=== block 1 ===
### The metal 2 layer, block 1

Scale bar: 50 um. Cells faint in the background.
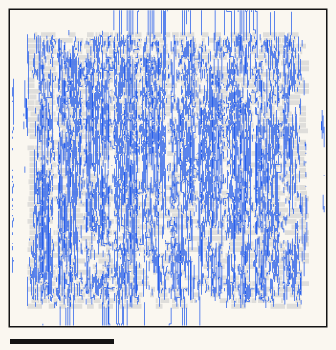

===== config.mk =====
export PLATFORM = sky130hd
export DESIGN_NAME = muldiv_unit
export DESIGN_NICKNAME = d
export VERILOG_FILES = /design/src/rtl/muldiv_pkg.sv /design/src/rtl/muldiv_div_iter.sv /design/src/rtl/muldiv_unit.sv
export SDC_FILE = /design/constraint.sdc
export NUM_CORES = 1
export LEC_CHECK = 0
export CAP_MARGIN = 0
export CORE_MARGIN = 8
export CORE_UTILIZATION = 60
export CTS_CLUSTER_DIAMETER = 120
export DETAILED_ROUTE_END_ITERATION = 16
export GPL_TIMING_DRIVEN = 0
export PLACE_DENSITY = 0.89
export SYNTH_ARGS = -nofsm -noshare
export SYNTH_HDL_FRONTEND = slang
export SYNTH_SLANG_ARGS = --single-unit

===== constraint.sdc =====
create_clock -name clk -period 9.5 [get_ports clk]
set_input_delay 1.425 -clock clk [delete_from_list [all_inputs] [get_ports clk]]
set_output_delay 1.425 -clock clk [all_outputs]
set_load 0.005 [all_outputs]

===== src/rtl/muldiv_pkg.sv =====
// Shared types and constants for the iterative RV32M multiply/divide unit.
package muldiv_pkg;

  localparam int XLEN = 32;

  localparam logic [XLEN-1:0] DIV_ZERO_Q = '1;

  typedef enum logic [2:0] {
    OP_MUL    = 3'd0,
    OP_MULH   = 3'd1,
    OP_MULHSU = 3'd2,
    OP_MULHU  = 3'd3,
    OP_DIV    = 3'd4,
    OP_DIVU   = 3'd5,
    OP_REM    = 3'd6,
    OP_REMU   = 3'd7
  } op_e;

  typedef enum logic [1:0] {
    S_IDLE,
    S_CALC,
    S_FIX
  } state_e;

endpackage


===== src/rtl/muldiv_div_iter.sv =====
// One restoring-division step: shift the next dividend bit into the partial
// remainder, trial-subtract the divisor and shift the quotient bit in.
module muldiv_div_iter #(
  parameter int Data_width = 32
) (
  input  logic [Data_width-1:0] rem_in,
  input  logic [Data_width-1:0] quo_in,
  input  logic [Data_width-1:0] divisor,
  output logic [Data_width-1:0] rem_out,
  output logic [Data_width-1:0] quo_out
);

  logic [Data_width:0] rem_sh;
  logic [Data_width:0] diff;
  logic                ge;

  always_comb begin
    rem_sh  = {rem_in, quo_in[Data_width-1]};
    diff    = rem_sh - {1'b0, divisor};
    // Partial remainder is always below the divisor, so bit Data_width is the borrow.
    ge      = ~diff[Data_width];
    rem_out = ge ? diff[Data_width-1:0] : rem_sh[Data_width-1:0];
    quo_out = {quo_in[Data_width-2:0], ge};
  end

endmodule


===== src/rtl/muldiv_unit.sv =====
// Iterative RV32M multiply/divide unit with register-file write-back handshake.
// Divide/remainder datapath is present only when MULDIV_DIV_EN is defined.
module muldiv_unit
  import muldiv_pkg::*;
#(
  parameter int Data_width    = XLEN,
  parameter int Address_width = 5
) (
  input  logic                     clk,
  input  logic                     rst,
  input  logic                     start,
  input  logic [2:0]               op,
  input  logic [Data_width-1:0]    operand_a,
  input  logic [Data_width-1:0]    operand_b,
  input  logic [Address_width-1:0] rd_addr,
  output logic                     busy,
  output logic                     done,
  output logic [Data_width-1:0]    result,
  output logic                     wb_en,
  output logic [Address_width-1:0] wb_addr
);

  localparam logic [Data_width-1:0] MIN_INT = {1'b1, {(Data_width-1){1'b0}}};

  state_e                   state_q, state_d;
  op_e                      op_q, op_d;
  logic [4:0]               cnt_q, cnt_d;
  logic [Data_width-1:0]    hi_q, hi_d, lo_q, lo_d, b_q, b_d;
  logic                     neg_res_q, neg_res_d, neg_rem_q, neg_rem_d;
  logic                     busy_q, busy_d, done_q, done_d, wb_en_q, wb_en_d;
  logic [Data_width-1:0]    result_q, result_d;
  logic [Address_width-1:0] wb_addr_q, wb_addr_d;

  op_e                      op_in;
  logic                     a_signed, b_signed, neg_a, neg_b, special;
  logic [Data_width-1:0]    abs_a, abs_b, quo_fix, rem_fix;
  logic [Data_width:0]      mul_sum;
  logic [2*Data_width-1:0]  prod_fix;

`ifdef MULDIV_DIV_EN
  logic [Data_width-1:0] div_rem_nx, div_quo_nx;

  muldiv_div_iter #(.Data_width(Data_width)) u_div_iter (
    .rem_in  (hi_q),
    .quo_in  (lo_q),
    .divisor (b_q),
    .rem_out (div_rem_nx),
    .quo_out (div_quo_nx)
  );
`endif

  always_comb begin
    op_in    = op_e'(op);
    a_signed = (op_in == OP_MULH) || (op_in == OP_MULHSU) || (op_in == OP_DIV) || (op_in == OP_REM);
    b_signed = (op_in == OP_MULH) || (op_in == OP_DIV) || (op_in == OP_REM);
    neg_a    = a_signed & operand_a[Data_width-1];
    neg_b    = b_signed & operand_b[Data_width-1];
    abs_a    = neg_a ? (~operand_a + 1'b1) : operand_a;
    abs_b    = neg_b ? (~operand_b + 1'b1) : operand_b;
`ifdef MULDIV_DIV_EN
    special  = op_in[2] && ((operand_b == '0) ||
               (((op_in == OP_DIV) || (op_in == OP_REM)) && (operand_a == MIN_INT) && (operand_b == '1)));
`else
    special  = op_in[2];
`endif
    mul_sum  = {1'b0, hi_q} + {1'b0, (lo_q[0] ? b_q : '0)};
    prod_fix = neg_res_q ? (~{hi_q, lo_q} + 1'b1) : {hi_q, lo_q};
    quo_fix  = neg_res_q ? (~lo_q + 1'b1) : lo_q;
    rem_fix  = neg_rem_q ? (~hi_q + 1'b1) : hi_q;
  end

  always_comb begin
    state_d   = state_q;
    op_d      = op_q;
    cnt_d     = cnt_q;
    hi_d      = hi_q;
    lo_d      = lo_q;
    b_d       = b_q;
    neg_res_d = neg_res_q;
    neg_rem_d = neg_rem_q;
    busy_d    = busy_q;
    done_d    = 1'b0;
    wb_en_d   = 1'b0;
    result_d  = result_q;
    wb_addr_d = wb_addr_q;
    unique case (state_q)
      S_IDLE: begin
        busy_d = 1'b0;
        // The done cycle is spent in IDLE; a start seen then waits one more cycle.
        if (start && !done_q) begin
          op_d      = op_in;
          wb_addr_d = rd_addr;
          cnt_d     = '0;
          busy_d    = 1'b1;
          b_d       = abs_b;
          hi_d      = '0;
          lo_d      = abs_a;
          neg_res_d = neg_a ^ neg_b;
          neg_rem_d = neg_a;
          state_d   = S_CALC;
          if (special) begin
            state_d   = S_FIX;
            neg_res_d = 1'b0;
`ifdef MULDIV_DIV_EN
            // Preload so FIX yields quotient all-ones / remainder dividend, or the overflow pair.
            if (operand_b == '0) begin
              lo_d = DIV_ZERO_Q;
              hi_d = abs_a;
            end else begin
              lo_d      = MIN_INT;
              neg_rem_d = 1'b0;
            end
`else
            lo_d      = '0;
            neg_rem_d = 1'b0;
`endif
          end
        end
      end
      S_CALC: begin
        cnt_d = cnt_q + 5'd1;
`ifdef MULDIV_DIV_EN
        if (op_q[2]) begin
          hi_d = div_rem_nx;
          lo_d = div_quo_nx;
        end else
`endif
        begin
          hi_d = mul_sum[Data_width:1];
          lo_d = {mul_sum[0], lo_q[Data_width-1:1]};
        end
        if (cnt_q == 5'd31) state_d = S_FIX;
      end
      S_FIX: begin
        done_d  = 1'b1;
        wb_en_d = (wb_addr_q != '0);
        state_d = S_IDLE;
        unique case (op_q)
          OP_MUL:                        result_d = prod_fix[Data_width-1:0];
          OP_MULH, OP_MULHSU, OP_MULHU:  result_d = prod_fix[2*Data_width-1:Data_width];
          OP_DIV, OP_DIVU:               result_d = quo_fix;
          default:                       result_d = rem_fix;
        endcase
      end
      default: state_d = S_IDLE;
    endcase
  end

  always_ff @(posedge clk) begin
    if (rst) begin
      state_q   <= S_IDLE;
      op_q      <= OP_MUL;
      cnt_q     <= '0;
      hi_q      <= '0;
      lo_q      <= '0;
      b_q       <= '0;
      neg_res_q <= 1'b0;
      neg_rem_q <= 1'b0;
      busy_q    <= 1'b0;
      done_q    <= 1'b0;
      wb_en_q   <= 1'b0;
      result_q  <= '0;
      wb_addr_q <= '0;
    end else begin
      state_q   <= state_d;
      op_q      <= op_d;
      cnt_q     <= cnt_d;
      hi_q      <= hi_d;
      lo_q      <= lo_d;
      b_q       <= b_d;
      neg_res_q <= neg_res_d;
      neg_rem_q <= neg_rem_d;
      busy_q    <= busy_d;
      done_q    <= done_d;
      wb_en_q   <= wb_en_d;
      result_q  <= result_d;
      wb_addr_q <= wb_addr_d;
    end
  end

  assign busy    = busy_q;
  assign done    = done_q;
  assign wb_en   = wb_en_q;
  assign result  = result_q;
  assign wb_addr = wb_addr_q;

endmodule


=== block 2 ===
--- src/rtl/bic_receive_if.sv ---
// Receive-side bundle for the chat link: serial line and enable in,
// received character, status strobes and busy flag out.
interface bic_receive_if #(
  parameter int unsigned DATA_BITS = 8
);
  logic                 serialIn;
  logic                 recEn;
  logic [DATA_BITS-1:0] dataOut;
  logic                 charReceived;
  logic                 frameError;
  logic                 busy;

  modport master (
    output serialIn,
    output recEn,
    input  dataOut,
    input  charReceived,
    input  frameError,
    input  busy
  );

  modport slave (
    input  serialIn,
    input  recEn,
    output dataOut,
    output charReceived,
    output frameError,
    output busy
  );
endinterface

--- src/rtl/bic_receive.sv ---
// Oversampling serial character receiver: start/data/stop framing tracked by a
// bit-sampling counter (bsc) and a bit-identifying counter (bic).
module bic_receive #(
  parameter int unsigned OVERSAMPLE   = 16,
  parameter int unsigned DATA_BITS    = 8,
  parameter int unsigned SAMPLE_POINT = 7
) (
  input  logic         srClock,
  input  logic         rst,
  bic_receive_if.slave bus
);

  localparam int unsigned BSCW = $clog2(OVERSAMPLE);
  localparam int unsigned BICW = $clog2(DATA_BITS + 1);

  localparam logic [BSCW-1:0] BSC_SAMPLE = BSCW'(SAMPLE_POINT);
  localparam logic [BSCW-1:0] BSC_LAST   = BSCW'(OVERSAMPLE - 1);
  localparam logic [BICW-1:0] BIC_LAST   = BICW'(DATA_BITS - 1);

  typedef enum logic [2:0] {
    IDLE,
    START,
    DATA,
    STOP,
    WAIT_HIGH
  } state_t;

  state_t               state;
  logic                 sync1;
  logic                 syncIn;
  logic [BSCW-1:0]      bsc;
  logic [BICW-1:0]      bic;
  logic [DATA_BITS-1:0] shreg;

  // Two-flop synchronizer; resets to the idle (high) line level.
  always_ff @(posedge srClock or posedge rst) begin
    if (rst) begin
      sync1  <= 1'b1;
      syncIn <= 1'b1;
    end else begin
      sync1  <= bus.serialIn;
      syncIn <= sync1;
    end
  end

  always_ff @(posedge srClock or posedge rst) begin
    if (rst) begin
      state            <= IDLE;
      bsc              <= '0;
      bic              <= '0;
      shreg            <= '0;
      bus.dataOut      <= '0;
      bus.charReceived <= 1'b0;
      bus.frameError   <= 1'b0;
      bus.busy         <= 1'b0;
    end else begin
      bus.charReceived <= 1'b0;
      bus.frameError   <= 1'b0;

      unique case (state)
        IDLE: begin
          bsc <= '0;
          bic <= '0;
          if (bus.recEn && !syncIn) begin
            state    <= START;
            bus.busy <= 1'b1;
          end
        end

        START: begin
          if (bsc == BSC_SAMPLE) begin
            bsc <= '0;
            bic <= '0;
            if (!syncIn) begin
              state <= DATA;
            end else begin
              state    <= IDLE;
              bus.busy <= 1'b0;
            end
          end else begin
            bsc <= bsc + 1'b1;
          end
        end

        // bsc wraps naturally because OVERSAMPLE is a power of two.
        DATA: begin
          bsc <= bsc + 1'b1;
          if (bsc == BSC_LAST) begin
            shreg <= {syncIn, shreg[DATA_BITS-1:1]};
            bic   <= bic + 1'b1;
            if (bic == BIC_LAST) begin
              state <= STOP;
            end
          end
        end

        STOP: begin
          bsc <= bsc + 1'b1;
          if (bsc == BSC_LAST) begin
            bic <= '0;
            if (syncIn) begin
              bus.dataOut      <= shreg;
              bus.charReceived <= 1'b1;
              state            <= IDLE;
              bus.busy         <= 1'b0;
            end else begin
              bus.frameError <= 1'b1;
              state          <= WAIT_HIGH;
            end
          end
        end

        // A break or stuck-low line must not retrigger frames.
        WAIT_HIGH: begin
          bsc <= '0;
          bic <= '0;
          if (syncIn) begin
            state    <= IDLE;
            bus.busy <= 1'b0;
          end
        end

        default: begin
          state    <= IDLE;
          bsc      <= '0;
          bic      <= '0;
          bus.busy <= 1'b0;
        end
      endcase
    end
  end

endmodule
--- src/flat_wrapper.sv ---
// flat-port wrapper written by rule: the top's interface ports become plain ports
module bic_receive_flat 
#(
  parameter int unsigned OVERSAMPLE   = 16,
  parameter int unsigned DATA_BITS    = 8,
  parameter int unsigned SAMPLE_POINT = 7
)
  (srClock, rst, bus_serialIn, bus_recEn, bus_dataOut, bus_charReceived, bus_frameError, bus_busy);
  bic_receive_if #(.DATA_BITS(DATA_BITS)) bus_i ();
  input  logic srClock;
  input  logic rst;
  input wire logic [$bits(bus_i.serialIn)-1:0] bus_serialIn;
  input wire logic [$bits(bus_i.recEn)-1:0] bus_recEn;
  output wire logic [$bits(bus_i.dataOut)-1:0] bus_dataOut;
  output wire logic [$bits(bus_i.charReceived)-1:0] bus_charReceived;
  output wire logic [$bits(bus_i.frameError)-1:0] bus_frameError;
  output wire logic [$bits(bus_i.busy)-1:0] bus_busy;
  assign bus_i.serialIn = bus_serialIn;
  assign bus_i.recEn = bus_recEn;
  assign bus_dataOut = bus_i.dataOut;
  assign bus_charReceived = bus_i.charReceived;
  assign bus_frameError = bus_i.frameError;
  assign bus_busy = bus_i.busy;
  bic_receive #(.OVERSAMPLE(OVERSAMPLE), .DATA_BITS(DATA_BITS), .SAMPLE_POINT(SAMPLE_POINT)) u_core (.srClock(srClock), .rst(rst), .bus(bus_i));
endmodule
--- config.mk ---
export PLATFORM = sky130hd
export DESIGN_NAME = bic_receive_flat
export DESIGN_NICKNAME = d
export VERILOG_FILES = /design/src/rtl/bic_receive_if.sv /design/src/rtl/bic_receive.sv /design/src/flat_wrapper.sv
export SDC_FILE = /design/constraint.sdc
export NUM_CORES = 1
export LEC_CHECK = 0
export CAP_MARGIN = 10
export CORE_MARGIN = 1.5
export CORE_UTILIZATION = 50
export DETAILED_ROUTE_END_ITERATION = 10
export PLACE_DENSITY = 0.72
export SYNTH_ARGS = -nofsm -noshare
export SYNTH_HDL_FRONTEND = slang
export SYNTH_SLANG_ARGS = --single-unit
--- constraint.sdc ---
create_clock -name srClock -period 4.9 [get_ports srClock]
set_input_delay 0.98 -clock srClock [delete_from_list [all_inputs] [get_ports srClock]]
set_output_delay 0.98 -clock srClock [all_outputs]
set_load 0.1 [all_outputs]
=== block 3 ===
==> src/rtl/spike_synth.sv <==
// spike_synth: synthetic extracellular source; amplitude-scaled biphasic template plus LFSR noise, saturated to 11 bits.
module spike_synth #(
  parameter int TPL_LEN = 16,
  parameter int NOISE_BITS = 5,
  parameter logic [15:0] LFSR_SEED = 16'hACE1
) (
  input  logic               clk,
  input  logic               rst,
  input  logic               enable,
  input  logic [15:0]        period,
  input  logic [3:0]         amp,
  input  logic               trig,
  output logic signed [10:0] x,
  output logic               spike_true,
  output logic               busy
);
  typedef enum logic {WAIT, PLAY} state_t;
  localparam logic signed [9:0] TPL [16] = '{
    10'sd0, 10'sd40, 10'sd120, 10'sd240, 10'sd320, 10'sd200, 10'sd0, -10'sd160,
    -10'sd280, -10'sd320, -10'sd260, -10'sd180, -10'sd110, -10'sd60, -10'sd25, -10'sd8};
  state_t             state_q;
  logic [15:0]        lfsr_q, lfsr_d, cnt_q;
  logic [3:0]         idx_q;
  logic signed [10:0] x_q, x_d;
  logic               spike_q, busy_q, hit;
  logic signed [9:0]  tpl;
  logic signed [14:0] prod;
  logic signed [11:0] s;
  logic signed [12:0] noise, sum;
  generate
    if (NOISE_BITS == 0) begin : g_quiet
      assign noise = '0;
    end else begin : g_noise
      assign noise = 13'(signed'(lfsr_q[NOISE_BITS-1:0]));
    end
  endgenerate
  always_comb begin
    tpl    = (state_q == PLAY) ? TPL[idx_q] : '0;
    prod   = tpl * $signed({1'b0, amp});
    s      = 12'(prod >>> 3);
    sum    = {s[11], s} + noise;
    x_d    = (sum > 13'sd1023) ? 11'sd1023 : (sum < -13'sd1024) ? -11'sd1024 : sum[10:0];
    lfsr_d = lfsr_q[0] ? ((lfsr_q >> 1) ^ 16'hB400) : (lfsr_q >> 1);
    hit    = (period != '0) && (cnt_q == period - 16'd1);
  end
  always_ff @(posedge clk) begin
    if (rst) begin
      state_q <= WAIT;
      lfsr_q  <= LFSR_SEED;
      cnt_q   <= '0;
      idx_q   <= '0;
      x_q     <= '0;
      spike_q <= 1'b0;
      busy_q  <= 1'b0;
    end else if (enable) begin
      lfsr_q  <= lfsr_d;
      x_q     <= x_d;
      spike_q <= (state_q == PLAY) && (idx_q == '0);
      busy_q  <= (state_q == PLAY);
      if (state_q == WAIT) begin
        if (trig || hit) begin
          state_q <= PLAY;
          idx_q   <= '0;
          cnt_q   <= '0;
        end else begin
          cnt_q <= (period == '0) ? '0 : cnt_q + 16'd1;
        end
      end else begin
        idx_q <= idx_q + 4'd1;
        if (idx_q == 4'(TPL_LEN - 1)) begin
          state_q <= WAIT;
          cnt_q   <= '0;
        end
      end
    end
  end
  assign x          = x_q;
  assign spike_true = spike_q;
  assign busy       = busy_q;
endmodule

==> config.mk <==
export PLATFORM = sky130hd
export DESIGN_NAME = spike_synth
export DESIGN_NICKNAME = d
export VERILOG_FILES = /design/src/rtl/spike_synth.sv
export SDC_FILE = /design/constraint.sdc
export NUM_CORES = 1
export LEC_CHECK = 0
export CAP_MARGIN = 20
export CORE_ASPECT_RATIO = 0.7
export CORE_MARGIN = 2
export CORE_UTILIZATION = 55
export DETAILED_ROUTE_END_ITERATION = 6
export PLACE_DENSITY = 0.72
export SYNTH_ARGS = -nofsm -noshare
export SYNTH_HDL_FRONTEND = slang
export SYNTH_SLANG_ARGS = --single-unit
==> constraint.sdc <==
create_clock -name clk -period 8.75 [get_ports clk]
set_clock_uncertainty 0.05 [all_clocks]
set_input_delay 1.75 -clock clk [delete_from_list [all_inputs] [get_ports clk]]
set_output_delay 1.75 -clock clk [all_outputs]
set_load 0.05 [all_outputs]
=== block 4 ===
$ cat src/rtl/load_store_unit.sv
// rtl/load_store_unit.sv - data-memory load/store initiator; optional LSU_MISALIGNED_SPLIT_EN byte-splits misaligned ops
module load_store_unit #(
  parameter int DMEM_DATA_WIDTH = 32,
  parameter int DMEM_ADDR_WIDTH = 12
) (
  input  logic                       clk,
  input  logic                       rst,
  input  logic                       req_valid,
  output logic                       req_ready,
  input  logic                       req_we,
  input  logic [2:0]                 req_funct3,
  input  logic [DMEM_ADDR_WIDTH-1:0] req_addr,
  input  logic [DMEM_DATA_WIDTH-1:0] req_wdata,
  output logic                       resp_valid,
  output logic [DMEM_DATA_WIDTH-1:0] resp_rdata,
  output logic                       resp_err,
  output logic                       mem_wr_en,
  output logic [1:0]                 mem_rw_mode,
  output logic [DMEM_ADDR_WIDTH-1:0] mem_addr,
  output logic [DMEM_DATA_WIDTH-1:0] mem_w_data,
  input  logic [DMEM_DATA_WIDTH-1:0] mem_r_data
);

  localparam logic [1:0] ST_IDLE   = 2'd0;
  localparam logic [1:0] ST_ACCESS = 2'd1;
  localparam logic [1:0] ST_RESP   = 2'd2;

  localparam logic [1:0] MODE_BYTE = 2'd0;
  localparam logic [1:0] MODE_HALF = 2'd1;
  localparam logic [1:0] MODE_WORD = 2'd2;

  logic [1:0] state;
  logic       we_q;
  logic [2:0] f3_q;
  logic       err_q;   // misaligned op with splitting off: dummy ACCESS cycle, then error

  logic       req_legal;
  logic       req_aligned;
  logic [1:0] req_mode;

`ifdef LSU_MISALIGNED_SPLIT_EN
  logic        split_q;
  logic [1:0]  idx_q;
  logic [1:0]  last_q;
  logic [31:0] wdata_q;
  logic [31:0] acc_q;
  logic [31:0] acc_next;
  logic [1:0]  nidx;
  logic [7:0]  next_wbyte;
`endif

  assign req_ready = (state == ST_IDLE);

  // Apply load extension rules to raw little-endian data
  function automatic logic [31:0] extend(input logic [2:0] f3, input logic [31:0] d);
    case (f3)
      3'b000:  extend = {{24{d[7]}}, d[7:0]};
      3'b001:  extend = {{16{d[15]}}, d[15:0]};
      3'b100:  extend = {24'd0, d[7:0]};
      3'b101:  extend = {16'd0, d[15:0]};
      default: extend = d;
    endcase
  endfunction

  // Decode legality, natural access size and alignment of the incoming request
  always_comb begin
    case (req_funct3[1:0])
      2'b00:   req_mode = MODE_BYTE;
      2'b01:   req_mode = MODE_HALF;
      default: req_mode = MODE_WORD;
    endcase
    if (req_we)
      req_legal = !req_funct3[2] && (req_funct3[1:0] != 2'b11);
    else
      req_legal = (req_funct3 != 3'b011) && (req_funct3 != 3'b110) && (req_funct3 != 3'b111);
    case (req_funct3[1:0])
      2'b00:   req_aligned = 1'b1;
      2'b01:   req_aligned = !req_addr[0];
      default: req_aligned = (req_addr[1:0] == 2'b00);
    endcase
  end

`ifdef LSU_MISALIGNED_SPLIT_EN
  // Merge the current byte into the load accumulator and pick the next store byte
  always_comb begin
    acc_next = acc_q;
    case (idx_q)
      2'd0:    acc_next[7:0]   = mem_r_data[7:0];
      2'd1:    acc_next[15:8]  = mem_r_data[7:0];
      2'd2:    acc_next[23:16] = mem_r_data[7:0];
      default: acc_next[31:24] = mem_r_data[7:0];
    endcase
    nidx = idx_q + 2'd1;
    case (nidx)
      2'd0:    next_wbyte = wdata_q[7:0];
      2'd1:    next_wbyte = wdata_q[15:8];
      2'd2:    next_wbyte = wdata_q[23:16];
      default: next_wbyte = wdata_q[31:24];
    endcase
  end
`endif

  // Request FSM: accept, drive memory for one or more ACCESS cycles, pulse response
  always_ff @(posedge clk) begin
    if (rst) begin
      state       <= ST_IDLE;
      resp_valid  <= 1'b0;
      resp_rdata  <= '0;
      resp_err    <= 1'b0;
      mem_wr_en   <= 1'b0;
      mem_rw_mode <= MODE_BYTE;
      mem_addr    <= '0;
      mem_w_data  <= '0;
      we_q        <= 1'b0;
      f3_q        <= 3'd0;
      err_q       <= 1'b0;
`ifdef LSU_MISALIGNED_SPLIT_EN
      split_q     <= 1'b0;
      idx_q       <= 2'd0;
      last_q      <= 2'd0;
      wdata_q     <= '0;
      acc_q       <= '0;
`endif
    end else begin
      case (state)
        ST_IDLE: begin
          if (req_valid && req_ready) begin
            we_q  <= req_we;
            f3_q  <= req_funct3;
            err_q <= 1'b0;
            if (!req_legal) begin
              state      <= ST_RESP;
              resp_valid <= 1'b1;
              resp_err   <= 1'b1;
              resp_rdata <= '0;
            end else if (req_aligned) begin
              state       <= ST_ACCESS;
              mem_addr    <= req_addr;
              mem_rw_mode <= req_mode;
              mem_w_data  <= req_wdata;
              mem_wr_en   <= req_we;
`ifdef LSU_MISALIGNED_SPLIT_EN
              split_q     <= 1'b0;
`endif
            end else begin
              state <= ST_ACCESS;
`ifdef LSU_MISALIGNED_SPLIT_EN
              split_q     <= 1'b1;
              idx_q       <= 2'd0;
              last_q      <= (req_funct3[1:0] == 2'b01) ? 2'd1 : 2'd3;
              wdata_q     <= req_wdata;
              acc_q       <= '0;
              mem_addr    <= req_addr;
              mem_rw_mode <= MODE_BYTE;
              mem_w_data  <= {24'd0, req_wdata[7:0]};
              mem_wr_en   <= req_we;
`else
              err_q <= 1'b1;
`endif
            end
          end
        end
        ST_ACCESS: begin
          if (err_q) begin
            state      <= ST_RESP;
            resp_valid <= 1'b1;
            resp_err   <= 1'b1;
            resp_rdata <= '0;
`ifdef LSU_MISALIGNED_SPLIT_EN
          end else if (split_q && (idx_q != last_q)) begin
            idx_q      <= nidx;
            acc_q      <= acc_next;
            mem_addr   <= mem_addr + {{(DMEM_ADDR_WIDTH-1){1'b0}}, 1'b1};
            mem_w_data <= {24'd0, next_wbyte};
          end else if (split_q) begin
            mem_wr_en  <= 1'b0;
            state      <= ST_RESP;
            resp_valid <= 1'b1;
            resp_err   <= 1'b0;
            resp_rdata <= we_q ? '0 : extend(f3_q, acc_next);
`endif
          end else begin
            mem_wr_en  <= 1'b0;
            state      <= ST_RESP;
            resp_valid <= 1'b1;
            resp_err   <= 1'b0;
            resp_rdata <= we_q ? '0 : extend(f3_q, mem_r_data);
          end
        end
        ST_RESP: begin
          state      <= ST_IDLE;
          resp_valid <= 1'b0;
        end
        default: state <= ST_IDLE;
      endcase
    end
  end

endmodule

$ cat config.mk
export PLATFORM = sky130hd
export DESIGN_NAME = load_store_unit
export DESIGN_NICKNAME = d
export VERILOG_FILES = /design/src/rtl/load_store_unit.sv
export SDC_FILE = /design/constraint.sdc
export NUM_CORES = 1
export LEC_CHECK = 0
export ABC_AREA = 1
export CAP_MARGIN = 20
export CORE_AREA = 5 5 108 110
export DETAILED_ROUTE_END_ITERATION = 7
export DIE_AREA = 0 0 113 115
export HOLD_SLACK_MARGIN = 0.06
export PLACE_DENSITY_LB_ADDON = 0.12
export SLEW_MARGIN = 25
export SYNTH_ARGS = -nofsm -noshare
export SYNTH_HDL_FRONTEND = slang
export SYNTH_SLANG_ARGS = --single-unit
$ cat constraint.sdc
create_clock -name clk -period 1.18 [get_ports clk]
set_input_delay 0.118 -clock clk [delete_from_list [all_inputs] [get_ports clk]]
set_output_delay 0.118 -clock clk [all_outputs]
set_load 0.01 [all_outputs]
### M1 wires, block 1

Scale bar: 50 um. Cells faint in the background.
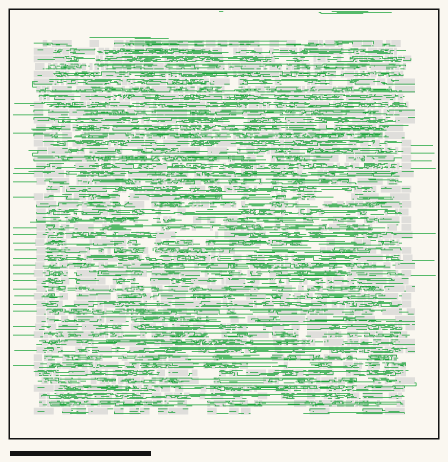
The longest straight run is 79.1 um. The layer holds 41% of the routed length. 1663 nets have wire on it.

About 'The metal 2 layer' of block 1:
1517 nets have wire on it. The layer carries 17700 um of wire. The longest straight run is 47.3 um. The layer holds 44% of the routed length. The wires run mostly vertical.

==> changes_impl.md, block 1 <==
### Changed

* Ao+oa area frac at 0.2531
* Multi-input logic portion of the cell area at 0.5766
* Hold Crit Depth at 2
* Slowest-stage cell, CP: or4b_2
* Outcome: finished clean
* Register Area at around 3000 um^2
* Yosys stat chip area at around 11000 um^2
* P_int at around 1.2 mW
* EDFF count, synth at 0
* M3 GR Usage at 0.06211
* Largest net degree at the start of global routing at 17
* Sequential-to-total area share from yosys stat at 0.2670
* Crit-path max FO at 10
* Post-synth ARST share at 0
* Routed wl met3 at approximately 4.4 mm
* Gate Count Post-Synth at between 1500 and 2000
* Family with the most delay on the worst path: simple AND/OR/NAND/NOR gates
* Drt total wl at 40.40 mm
* Top logic family: simple AND/OR/NAND/NOR gates
* Non-clock buffers at 220
* Simple-gate portion of the synthesized area at 0.2540
* RSZ-0062 raised after global routing: false
* Startpoint Class: flip-flop
* Top cell category: logic gates
* Mapped cell area at 11100 um^2
* M2 GR Usage at 0.5191
* Comb gate area at about 7600 um^2
* Maximum single-stage delay on the critical path at approximately 0.69 ns
* Dominant cell area share at 0.2670
* Remaining global-route overflow at 0
* Utilization after layout at 0.7266
* Die H at 152.0 um
* Initial DRC count at roughly 1700
* Sw frac at 0.3306
* Initial antenna violation count at 0
* CTS tree: built
* Seq. pwr at roughly 0.68 mW
* Switch Pwr at between 0.5 and 0.6 mW
* Chip area at roughly 23000 um^2
-- block 1: sequential cells by signal, indices dropped and copies added, names as in the netlist --
| name | cells |
|---|---|
| wb_en | 1 |
| neg_rem_q | 1 |
| op_q | 3 |
| busy | 1 |
| hi_q | 32 |
| result | 32 |
| cnt_q | 5 |
| done | 1 |
| state_q | 2 |
| wb_addr | 5 |
| neg_res_q | 1 |
| b_q | 32 |
| lo_q | 32 |
-- block 1: layout by cell type (no fill, tap or decap), types with 8 or more instances in the layout --
master,instances
a211oi_1,33
nor3_1,55
nand2_1,171
or3_1,24
xor2_1,78
a21o_1,16
a22oi_1,9
nand4_1,10
and2_1,37
a31oi_1,41
o22ai_1,12
nor2_1,127
xnor2_1,80
clkbuf_16,17
buf_1,8
o21ai_0,75
dfxtp_1,148
a21oi_1,115
o221ai_1,12
o31ai_1,29
nand3_1,69
nand2b_1,14
nor4_1,16
clkbuf_1,97
inv_1,38
clkdlybuf4s50_1,113
or4_1,17
a22o_1,11
ha_1,38
o41ai_1,13
nor2b_1,9
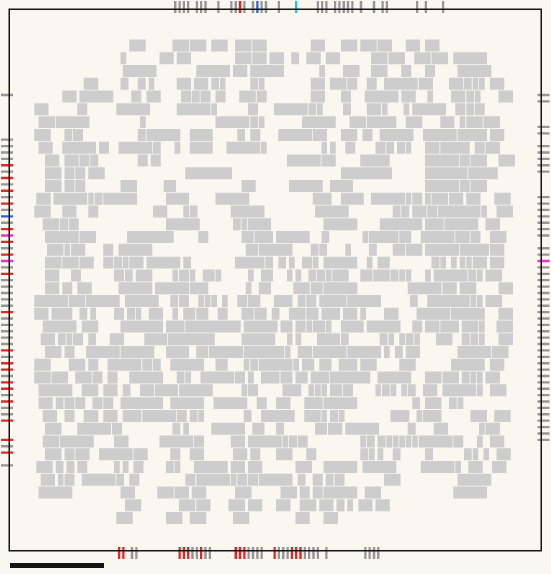
*Ports around the boundary, block 4*
Scale bar: 20 um. Pins as bars across the die edge, other pins in grey.
Key: rst = cyan [pins 1, direction input, edge top]; req_funct3 = magenta [pins 3, direction input, edge 2 left, 1 right]; req_wdata = red [pins 32, direction input, edge 18 left, 13 bottom, 1 top]; mem_rw_mode = blue [pins 2, direction output, edge 1 top, 1 left]
All pins by edge: 50 left, 47 right, 35 bottom, 33 top.

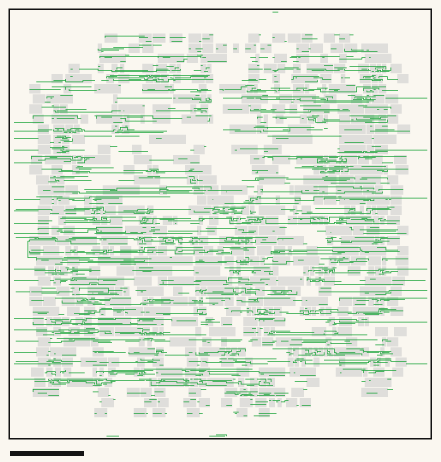
*M1 wires, block 4*
Scale bar: 20 um. Cells faint in the background.
657 nets have wire on it. The wires run mostly horizontal.

==> changes_impl.md, block 4 <==
### Changed

* Outcome: finished, violations left
* Failing checks: negative setup slack
* Global-route layer with the greatest usage: met2
* Share of cells above drive strength 1 at 0.2569
* Core Region at ~11000 um^2
* Setup violators final at about 81
* Initial DRC count at 186
* Yosys top cell by instances: nand2_1
* Maximum single-stage delay on the critical path at around 0.37 ns
* Fin. max-slew vios at 0
* Setup ws final at -0.1865 ns
* Crit path DRT at 1.45 ns
* Avg WL per Cell at between 15 and 20 um
* Gate Count Post-Synth at 457
* Biggest consumer: sequential cells
* Mapped cell area at 3635 um^2
* Netlist cell types at 21
* Dominant cell area share at 0.4847
* RSZ-0062 raised after global routing: true
* Hold Fails Final Rpt at 0
* Pre-antenna DRT Iters at 5
* Seq. pwr at around 3.2 mW
* Initial antenna violation count at 0
* Final min period at about 1.4 ns
* Top Metal Used: met4
block 4: critical path, delay by kind of cell (launching register included):
family,cells,cell delay [ns]
AND/OR/NAND/NOR,3,0.52
flip-flops,1,0.37
AND-OR/OR-AND,1,0.14
buffers and inverters,2,0.28
block 4: final timing paths:
path / cells after the start / from / slack [ns] / endpoint
setup / recovery: 6 / state[1]$_SDFFE_PP0P_ / -0.19 / resp_rdata[29]$_SDFFE_PP0P_
hold / removal: 2 / rst / 0.15 / mem_w_data[17]$_SDFFE_PP0P_
setup reg to reg: 6 / state[1]$_SDFFE_PP0P_ / -0.19 / resp_rdata[29]$_SDFFE_PP0P_
hold reg to reg: 2 / resp_rdata[1]$_SDFFE_PP0P_ / 0.46 / resp_rdata[1]$_SDFFE_PP0P_
block 4: logic make-up after synthesis:
kind of cell           Yosys count
AND/OR/NAND/NOR                219
AND-OR/OR-AND                   98
buffers and inverters           52
flip-flops                      88
block 4: area by class of cell:
class	instances	area, um^2	area share
Clock buffer	11	151.4	0.02377
Clock inverter	3	42.54	0.006678
Inverter	14	60.06	0.009428
Multi-Input combinational cell	317	1901	0.2984
Sequential cell	88	1769	0.2777
Tap cell	140	175.2	0.02750
Timing Repair Buffer	217	2271	0.3565
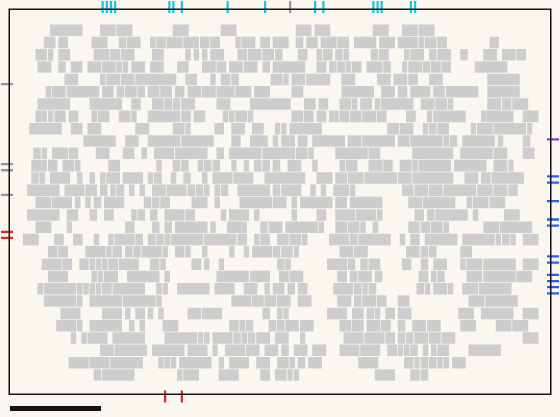
*Ports around the boundary, block 3*
Scale bar: 20 um. Pins as bars across the die edge, other pins in grey.
Key: rst = purple [pins 1, direction input, edge right]; amp = red [pins 4, direction input, edge 2 bottom, 2 left]; period = cyan [pins 16, direction input, edge top]; x = blue [pins 11, direction output, edge right]
All pins by edge: 17 top, 12 right, 6 left, 2 bottom.

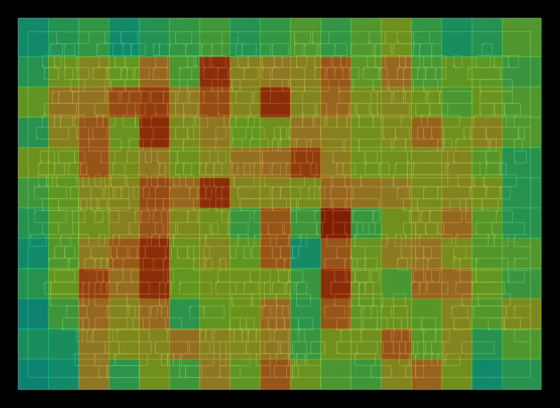
*Congestion heat map, block 3*
global-route layer with the greatest usage: met1
M3 GR Usage: 0.03465
M2 GR Usage: 0.3511
gr usage total: 0.2357
utilization after layout: 0.6314

==> changes_impl.md, block 3 <==
### Changed

* Outcome: finished clean
* Gpl congestion at 0.8982
* Min-delay worst type: flip-flop to flip-flop
* Top Metal Used: met4
* Worst hold endpoint: spike_true$_SDFFE_PP0P_
* Crit path DRT at 8.94 ns
* Top Layout Cells: 54 x inv_1, 52 x nor2_1, 50 x dfxtp_1
* Die H at around 85 um
* Tightest hold margin at approximately 0.41 ns
* Post_cts resized at 0
* PD cells at ~100 nW/um^2
* First-pass GRT wire length at 19.84 mm
* Comb pwr share at 0.222
* Ao+oa area frac at 0.1815
* Setup violators final at 0
* Post-layout power at approximately 0.58 mW
* Port Buffers at 36
* Mapped cell area at ~5100 um^2
* Filler instances at between 700 and 800
* Hold Fails Final Rpt at 0
* Gate Count Post-Synth at between 600 and 700
* Avg Cell Area, Syn at 8.019 um^2
* CTS tree: built
* Core Region at approximately 9000 um^2
* Synth-to-layout area growth at 11.49%
* Slowest-stage cell, CP: a41oi_1
* Crit. Startpoint: amp[2]
* Avg WL per Cell at approximately 15 um
* Max-cap check violation count at 0
* EDFF count, synth at 0
* Post-synth ARST share at 0
* Grt met1 use at 0.3695
* Yosys top cell by instances: inv_1
* Simple-gate portion of the synthesized area at 0.2675
* Share of cells above drive strength 1 at 0.03338
* DP HPWL at 9.141 mm
* Final instance area at roughly 5700 um^2
* Startpoint Class: primary input
* Initial DRC count at about 300
* Boundary pin count at 37
* CTS Buf Count at 5
* Syn Nets at 733
## block 3: area by class of cell
cell class / instances / area [um^2] / share of cell area
Tap cell: 124 / 155.1 / 0.02720
Clock inverter: 3 / 28.78 / 0.005045
Timing Repair Buffer: 39 / 377.9 / 0.06624
Sequential cell: 50 / 1001 / 0.1755
Inverter: 55 / 206.4 / 0.03619
Multi-Input combinational cell: 507 / 3810 / 0.6679
Clock buffer: 5 / 125.1 / 0.02193
## block 3: through the flow
step | setup slack, ns | cells | utilization
after floorplan | 1.967 | 638 | -
after global placement | 1.067 | 775 | 0.6143
after detailed placement | 0.9135 | 775 | 0.6143
after CTS | 1.210 | 783 | 0.6314
after global routing | 0.7632 | 783 | 0.6314
final | 1.166 | 783 | 0.6314
## block 3: power groups by stage
stage                     clock network (mW)  registers (mW)  logic [mW]
after floorplan                            0           0.273      0.0659
after global placement                     0           0.255       0.124
after detailed placement                   0           0.256       0.126
after CTS                              0.202           0.250       0.127
after global routing                   0.213           0.252       0.138
final                                  0.198           0.250       0.128
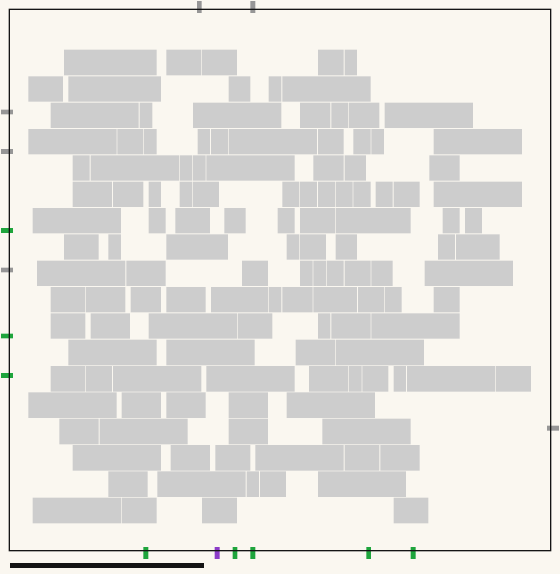
*Ports around the boundary, block 2*
Scale bar: 20 um. Pins as bars across the die edge, other pins in grey.
Key: rst = purple [pins 1, direction input, edge bottom]; bus_dataOut = green [pins 8, direction output, edge 5 bottom, 3 left]

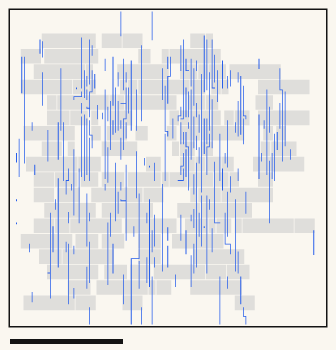
*The metal 2 layer, block 2*
Scale bar: 20 um. Cells faint in the background.
The wires run mostly vertical. The layer carries 1130 um of wire. 118 nets have wire on it. The longest straight run is 20.7 um. The layer holds 49% of the routed length.

==> changes_impl.md, block 2 <==
### Changed

* Syn Nets at 117
* Post_cts resized at 0
* Wire length on met2 at about 1.1 mm
* Sw frac at 0.3437
* Chip area at a little over 3000 um^2
* Register Area at 803.3 um^2
* Avg WL per Cell at 14.41 um
* Top Metal Used: met4
* First-pass GRT wire length at approximately 4.2 mm
* Top logic cell by instance count in the layout: dfrtp_1
* Diode count at 0
* Core Region at 2545 um^2
* Crit. End Element: output port
* Setup violators final at 0
* Worst-path clk slew at ~0.090 ns
* Mapped cell area at between 1000 and 1500 um^2
* Via/cell ratio at between 5 and 6
* Ao+oa area frac at 0.07194
* Top Layout Cells: 30 x dfrtp_1, 16 x mux2_1, 14 x clkdlybuf4s50_1
* Postcts setup bufs at 0
* Initial DRC count at 9
* Hold Crit Depth at 0
* CP Buf/Inv Count at 1
* Top logic family: simple AND/OR/NAND/NOR gates
* Inst Count DP at between 150 and 200
* XOR/XNOR Area Share at 0.01888
* Setup Crit Path Kind: flip-flop to output port
* Leakage Power at around 0.74 nW
* Final instance area at ~1600 um^2
* Comb gate area at approximately 560 um^2
* Top_reg_cell synth: dfrtp_1
* Boundary pin count at 15
* Filler instances at between 150 and 200
* Sequential-to-total area share from yosys stat at 0.5773
* Capture point of the worst reg-to-reg path: u_core.bus.dataOut[6]$_DFFE_PP0P_
* Worst EP arrival at 1.88 ns
* Outcome: finished clean
* Hold Fails Final Rpt at 0
block 2: synth_stat cells (2+ instances only):
| library cell | count | share of area |
|---|---|---|
| a21oi_1 | 6 | 0.022 |
| a2bb2oi_1 | 2 | 0.013 |
| buf_2 | 3 | 0.011 |
| dfrtp_1 | 30 | 0.54 |
| dfstp_2 | 2 | 0.038 |
| ha_1 | 2 | 0.018 |
| mux2_1 | 16 | 0.13 |
| nand2_1 | 5 | 0.013 |
| nand3_1 | 4 | 0.014 |
| nand3b_1 | 3 | 0.016 |
| nor2_1 | 10 | 0.027 |
| nor3_1 | 4 | 0.014 |
| xor2_1 | 2 | 0.013 |
block 2: metrics by stage:
stage / utilization / hold WS (ns)
2_1_floorplan: - / 0.3452
3_3_place_gp: 0.6121 / 0.3474
3_5_place_dp: 0.6121 / 0.3478
4_1_cts: 0.6318 / 0.3645
5_1_grt: 0.6318 / 0.3731
6_report: 0.6318 / 0.3614
block 2: area by class of cell:
cell class | count | area share
flip-flops and latches | 32 | 0.4996
multi-input cells | 73 | 0.3494
repair buffers | 15 | 0.09183
clock buffers | 7 | 0.02802
well taps | 30 | 0.02335
inverters | 2 | 0.004669
clock inverters | 1 | 0.003113

=== block 5 ===
### The metal 2 layer, block 5

Scale bar: 50 um. Cells faint in the background.
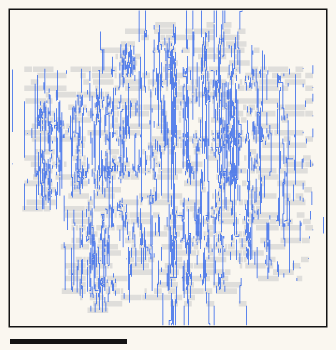

--- config.mk ---
export PLATFORM = sky130hd
export DESIGN_NAME = ultrasonic_multi_detector
export DESIGN_NICKNAME = d
export VERILOG_FILES = /design/src/rtl/ultrasonic_pkg.sv /design/src/rtl/ultrasonic_debounce.sv /design/src/rtl/ultrasonic_multi_detector.sv
export SDC_FILE = /design/constraint.sdc
export NUM_CORES = 1
export LEC_CHECK = 0
export CAP_MARGIN = 30
export CORE_MARGIN = 5
export CORE_UTILIZATION = 40
export CTS_BUF_LIST = sky130_fd_sc_hd__clkbuf_4
export DETAILED_ROUTE_END_ITERATION = 10
export PLACE_DENSITY = 0.58
export SLEW_MARGIN = 20
export SYNTH_ARGS = -nofsm -noshare
export SYNTH_HDL_FRONTEND = slang
export SYNTH_SLANG_ARGS = --single-unit
--- constraint.sdc ---
create_clock -name clk -period 5.75 [get_ports clk]
set_input_delay 1.15 -clock clk [delete_from_list [all_inputs] [get_ports clk]]
set_output_delay 1.15 -clock clk [all_outputs]
set_load 0.02 [all_outputs]
--- src/rtl/ultrasonic_pkg.sv ---
// Shared definitions for the ultrasonic multi-channel detector.
//   - FSM state encoding of the shared measurement engine
//   - result class encoding fed to the per-channel debouncers
//   - ch_width(): width of a channel index (never below 1 bit)
package ultrasonic_pkg;

  localparam logic [2:0] ST_IDLE      = 3'd0;
  localparam logic [2:0] ST_TRIG      = 3'd1;
  localparam logic [2:0] ST_WAIT_RISE = 3'd2;
  localparam logic [2:0] ST_MEASURE   = 3'd3;
  localparam logic [2:0] ST_DONE      = 3'd4;

  typedef enum logic [1:0] {
    CLS_NONE = 2'd0,
    CLS_NEAR = 2'd1,
    CLS_FAR  = 2'd2
  } cls_e;

  function automatic int ch_width(input int n);
    return (n > 1) ? $clog2(n) : 1;
  endfunction

endpackage

--- src/rtl/ultrasonic_debounce.sv ---
// Per-channel near/far streak counters and the debounced detection flag.
// Ports:
//   clk, rst   system clock, asynchronous active-low reset
//   strobe_i   a result for this channel is being reported this cycle
//   cls_i      class of that result (NONE leaves both streaks untouched)
//   flag_o     debounced object-detected flag
module ultrasonic_debounce
  import ultrasonic_pkg::*;
#(
  parameter int DEBOUNCE = 3
) (
  input  logic clk,
  input  logic rst,
  input  logic strobe_i,
  input  cls_e cls_i,
  output logic flag_o
);

  localparam int SW = $clog2(DEBOUNCE + 1);
  localparam logic [SW-1:0] SAT = SW'(DEBOUNCE);

  logic [SW-1:0] near_q, near_d;
  logic [SW-1:0] far_q, far_d;
  logic          flag_q, flag_d;

  always_comb begin
    near_d = near_q;
    far_d  = far_q;
    flag_d = flag_q;
    if (strobe_i) begin
      case (cls_i)
        CLS_NEAR: begin
          far_d = '0;
          if (near_q != SAT) near_d = near_q + SW'(1);
        end
        CLS_FAR: begin
          near_d = '0;
          if (far_q != SAT) far_d = far_q + SW'(1);
        end
        default: ;
      endcase
    end
    // Opposing streak is always cleared, so both cannot be saturated at once.
    if (near_d == SAT)     flag_d = 1'b1;
    else if (far_d == SAT) flag_d = 1'b0;
  end

  always_ff @(posedge clk or negedge rst) begin
    if (!rst) begin
      near_q <= '0;
      far_q  <= '0;
      flag_q <= 1'b0;
    end else begin
      near_q <= near_d;
      far_q  <= far_d;
      flag_q <= flag_d;
    end
  end

  assign flag_o = flag_q;

endmodule

--- src/rtl/ultrasonic_multi_detector.sv ---
// N-channel HC-SR04-style proximity detector sharing one measurement engine.
// Channels are served round-robin, one per slot, so neighbours never fire
// together. Each echo width is classified near/far and debounced per channel.
// Ports:
//   clk, rst            system clock, asynchronous active-low reset
//   enable_i            permits new measurements to start at a slot tick
//   echo_i[N_CH]        raw asynchronous echo lines
//   trigger_o[N_CH]     trigger pulse to the selected sensor
//   object_detected_o   debounced per-channel detection flags
//   meas_valid_o        one-cycle strobe for a completed measurement
//   meas_ch_o           channel of the reported result
//   meas_count_o        echo width in cycles (saturates at ECHO_TIMEOUT)
//   meas_timeout_o      reported result is a timeout
//
// state     | meaning
// ----------+-------------------------------------------------------------
// IDLE      | waiting for a slot tick with enable_i high
// TRIG      | trigger_o[ch] high for TRIG_CYCLES
// WAIT_RISE | waiting for the echo to rise, bounded by ECHO_TIMEOUT
// MEASURE   | counting synchronized echo-high cycles
// DONE      | result strobed; channel pointer advances
module ultrasonic_multi_detector
  import ultrasonic_pkg::*;
#(
  parameter int CLOCK_FREQ     = 50_000_000,
  parameter int N_CH           = 2,
  parameter int CNT_W          = 32,
  parameter int TRIG_CYCLES    = CLOCK_FREQ / 100_000,
  parameter int ECHO_TIMEOUT   = (CLOCK_FREQ / 1000) * 28,
  parameter int PERIOD_CYCLES  = (CLOCK_FREQ / 1000) * 60,
  parameter int NEAR_THRESHOLD = 29155,
  parameter int FAR_THRESHOLD  = 32070,
  parameter int DEBOUNCE       = 3,
  localparam int CH_W          = ch_width(N_CH)
) (
  input  logic             clk,
  input  logic             rst,
  input  logic             enable_i,
  input  logic [N_CH-1:0]  echo_i,
  output logic [N_CH-1:0]  trigger_o,
  output logic [N_CH-1:0]  object_detected_o,
  output logic             meas_valid_o,
  output logic [CH_W-1:0]  meas_ch_o,
  output logic [CNT_W-1:0] meas_count_o,
  output logic             meas_timeout_o
);

  localparam int SLOT_W  = $clog2(PERIOD_CYCLES);
  localparam int TMR_MAX = (TRIG_CYCLES > ECHO_TIMEOUT) ? TRIG_CYCLES : ECHO_TIMEOUT;
  localparam int TMR_W   = $clog2(TMR_MAX + 1);

  localparam logic [SLOT_W-1:0] SLOT_LAST = SLOT_W'(PERIOD_CYCLES - 1);
  localparam logic [CNT_W-1:0]  TO_CNT    = CNT_W'(ECHO_TIMEOUT);
  localparam logic [CNT_W-1:0]  NEAR_CNT  = CNT_W'(NEAR_THRESHOLD);
  localparam logic [CNT_W-1:0]  FAR_CNT   = CNT_W'(FAR_THRESHOLD);

  logic [N_CH-1:0]   echo_s1_q, echo_s2_q, echo_s3_q;
  logic [SLOT_W-1:0] slot_q, slot_d;
  logic              slot_tick;
  logic [2:0]        state_q, state_d;
  logic [TMR_W-1:0]  tmr_q, tmr_d;
  logic [CNT_W-1:0]  cnt_q, cnt_d;
  logic [CH_W-1:0]   ch_q, ch_d;
  logic [N_CH-1:0]   trig_q;
  logic              meas_valid_q, meas_to_q;
  logic [CH_W-1:0]   meas_ch_q;
  logic [CNT_W-1:0]  meas_count_q;

  logic              sel_s2, sel_rise;
  logic              done_now, res_to;
  logic [CNT_W-1:0]  res_cnt;
  cls_e              res_cls;

  // Third stage only serves edge detection on the synchronized value.
  assign sel_s2   = echo_s2_q[ch_q];
  assign sel_rise = echo_s2_q[ch_q] & ~echo_s3_q[ch_q];

  assign slot_tick = (slot_q == SLOT_LAST);
  assign slot_d    = slot_tick ? '0 : slot_q + SLOT_W'(1);

  always_comb begin
    state_d  = state_q;
    tmr_d    = tmr_q;
    cnt_d    = cnt_q;
    ch_d     = ch_q;
    done_now = 1'b0;
    res_to   = 1'b0;
    res_cnt  = '0;
    case (state_q)
      ST_IDLE: begin
        if (slot_tick && enable_i) begin
          state_d = ST_TRIG;
          tmr_d   = TMR_W'(TRIG_CYCLES - 1);
        end
      end
      ST_TRIG: begin
        if (tmr_q == '0) begin
          state_d = ST_WAIT_RISE;
          tmr_d   = TMR_W'(ECHO_TIMEOUT - 1);
        end else begin
          tmr_d = tmr_q - TMR_W'(1);
        end
      end
      ST_WAIT_RISE: begin
        if (sel_rise) begin
          // The cycle that revealed the edge is already one high cycle.
          state_d = ST_MEASURE;
          cnt_d   = CNT_W'(1);
        end else if (tmr_q == '0) begin
          state_d  = ST_DONE;
          done_now = 1'b1;
          res_to   = 1'b1;
        end else begin
          tmr_d = tmr_q - TMR_W'(1);
        end
      end
      ST_MEASURE: begin
        if (cnt_q == TO_CNT) begin
          state_d  = ST_DONE;
          done_now = 1'b1;
          res_to   = 1'b1;
          res_cnt  = cnt_q;
        end else if (!sel_s2) begin
          state_d  = ST_DONE;
          done_now = 1'b1;
          res_cnt  = cnt_q;
        end else begin
          cnt_d = cnt_q + CNT_W'(1);
        end
      end
      ST_DONE: begin
        state_d = ST_IDLE;
        ch_d    = (ch_q == CH_W'(N_CH - 1)) ? '0 : ch_q + CH_W'(1);
      end
      default: state_d = ST_IDLE;
    endcase
  end

  always_comb begin
    res_cls = CLS_NONE;
    if (res_to || (res_cnt >= FAR_CNT))               res_cls = CLS_FAR;
    else if ((res_cnt != '0) && (res_cnt < NEAR_CNT)) res_cls = CLS_NEAR;
  end

  always_ff @(posedge clk or negedge rst) begin
    if (!rst) begin
      echo_s1_q    <= '0;
      echo_s2_q    <= '0;
      echo_s3_q    <= '0;
      slot_q       <= '0;
      state_q      <= ST_IDLE;
      tmr_q        <= '0;
      cnt_q        <= '0;
      ch_q         <= '0;
      trig_q       <= '0;
      meas_valid_q <= 1'b0;
      meas_ch_q    <= '0;
      meas_count_q <= '0;
      meas_to_q    <= 1'b0;
    end else begin
      echo_s1_q    <= echo_i;
      echo_s2_q    <= echo_s1_q;
      echo_s3_q    <= echo_s2_q;
      slot_q       <= slot_d;
      state_q      <= state_d;
      tmr_q        <= tmr_d;
      cnt_q        <= cnt_d;
      ch_q         <= ch_d;
      trig_q       <= (state_d == ST_TRIG) ? (N_CH'(1) << ch_q) : '0;
      meas_valid_q <= done_now;
      if (done_now) begin
        meas_ch_q    <= ch_q;
        meas_count_q <= res_cnt;
        meas_to_q    <= res_to;
      end
    end
  end

  for (genvar i = 0; i < N_CH; i++) begin : g_deb
    ultrasonic_debounce #(
      .DEBOUNCE(DEBOUNCE)
    ) u_deb (
      .clk     (clk),
      .rst     (rst),
      .strobe_i(done_now && (ch_q == CH_W'(i))),
      .cls_i   (res_cls),
      .flag_o  (object_detected_o[i])
    );
  end

  assign trigger_o      = trig_q;
  assign meas_valid_o   = meas_valid_q;
  assign meas_ch_o      = meas_ch_q;
  assign meas_count_o   = meas_count_q;
  assign meas_timeout_o = meas_to_q;

endmodule

=== block 6 ===
`config.mk`:
```
export PLATFORM = sky130hd
export DESIGN_NAME = emulib_uart_phy_flat
export DESIGN_NICKNAME = d
export VERILOG_FILES = /design/src/rtl/emulib_uart_phy_if.sv /design/src/rtl/emulib_uart_phy.sv /design/src/flat_wrapper.sv
export SDC_FILE = /design/constraint.sdc
export NUM_CORES = 1
export LEC_CHECK = 0
export CAP_MARGIN = 20
export CORE_MARGIN = 4
export CORE_UTILIZATION = 45
export DETAILED_ROUTE_END_ITERATION = 8
export PLACE_DENSITY = 0.63
export RECOVER_POWER = 25
export SYNTH_ARGS = -nofsm -noshare
export SYNTH_HDL_FRONTEND = slang
export SYNTH_SLANG_ARGS = --single-unit
```
`constraint.sdc`:
```
create_clock -name clk -period 2.55 [get_ports clk]
set_clock_uncertainty 0.1 [all_clocks]
set_input_delay 0.255 -clock clk [delete_from_list [all_inputs] [get_ports clk]]
set_output_delay 0.255 -clock clk [all_outputs]
set_load 0.05 [all_outputs]
```
`src/rtl/emulib_uart_phy_if.sv`:
```
// emulib_uart_phy_if: byte-stream side of the UART PHY.
// master = UART register/FIFO model, slave = PHY.
interface emulib_uart_phy_if;
  logic       tx_valid;
  logic       tx_ready;
  logic [7:0] tx_data;
  logic       rx_valid;
  logic [7:0] rx_data;
  logic       rx_frame_err;

  modport master (
    output tx_valid, tx_data,
    input  tx_ready, rx_valid, rx_data, rx_frame_err
  );

  modport slave (
    input  tx_valid, tx_data,
    output tx_ready, rx_valid, rx_data, rx_frame_err
  );
endinterface

```
`src/rtl/emulib_uart_phy.sv`:
```
// emulib_uart_phy: fixed-divisor full-duplex 8N1 serial PHY.
// Ports: clk, rst_n, bus (tx byte in / rx byte out), txd out, rxd in.
module emulib_uart_phy #(
  parameter int unsigned CLK_DIV = 16
) (
  input  logic             clk,
  input  logic             rst_n,
  emulib_uart_phy_if.slave bus,
  output logic             txd,
  input  logic             rxd
);
  localparam int unsigned CW = (CLK_DIV > 2) ? $clog2(CLK_DIV) : 1;
  localparam logic [CW-1:0] FULL = CW'(CLK_DIV - 1);
  localparam logic [CW-1:0] HALF = CW'(CLK_DIV / 2 - 1);

  typedef enum logic [1:0] {
    T_IDLE, T_START, T_DATA, T_STOP
  } tx_st_t;

  typedef enum logic [2:0] {
    R_IDLE, R_START, R_DATA, R_STOP, R_BREAK
  } rx_st_t;

  // ---------------- TX ----------------
  tx_st_t        tx_st, tx_st_n;
  logic [CW-1:0] tx_cnt, tx_cnt_n;
  logic [2:0]    tx_bit, tx_bit_n;
  logic [7:0]    tx_sh, tx_sh_n;
  logic          txd_n;
  logic          tx_hs;
  logic          tx_exp;
  logic          tx_ready;

  assign tx_exp = (tx_cnt == '0);
  assign tx_hs  = bus.tx_valid && tx_ready;
  assign bus.tx_ready = tx_ready;

  always_ff @(posedge clk or negedge rst_n) begin
    if (!rst_n) tx_st <= T_IDLE;
    else        tx_st <= tx_st_n;
  end

  always_comb begin
    tx_st_n = tx_st;
    unique case (tx_st)
      T_IDLE:  if (tx_hs) tx_st_n = T_START;
      T_START: if (tx_exp) tx_st_n = T_DATA;
      T_DATA:  if (tx_exp && tx_bit == 3'd7)
                 tx_st_n = T_STOP;
      T_STOP:  if (tx_exp) tx_st_n = T_IDLE;
      default: tx_st_n = T_IDLE;
    endcase
  end

  always_comb begin
    tx_ready = (tx_st == T_IDLE);
    tx_cnt_n = tx_cnt;
    tx_bit_n = tx_bit;
    tx_sh_n  = tx_sh;
    txd_n    = 1'b1;
    if (tx_hs) begin
      tx_cnt_n = FULL;
      tx_bit_n = '0;
      tx_sh_n  = bus.tx_data;
    end else if (tx_st != T_IDLE) begin
      tx_cnt_n = tx_exp ? FULL : tx_cnt - CW'(1);
      if (tx_st == T_DATA && tx_exp) begin
        tx_bit_n = tx_bit + 3'd1;
        tx_sh_n  = {1'b0, tx_sh[7:1]};
      end
    end
    // txd is registered: drive the level of
    // the state being entered on this edge.
    unique case (tx_st_n)
      T_START: txd_n = 1'b0;
      T_DATA:  txd_n = tx_sh_n[0];
      default: txd_n = 1'b1;
    endcase
  end

  always_ff @(posedge clk or negedge rst_n) begin
    if (!rst_n) begin
      tx_cnt <= '0;
      tx_bit <= '0;
      tx_sh  <= '0;
      txd    <= 1'b1;
    end else begin
      tx_cnt <= tx_cnt_n;
      tx_bit <= tx_bit_n;
      tx_sh  <= tx_sh_n;
      txd    <= txd_n;
    end
  end

  // ---------------- RX ----------------
  rx_st_t        rx_st, rx_st_n;
  logic [CW-1:0] rx_cnt, rx_cnt_n;
  logic [2:0]    rx_bit, rx_bit_n;
  logic [7:0]    rx_sh, rx_sh_n;
  logic [7:0]    rx_data, rx_data_n;
  logic          rx_valid, rx_valid_n;
  logic          rx_err, rx_err_n;
  logic          rx_s1, rx_s2;
  logic          rxs;
  logic          rx_exp;

  assign rxs    = rx_s2;
  assign rx_exp = (rx_cnt == '0);

  assign bus.rx_valid     = rx_valid;
  assign bus.rx_data      = rx_data;
  assign bus.rx_frame_err = rx_err;

  // Idle-high synchronizer so reset never
  // looks like a start bit.
  always_ff @(posedge clk or negedge rst_n) begin
    if (!rst_n) begin
      rx_s1 <= 1'b1;
      rx_s2 <= 1'b1;
    end else begin
      rx_s1 <= rxd;
      rx_s2 <= rx_s1;
    end
  end

  always_ff @(posedge clk or negedge rst_n) begin
    if (!rst_n) rx_st <= R_IDLE;
    else        rx_st <= rx_st_n;
  end

  always_comb begin
    rx_st_n = rx_st;
    unique case (rx_st)
      R_IDLE:  if (!rxs) rx_st_n = R_START;
      R_START: if (rx_exp)
                 rx_st_n = rxs ? R_IDLE : R_DATA;
      R_DATA:  if (rx_exp && rx_bit == 3'd7)
                 rx_st_n = R_STOP;
      R_STOP:  if (rx_exp)
                 rx_st_n = rxs ? R_IDLE : R_BREAK;
      R_BREAK: if (rxs) rx_st_n = R_IDLE;
      default: rx_st_n = R_IDLE;
    endcase
  end

  always_comb begin
    rx_cnt_n   = rx_cnt;
    rx_bit_n   = rx_bit;
    rx_sh_n    = rx_sh;
    rx_data_n  = rx_data;
    rx_valid_n = 1'b0;
    rx_err_n   = 1'b0;
    unique case (rx_st)
      R_IDLE: begin
        if (!rxs) rx_cnt_n = HALF;
      end
      R_START, R_DATA, R_STOP: begin
        rx_cnt_n = rx_exp ? FULL : rx_cnt - CW'(1);
        if (rx_st == R_START) rx_bit_n = '0;
        if (rx_exp && rx_st == R_DATA) begin
          rx_sh_n  = {rxs, rx_sh[7:1]};
          rx_bit_n = rx_bit + 3'd1;
        end
        if (rx_exp && rx_st == R_STOP) begin
          rx_valid_n = rxs;
          rx_err_n   = !rxs;
          if (rxs) rx_data_n = rx_sh;
        end
      end
      default: ;
    endcase
  end

  always_ff @(posedge clk or negedge rst_n) begin
    if (!rst_n) begin
      rx_cnt   <= '0;
      rx_bit   <= '0;
      rx_sh    <= '0;
      rx_data  <= '0;
      rx_valid <= 1'b0;
      rx_err   <= 1'b0;
    end else begin
      rx_cnt   <= rx_cnt_n;
      rx_bit   <= rx_bit_n;
      rx_sh    <= rx_sh_n;
      rx_data  <= rx_data_n;
      rx_valid <= rx_valid_n;
      rx_err   <= rx_err_n;
    end
  end
endmodule

```
`src/flat_wrapper.sv`:
```
// flat-port wrapper written by rule: the top's interface ports become plain ports
module emulib_uart_phy_flat 
#(
  parameter int unsigned CLK_DIV = 16
)
  (clk, rst_n, txd, rxd, bus_tx_valid, bus_tx_data, bus_tx_ready, bus_rx_valid, bus_rx_data, bus_rx_frame_err);
  emulib_uart_phy_if bus_i ();
  input  logic clk;
  input  logic rst_n;
  output logic txd;
  input  logic rxd;
  input wire logic [$bits(bus_i.tx_valid)-1:0] bus_tx_valid;
  input wire logic [$bits(bus_i.tx_data)-1:0] bus_tx_data;
  output wire logic [$bits(bus_i.tx_ready)-1:0] bus_tx_ready;
  output wire logic [$bits(bus_i.rx_valid)-1:0] bus_rx_valid;
  output wire logic [$bits(bus_i.rx_data)-1:0] bus_rx_data;
  output wire logic [$bits(bus_i.rx_frame_err)-1:0] bus_rx_frame_err;
  assign bus_i.tx_valid = bus_tx_valid;
  assign bus_i.tx_data = bus_tx_data;
  assign bus_tx_ready = bus_i.tx_ready;
  assign bus_rx_valid = bus_i.rx_valid;
  assign bus_rx_data = bus_i.rx_data;
  assign bus_rx_frame_err = bus_i.rx_frame_err;
  emulib_uart_phy #(.CLK_DIV(CLK_DIV)) u_core (.clk(clk), .rst_n(rst_n), .bus(bus_i), .txd(txd), .rxd(rxd));
endmodule
```
=== block 7 ===
File: src/rtl/y_row_unpack_pkg.sv
// rtl/y_row_unpack_pkg.sv - shared types, widths and row/index helper for Y-matrix blocks
package y_row_unpack_pkg;

    localparam int DEF_ELEM_W = 16;
    localparam int DEF_ELEMS  = 16;
    localparam int DEF_ADDR_W = 11;
    localparam int DEF_OFF_W  = 4;
    localparam int INDEX_W    = 16;

    typedef enum logic [1:0] {
        IDLE   = 2'd0,
        WAIT   = 2'd1,
        STREAM = 2'd2
    } state_t;

    // Matrix row index of element `offset` in SRAM row `addr` (16 rows per word).
    function automatic logic [INDEX_W-1:0] row_to_index(
        input logic [DEF_ADDR_W-1:0] addr,
        input logic [DEF_OFF_W-1:0]  offset
    );
        return INDEX_W'({addr, offset});
    endfunction

endpackage

File: src/rtl/y_row_unpack_if.sv
// rtl/y_row_unpack_if.sv - request, SRAM read and element stream signals of the row unpacker
interface y_row_unpack_if #(
    parameter int ELEM_W = y_row_unpack_pkg::DEF_ELEM_W,
    parameter int ELEMS  = y_row_unpack_pkg::DEF_ELEMS,
    parameter int ADDR_W = y_row_unpack_pkg::DEF_ADDR_W
);
    logic                    req_valid;
    logic                    req_ready;
    logic [ADDR_W-1:0]       req_addr;
    logic                    sram_rd_en;
    logic [ADDR_W-1:0]       sram_addr;
    logic [ELEMS*ELEM_W-1:0] sram_rdata;
    logic                    out_valid;
    logic                    out_ready;
    logic [ELEM_W-1:0]       out_data;
    logic [15:0]             out_index;
    logic                    out_last;

    modport slave (
        input  req_valid, req_addr, sram_rdata, out_ready,
        output req_ready, sram_rd_en, sram_addr, out_valid, out_data, out_index, out_last
    );

    modport master (
        output req_valid, req_addr, sram_rdata, out_ready,
        input  req_ready, sram_rd_en, sram_addr, out_valid, out_data, out_index, out_last
    );
endinterface

File: src/rtl/y_row_unpack.sv
// rtl/y_row_unpack.sv - reads one packed SRAM row and streams its elements with matrix row indices
module y_row_unpack
    import y_row_unpack_pkg::*;
#(
    parameter int ELEM_W   = DEF_ELEM_W,
    parameter int ELEMS    = DEF_ELEMS,
    parameter int ADDR_W   = DEF_ADDR_W,
    parameter int SRAM_LAT = 1
) (
    input logic           clock,
    input logic           reset,
    y_row_unpack_if.slave bus
);

    localparam int OFF_W = $clog2(ELEMS);
    localparam int LAT_W = 3;
    localparam logic [OFF_W-1:0] LAST_OFF = OFF_W'(ELEMS - 1);
    localparam logic [LAT_W-1:0] LAT_END  = LAT_W'(SRAM_LAT);

    state_t                  state;
    state_t                  stateNext;
    logic [ADDR_W-1:0]       addrReg;
    logic [ELEMS*ELEM_W-1:0] wordReg;
    logic [OFF_W-1:0]        offset;
    logic [LAT_W-1:0]        latCnt;
    logic                    rdEn;

    logic reqFire;
    logic outFire;
    logic lastBeat;
    logic captureNow;

    always_comb begin
        reqFire    = (state == IDLE) && bus.req_valid;
        outFire    = (state == STREAM) && bus.out_ready;
        lastBeat   = (state == STREAM) && (offset == LAST_OFF);
        // latCnt==0 is the strobe cycle, so data lands SRAM_LAT cycles later
        captureNow = (state == WAIT) && (latCnt == LAT_END);
        stateNext  = state;
        case (state)
            IDLE:    if (reqFire) stateNext = WAIT;
            WAIT:    if (captureNow) stateNext = STREAM;
            STREAM:  if (outFire && lastBeat) stateNext = IDLE;
            default: stateNext = IDLE;
        endcase
    end

    always_ff @(posedge clock or negedge reset) begin
        if (!reset) begin
            state <= IDLE;
        end else begin
            state <= stateNext;
        end
    end

    always_ff @(posedge clock or negedge reset) begin
        if (!reset) begin
            addrReg <= '0;
            wordReg <= '0;
            offset  <= '0;
            latCnt  <= '0;
            rdEn    <= 1'b0;
        end else begin
            rdEn <= reqFire;
            if (reqFire) begin
                addrReg <= bus.req_addr;
                latCnt  <= '0;
            end
            if ((state == WAIT) && !captureNow) begin
                latCnt <= latCnt + 1'b1;
            end
            if (captureNow) begin
                wordReg <= bus.sram_rdata;
                offset  <= '0;
            end
            if (outFire) begin
                offset <= offset + 1'b1;
            end
        end
    end

    assign bus.req_ready  = (state == IDLE);
    assign bus.sram_rd_en = rdEn;
    assign bus.sram_addr  = addrReg;
    assign bus.out_valid  = (state == STREAM);
    assign bus.out_data   = (state == STREAM) ? wordReg[offset*ELEM_W +: ELEM_W] : '0;
    assign bus.out_index  = (state == STREAM) ? INDEX_W'({addrReg, offset}) : '0;
    assign bus.out_last   = lastBeat;

endmodule

File: src/flat_wrapper.sv
// flat-port wrapper written by rule: the top's interface ports become plain ports
module y_row_unpack_flat import y_row_unpack_pkg::*;
#(
    parameter int ELEM_W   = DEF_ELEM_W,
    parameter int ELEMS    = DEF_ELEMS,
    parameter int ADDR_W   = DEF_ADDR_W,
    parameter int SRAM_LAT = 1
)
  (clock, reset, bus_req_valid, bus_req_addr, bus_sram_rdata, bus_out_ready, bus_req_ready, bus_sram_rd_en, bus_sram_addr, bus_out_valid, bus_out_data, bus_out_index, bus_out_last);
  y_row_unpack_if #(.ELEM_W(ELEM_W), .ELEMS(ELEMS), .ADDR_W(ADDR_W)) bus_i ();
  input logic clock;
  input logic reset;
  input wire logic [$bits(bus_i.req_valid)-1:0] bus_req_valid;
  input wire logic [$bits(bus_i.req_addr)-1:0] bus_req_addr;
  input wire logic [$bits(bus_i.sram_rdata)-1:0] bus_sram_rdata;
  input wire logic [$bits(bus_i.out_ready)-1:0] bus_out_ready;
  output wire logic [$bits(bus_i.req_ready)-1:0] bus_req_ready;
  output wire logic [$bits(bus_i.sram_rd_en)-1:0] bus_sram_rd_en;
  output wire logic [$bits(bus_i.sram_addr)-1:0] bus_sram_addr;
  output wire logic [$bits(bus_i.out_valid)-1:0] bus_out_valid;
  output wire logic [$bits(bus_i.out_data)-1:0] bus_out_data;
  output wire logic [$bits(bus_i.out_index)-1:0] bus_out_index;
  output wire logic [$bits(bus_i.out_last)-1:0] bus_out_last;
  assign bus_i.req_valid = bus_req_valid;
  assign bus_i.req_addr = bus_req_addr;
  assign bus_i.sram_rdata = bus_sram_rdata;
  assign bus_i.out_ready = bus_out_ready;
  assign bus_req_ready = bus_i.req_ready;
  assign bus_sram_rd_en = bus_i.sram_rd_en;
  assign bus_sram_addr = bus_i.sram_addr;
  assign bus_out_valid = bus_i.out_valid;
  assign bus_out_data = bus_i.out_data;
  assign bus_out_index = bus_i.out_index;
  assign bus_out_last = bus_i.out_last;
  y_row_unpack #(.ELEM_W(ELEM_W), .ELEMS(ELEMS), .ADDR_W(ADDR_W), .SRAM_LAT(SRAM_LAT)) u_core (.clock(clock), .reset(reset), .bus(bus_i));
endmodule
File: config.mk
export PLATFORM = sky130hd
export DESIGN_NAME = y_row_unpack_flat
export DESIGN_NICKNAME = d
export VERILOG_FILES = /design/src/rtl/y_row_unpack_pkg.sv /design/src/rtl/y_row_unpack_if.sv /design/src/rtl/y_row_unpack.sv /design/src/flat_wrapper.sv
export SDC_FILE = /design/constraint.sdc
export NUM_CORES = 1
export LEC_CHECK = 0
export CAP_MARGIN = 20
export CORE_ASPECT_RATIO = 1.25
export CORE_MARGIN = 5
export CORE_UTILIZATION = 50
export DETAILED_ROUTE_END_ITERATION = 7
export PLACE_DENSITY = 0.84
export SLEW_MARGIN = 0
export SYNTH_ARGS = -nofsm -noshare
export SYNTH_HDL_FRONTEND = slang
export SYNTH_SLANG_ARGS = --single-unit
File: constraint.sdc
create_clock -name clock -period 2.4 [get_ports clock]
set_input_delay 0.48 -clock clock [delete_from_list [all_inputs] [get_ports clock]]
set_output_delay 0.48 -clock clock [all_outputs]
set_load 0.005 [all_outputs]
=== block 8 ===
===== src/rtl/cbus_rr_arbiter.sv =====
// cbus_rr_arbiter: N-to-1 cached-bus arbiter (fixed priority or round-robin), grant held per burst.
// Define CBUS_ARB_XLAT_EN to add the address-translation and page-walk stage ahead of the transfer.

package cbus_pkg;
    typedef struct packed {
        logic        valid;
        logic        is_write;
        logic [63:0] addr;
        logic [63:0] data;
        logic [7:0]  len;
    } cbus_req_t;

    typedef struct packed {
        logic        ready;
        logic        last;
        logic [63:0] data;
    } cbus_resp_t;
endpackage

module cbus_rr_arbiter
    import cbus_pkg::*;
#(
    parameter int unsigned NUM_INPUTS    = 2,
    parameter int unsigned PRIORITY_MODE = 1,
    localparam int unsigned IDX_W        = (NUM_INPUTS > 1) ? $clog2(NUM_INPUTS) : 1
) (
    input  logic                        clk,
    input  logic                        reset,
    input  cbus_req_t  [NUM_INPUTS-1:0] ireqs,
    output cbus_resp_t [NUM_INPUTS-1:0] iresps,
    output cbus_req_t                   oreq,
    input  cbus_resp_t                  oresp,
    output logic                        grant_valid,
    output logic [IDX_W-1:0]            grant_idx,
    output logic                        xlat_req_valid,
    output logic [63:0]                 xlat_vaddr,
    input  logic                        xlat_resp_valid,
    input  logic [63:0]                 xlat_paddr,
    input  logic                        xlat_fault,
    input  cbus_req_t                   walk_req,
    output cbus_resp_t                  walk_resp,
    output logic                        fault_pulse
);

    typedef enum logic [2:0] {StIdle, StXlat, StWalk, StXfer, StFault} state_e;

    state_e           state_q, state_d;
    logic             grant_valid_q;
    logic [IDX_W-1:0] grant_idx_q;
    logic [IDX_W-1:0] rr_ptr_q;

    logic [IDX_W-1:0] scan_start;
    logic [IDX_W-1:0] sel_idx;
    logic             sel_found;
    logic [IDX_W-1:0] ptr_next;
    logic             burst_done;

    assign grant_valid = grant_valid_q;
    assign grant_idx   = grant_idx_q;

    // Fixed priority always scans from port 0; round-robin starts one past the last grantee.
    assign scan_start = (PRIORITY_MODE == 1) ? rr_ptr_q : '0;

    always_comb begin
        int unsigned cand;
        cand      = 0;
        sel_found = 1'b0;
        sel_idx   = '0;
        for (int unsigned k = 0; k < NUM_INPUTS; k++) begin
            cand = (32'(scan_start) + k) % NUM_INPUTS;
            if (!sel_found && ireqs[IDX_W'(cand)].valid) begin
                sel_found = 1'b1;
                sel_idx   = IDX_W'(cand);
            end
        end
    end

    assign ptr_next   = (grant_idx_q == IDX_W'(NUM_INPUTS - 1)) ? '0 : grant_idx_q + 1'b1;
    assign burst_done = ((state_q == StXfer) && oresp.last) || (state_q == StFault);

    // State register
    always_ff @(posedge clk) begin
        if (reset) begin
            state_q       <= StIdle;
            grant_valid_q <= 1'b0;
            grant_idx_q   <= '0;
            rr_ptr_q      <= '0;
        end else begin
            state_q <= state_d;
            if ((state_q == StIdle) && sel_found) begin
                grant_valid_q <= 1'b1;
                grant_idx_q   <= sel_idx;
            end else if (burst_done) begin
                grant_valid_q <= 1'b0;
                rr_ptr_q      <= ptr_next;
            end
        end
    end

`ifdef CBUS_ARB_XLAT_EN
    logic [63:0] paddr_q;

    always_ff @(posedge clk) begin
        if (reset) begin
            paddr_q <= '0;
        end else if ((state_q == StXlat) && xlat_resp_valid && !xlat_fault) begin
            paddr_q <= xlat_paddr;
        end
    end
`else
    logic unused_xlat;
    assign unused_xlat = ^{xlat_resp_valid, xlat_paddr, xlat_fault, walk_req};
`endif

    // Next-state logic
    always_comb begin
        state_d = state_q;
        unique case (state_q)
            StIdle: begin
                if (sel_found) begin
`ifdef CBUS_ARB_XLAT_EN
                    state_d = StXlat;
`else
                    state_d = StXfer;
`endif
                end
            end
            StXfer: begin
                if (oresp.last) state_d = StIdle;
            end
`ifdef CBUS_ARB_XLAT_EN
            StXlat: begin
                // A translation result takes precedence over a simultaneous walk request.
                if (xlat_resp_valid) begin
                    state_d = xlat_fault ? StFault : StXfer;
                end else if (walk_req.valid) begin
                    state_d = StWalk;
                end
            end
            StWalk: begin
                if (oresp.last) state_d = StXlat;
            end
            StFault: state_d = StIdle;
`endif
            default: state_d = StIdle;
        endcase
    end

    // Output logic
    always_comb begin
        oreq           = '0;
        iresps         = '0;
        walk_resp      = '0;
        xlat_req_valid = 1'b0;
        xlat_vaddr     = '0;
        fault_pulse    = 1'b0;
        unique case (state_q)
            StXfer: begin
                oreq = ireqs[grant_idx_q];
`ifdef CBUS_ARB_XLAT_EN
                oreq.addr = paddr_q;
`endif
                iresps[grant_idx_q] = oresp;
            end
`ifdef CBUS_ARB_XLAT_EN
            StXlat: begin
                xlat_req_valid = 1'b1;
                xlat_vaddr     = ireqs[grant_idx_q].addr;
            end
            StWalk: begin
                oreq      = walk_req;
                walk_resp = oresp;
            end
            StFault: begin
                iresps[grant_idx_q] = '{ready: 1'b1, last: 1'b1, data: '0};
                fault_pulse         = 1'b1;
            end
`endif
            default: ;
        endcase
    end

endmodule


===== config.mk =====
export PLATFORM = sky130hd
export DESIGN_NAME = cbus_rr_arbiter
export DESIGN_NICKNAME = d
export VERILOG_FILES = /design/src/rtl/cbus_rr_arbiter.sv
export SDC_FILE = /design/constraint.sdc
export NUM_CORES = 1
export LEC_CHECK = 0
export CAP_MARGIN = 40
export CORE_AREA = 2 2 376 378
export DETAILED_ROUTE_END_ITERATION = 7
export DIE_AREA = 0 0 378 380
export HOLD_SLACK_MARGIN = 0.05
export MAX_ROUTING_LAYER = met4
export PLACE_DENSITY = 0.31
export SLEW_MARGIN = 20
export SYNTH_ARGS = -nofsm -noshare
export SYNTH_HDL_FRONTEND = slang
export SYNTH_SLANG_ARGS = --single-unit

===== constraint.sdc =====
create_clock -name clk -period 1.35 [get_ports clk]
set_input_delay 0.2025 -clock clk [delete_from_list [all_inputs] [get_ports clk]]
set_output_delay 0.2025 -clock clk [all_outputs]
set_load 0.005 [all_outputs]

### Metal 3, block 5

Scale bar: 50 um. Cells faint in the background.
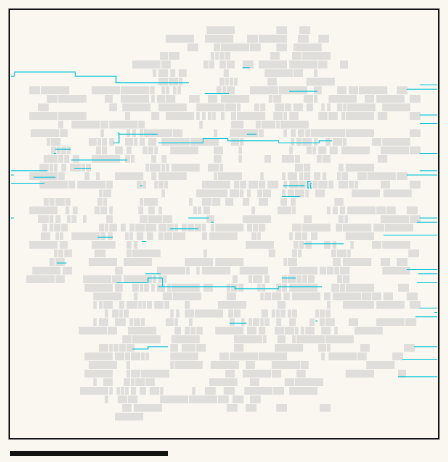
The layer holds 3.6% of the routed length. The longest straight run is 24.2 um.

Notes on 'The metal 2 layer' of block 5 above:
The longest straight run is 58.0 um. The layer carries 6980 um of wire.

==> changes_impl.md, block 5 <==
### Changed

* Hold Crit Depth at 0
* Sw frac at 0.3392
* Commonest cells post-synth: 132 x dfrtp_1, 81 x nor2_1, 57 x nand2_1
* Yosys reg bits at 132
* Crit path DRT at a little over 6 ns
* Outcome: finished clean
* Grt met1 use at 0.2077
* Clock group total power at ~0.54 mW
* R2R setup slack at 2.60 ns
* Synth mux share at 0.004958
* P_comb at roughly 0.48 mW
* CTS Buf Count at 17
* CTS tree: built
* # Taps at 216
* Cell type with the largest total area: dfrtp_1
* Avg Cell Area, Syn at ~10 um^2
* Seq. pwr at ~1.1 mW
* Family with the most delay on the worst path: simple AND/OR/NAND/NOR gates
* Syn Nets at 652
* Setup Crit Path Kind: flip-flop to flip-flop
* Root Buffer: clkbuf_4
* Net count, final at 691
==> block 5: cells in the final DEF (no fill, tap or decap), types with 7 or more instances in the layout <==
| master | netlist | routed |
|---|---|---|
| a22o_1 | 32 | 32 |
| xnor2_1 | 17 | 17 |
| nor4_1 | 9 | 9 |
| nand2_1 | 57 | 57 |
| o21ai_0 | 44 | 43 |
| nor3_1 | 25 | 25 |
| inv_1 | 24 | 24 |
| dfrtp_1 | 132 | 132 |
| nor2_1 | 81 | 81 |
| nand4_1 | 11 | 11 |
| xor2_1 | 24 | 24 |
| clkdlybuf4s50_1 | 0 | 42 |
| or3_1 | 14 | 14 |
| o31ai_1 | 9 | 9 |
| a21oi_1 | 23 | 23 |
| nand3_1 | 23 | 23 |
| and3_1 | 7 | 7 |
| clkbuf_4 | 0 | 21 |
==> block 5: per-layer routing <==
layer  up-vias  routed length, um
li1       2395                  -
met1      2409               6480
met2        79               6978
met3        15                501
met4         0                167
met5         -                  0
==> block 5: worst reg2reg max path, cell delays in order (launching register included) <==
cell and delay (ns):
dfrtp_1 0.42, inv_1 0.07, ha_1 0.18, or4b_1 0.63
nor4_1 0.56, a31oi_1 0.20, o211ai_2 0.54, or2_2 0.31
nand2_1 0.06, o21ai_0 0.08
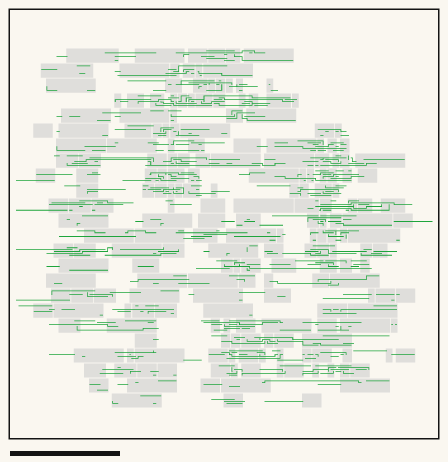
*M1 wires, block 6*
Scale bar: 20 um. Cells faint in the background.
215 nets have wire on it. The longest straight run is 22.1 um. The layer carries 1750 um of wire.

==> changes_impl.md, block 6 <==
### Changed

* Slowest-stage cell, CP: clkdlybuf4s50_1
* Die H at around 78 um
* Crit path DRT at ~2.2 ns
* Worst-case reg-to-reg path depth at 6
* Switch Pwr at around 0.76 mW
* Setup TNS at 0 ns
* Gate Count Post-Synth at between 150 and 200
* Post-layout power at roughly 2.3 mW
* DP HPWL at about 2.6 mm
* CP Buf/Inv Count at 2
* Post_cts resized at 0
* Slew at the pin closest to its max-slew limit at 1.312 ns
* Leakage Power at approximately 1.2 nW
* Post-synth ARST share at 1.000
* Top_reg_cell synth: dfrtp_1
* Diode count at 0
* Comb pwr share at 0.274
* Top Metal Used: met4
* Core Region at approximately 4700 um^2
* DR vias at between 1000 and 1500
* # Cells Yosys at 192
* RSZ-0062 raised after global routing: false
* Yosys stat chip area at about 2200 um^2
* Fmax at around 0.42 GHz
* CP Cell Sequence: or2_1, inv_2, clkdlybuf4s50_1
* Register share of total power at 0.497
* Via/cell ratio at about 5
* Cell type with the largest total area: dfrtp_1
* Initial DRC count at approximately 53
* Remaining global-route overflow at 0
* Gpl congestion at 0.8499
* M2 GR Usage at 0.2235
* Clock buffer depth at 2
* EDFF count, synth at 0
* Outcome: finished clean
* Top Layout Cells: 45 x dfrtp_1, 21 x clkdlybuf4s50_1, 16 x nand2_1
block 6: power by group through the flow:
stage,Sequential (mW),Clock [mW],Combinational [mW]
4_1_cts,1.14,0.548,0.638
5_1_grt,1.18,0.587,0.728
3_5_place_dp,1.16,0,0.637
2_1_floorplan,1.11,0,0.525
6_report,1.15,0.530,0.633
3_3_place_gp,1.14,0,0.604
block 6: stage by stage:
step                      area, um^2  setup WS (ns)    util
final                           2549         0.1959  0.5396
after global placement          2427         0.3591  0.5139
after floorplan                 2182         0.5327       -
after CTS                       2535         0.1912  0.5367
after detailed placement        2427         0.2851  0.5139
after global routing            2549         0.1017  0.5396
block 6: cells by family after synthesis:
kind of cell               Yosys count  share of synthesized area
xor gates and xnor gates             2                   0.008029
muxes                               24                     0.1193
DFF                                 48                     0.5522
and+or+nand+nor                     52                     0.1233
AOI/OAI and AO/OA                   37                     0.1095
adders and majority gates            6                    0.03440
buffers and inverters               23                    0.05332
block 6: layout make-up:
class	instances	area (um^2)	area share
sequential	48	1205	0.4728
multi-input combinational	121	860.8	0.3378
tap	67	83.83	0.03289
clock inverter	2	35.03	0.01375
clock buffer	6	72.57	0.02847
inverter	12	45.04	0.01767
timing repair buffer	26	246.5	0.09671
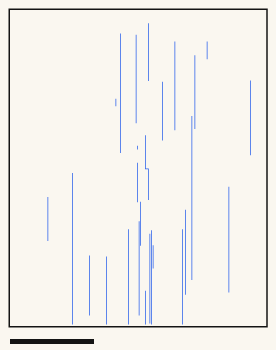
*The metal 4 layer, block 7*
Scale bar: 50 um.
The wires run mostly vertical. The layer carries 1150 um of wire. The layer holds 3.2% of the routed length. The longest straight run is 97.2 um. 22 nets have wire on it.

==> changes_impl.md, block 7 <==
### Changed

* Via/cell ratio at approximately 5.5
* Setup ws final at -0.4734 ns
* Outcome: finished, violations left
* Flop count at between 200 and 300
* M2 GR Usage at 0.4523
* Worst VDD drop at about 800 uV
* Failing checks: negative setup slack
* R2R setup slack at between 0.3 and 0.4 ns
* Max-cap check violation count at 0
* Setup violators final at 16
* Cell row count at 65
* Remaining antenna violation count after routing at 0
* Chip area at roughly 29000 um^2
* Initial antenna violation count at 9
* Hold Fails Final Rpt at 0
* Setup Crit Path Kind: flip-flop to output port
* Slew at the pin closest to its max-slew limit at 0.6984 ns
* Pre-antenna DRT Iters at 5
* Fin. max-slew vios at 0
[block 7: worst register-to-register path: stages (launching register included)]
cell and delay (ns):
dfrtp_1 0.38, buf_4 0.13, buf_4 0.14, and4bb_4 0.33, buf_4 0.19, buf_4 0.35, mux2_2 0.40
[block 7: registers in the layout (all words and copies together), names as in the netlist]
signal                 count
u_core.bus.sram_rd_en      1
u_core.wordReg           256
u_core.state               2
u_core.offset              4
u_core.bus.sram_addr      11
u_core.latCnt              3
[block 7: where the power goes]
part	total [mW]	internal, mW	leakage [nW]	switching [mW]
sequential	8.58	7.11	3.24	1.46
combinational	10.1	6.20	3.58	3.92
clock	4.43	2.63	0.470	1.80
total	23.1	15.9	7.29	7.18
[block 7: placed cells by master (no fill, tap or decap), types with 7 or more instances in the layout]
master / instances
a221o_1: 16
and2_1: 14
buf_12: 18
buf_2: 14
buf_4: 44
buf_6: 13
buf_8: 9
clkbuf_16: 30
clkbuf_8: 7
clkdlybuf4s50_1: 282
clkinv_2: 7
dfrtp_1: 274
diode_2: 8
mux2_2: 267
mux2i_1: 41
mux2i_2: 7
mux4_2: 48
nor2_1: 11
o22ai_1: 8
o22ai_2: 7
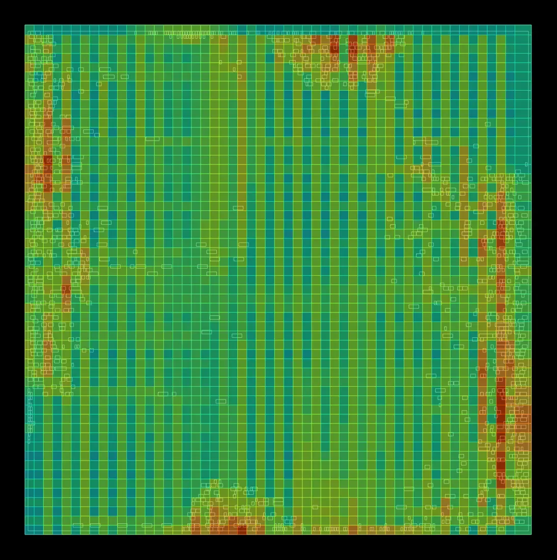
*Congestion heat map, block 8*
utilization after layout: 0.09784
M2 GR Usage: 0.1396
Avg WL per Cell: 18.29 um
gr usage total: 0.07731
global-route layer with the greatest usage: met2

==> changes_impl.md, block 8 <==
### Changed

* Outcome: finished, violations left
* Failing checks: negative setup slack
* Clock buffer depth at 2
* M3 GR Usage at 0.02039
* Synth mux share at 0.3265
* DIE WIDTH at roughly 380 um
* Fin. max-slew vios at 0
* Worst-case reg-to-reg path depth at 5
* Initial DRC count at slightly above 90
* Top cell by count, worst path: buf_12
* PD cells at roughly 360 nW/um^2
* Drt drc at 0
* DP HPWL at around 53 mm
* # Cells Yosys at 612
* Setup ws final at -0.6848 ns
* R2R setup slack at roughly 0.080 ns
* P_comb at between 4 and 5 mW
* Slew at the pin closest to its max-slew limit at just under 0.5 ns
* Fp_density at 0.03039
* Comb pwr share at 0.869
* Worst Skew at between 0.004 and 0.005 ns
* Drt total wl at about 58 mm
* Grt met1 use at 0.08793
* Comb gate area at between 3000 and 4000 um^2
* Final min period at 2.035 ns
* Sw frac at 0.3818
* Top logic cell by instance count in the layout: clkdlybuf4s50_1
* Register share of total power at 0.029
* Largest net degree at the start of global routing at 33
* Vias in the first global route at 6744
* Setup violators final at around 270
* RSZ-0062 raised after global routing: true
* Die H at ~380 um
* Hold Startpoint: grant_valid$_SDFFE_PP0P_
* Hold Fails Final Rpt at 0
* Share of cells above drive strength 1 at 0.2113
* Routed wl met3 at 4.933 mm
* # Taps at between 1500 and 2000
* Biggest consumer: combinational cells
* Root Buffer: clkbuf_16
* Crit. End Element: output port
* First-pass GRT wire length at between 70 and 80 mm
* Flop count at 4
## block 8: cells in the mapped netlist, drive strengths merged
| cell type | n | share of area |
|---|---|---|
| o21ai | 2 | 0.0024 |
| mux2i | 138 | 0.33 |
| o211ai | 1 | 0.0018 |
| dfxtp | 4 | 0.019 |
| conb | 1 | 0.00089 |
| nand2 | 2 | 0.0018 |
| inv | 2 | 0.0018 |
| a211oi | 1 | 0.0018 |
| buf | 169 | 0.30 |
| clkbuf | 16 | 0.016 |
| a21oi | 3 | 0.0035 |
| nor3 | 2 | 0.0024 |
| nor2 | 140 | 0.12 |
| and2 | 65 | 0.096 |
| and3 | 66 | 0.098 |
## block 8: flip-flops by register name, summed over array words and instances, names as in the netlist
register     cells
rr_ptr_q         1
grant_valid      1
grant_idx        1
state_q          1
## block 8: tightest hold or removal path: stages (launching register included)
cell,delay (ns)
dfxtp_1,0.30
nand2_1,0.06
a21oi_1,0.05
## block 8: stage by stage
stage | cell area, um^2 | hold WS, ns
global route | 13610 | 0.5097
floorplan | 4722 | 0.2716
CTS | 13350 | 0.4670
detailed placement | 13000 | 0.4620
global placement | 13000 | 0.4555
finish | 13620 | 0.4611

## Gallery

The metal 2 layer.
Plate I
Scale bar: 20 um. Cells faint in the background.
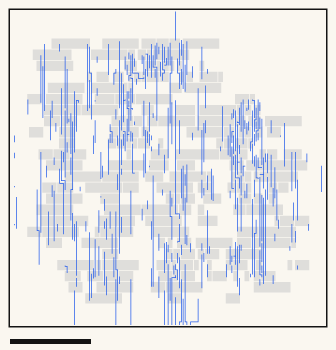
Plate II
Scale bar: 100 um. Cells faint in the background.
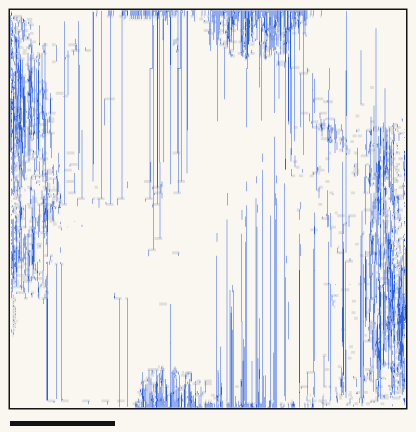
Plate III
Scale bar: 50 um. Cells faint in the background.
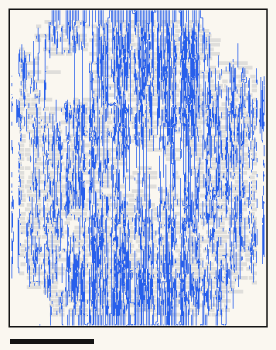
- smallest die: Plate I
Plate III is block 7.
Plate I is block 6.
Plate II is block 8.



==> layout pictures side by side <==
Metal 3.
panel A
Scale bar: 20 um. Cells faint in the background.
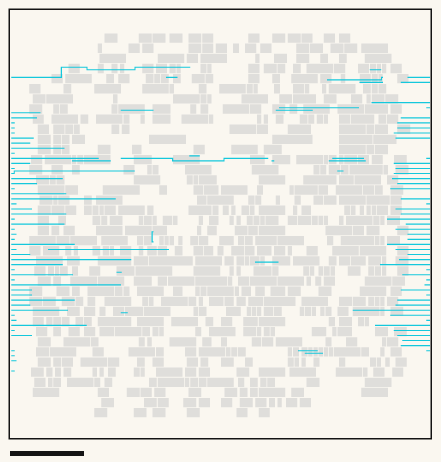
panel B
Scale bar: 50 um. Cells faint in the background.
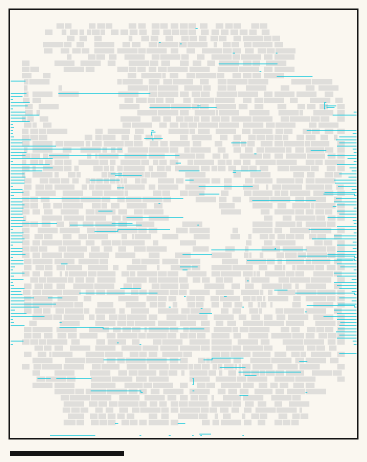
panel C
Scale bar: 20 um. Cells faint in the background.
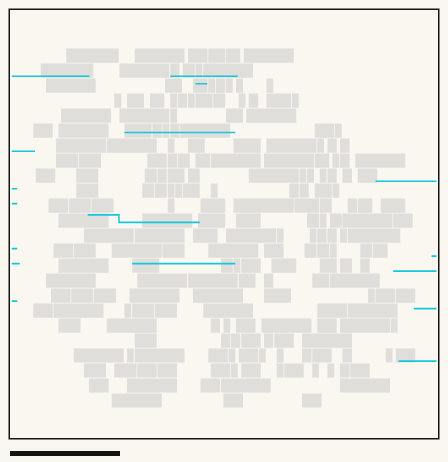
panel D
Scale bar: 100 um. Cells faint in the background.
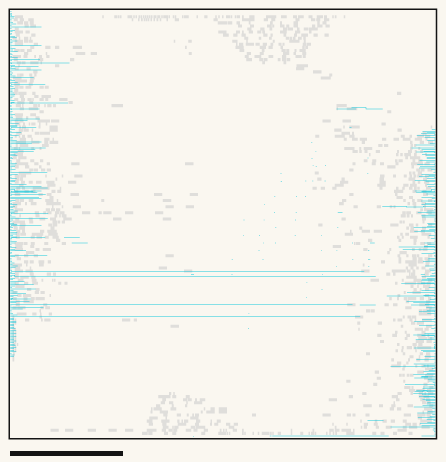
panel E
Scale bar: 20 um. Cells faint in the background.
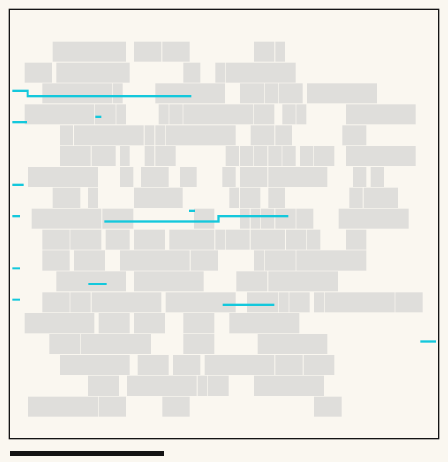
panel F
Scale bar: 50 um. Cells faint in the background.
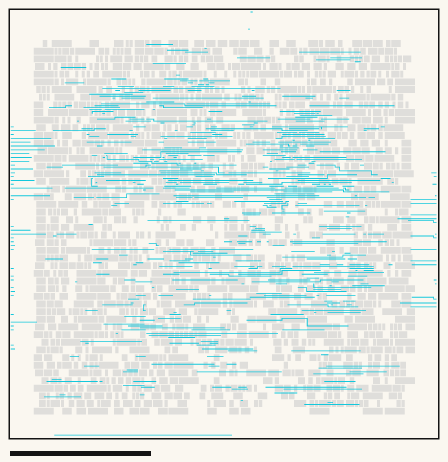
- smallest die: panel E
- block 1 = panel F
- block 6 = panel C
- block 4 = panel A
- block 2 = panel E
- block 7 = panel B
- block 8 = panel D

Key to panel F:
311 nets have wire on it. The layer holds 11% of the routed length. The longest straight run is 63.0 um. The wires run mostly horizontal. The layer carries 4370 um of wire.


==> layout pictures side by side <==
M1 wires.
(a)
Scale bar: 20 um. Cells faint in the background.
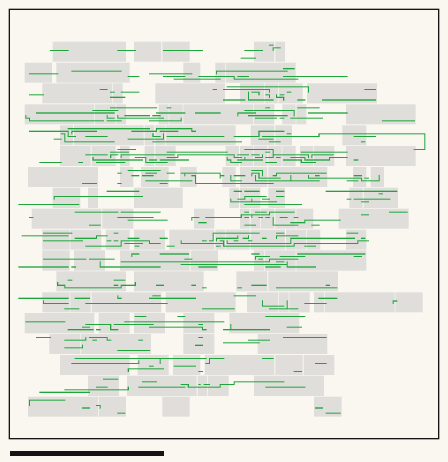
(b)
Scale bar: 20 um. Cells faint in the background.
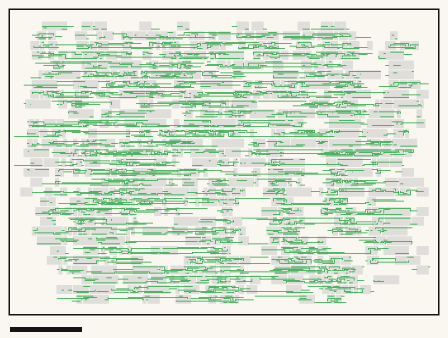
(c)
Scale bar: 50 um. Cells faint in the background.
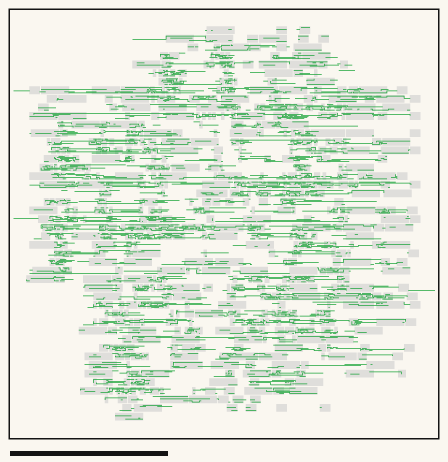
(d)
Scale bar: 50 um. Cells faint in the background.
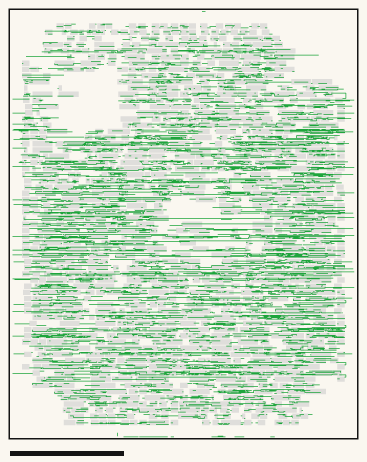
(e)
Scale bar: 100 um. Cells faint in the background.
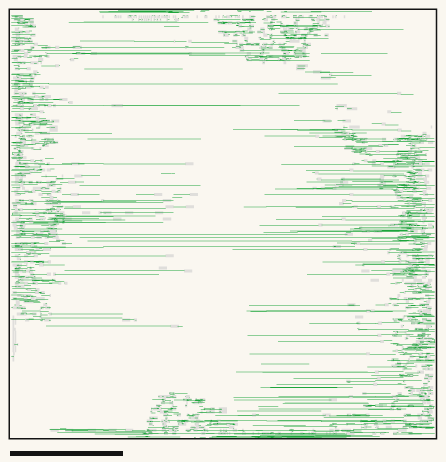
| picture | from |
|---|---|
| (d) | block 7 |
| (a) | block 2 |
| (b) | block 3 |
| (e) | block 8 |
| (c) | block 5 |

Key to (e):
The wires run mostly horizontal. 1322 nets have wire on it.

Power and IR drop assume default switching activity.
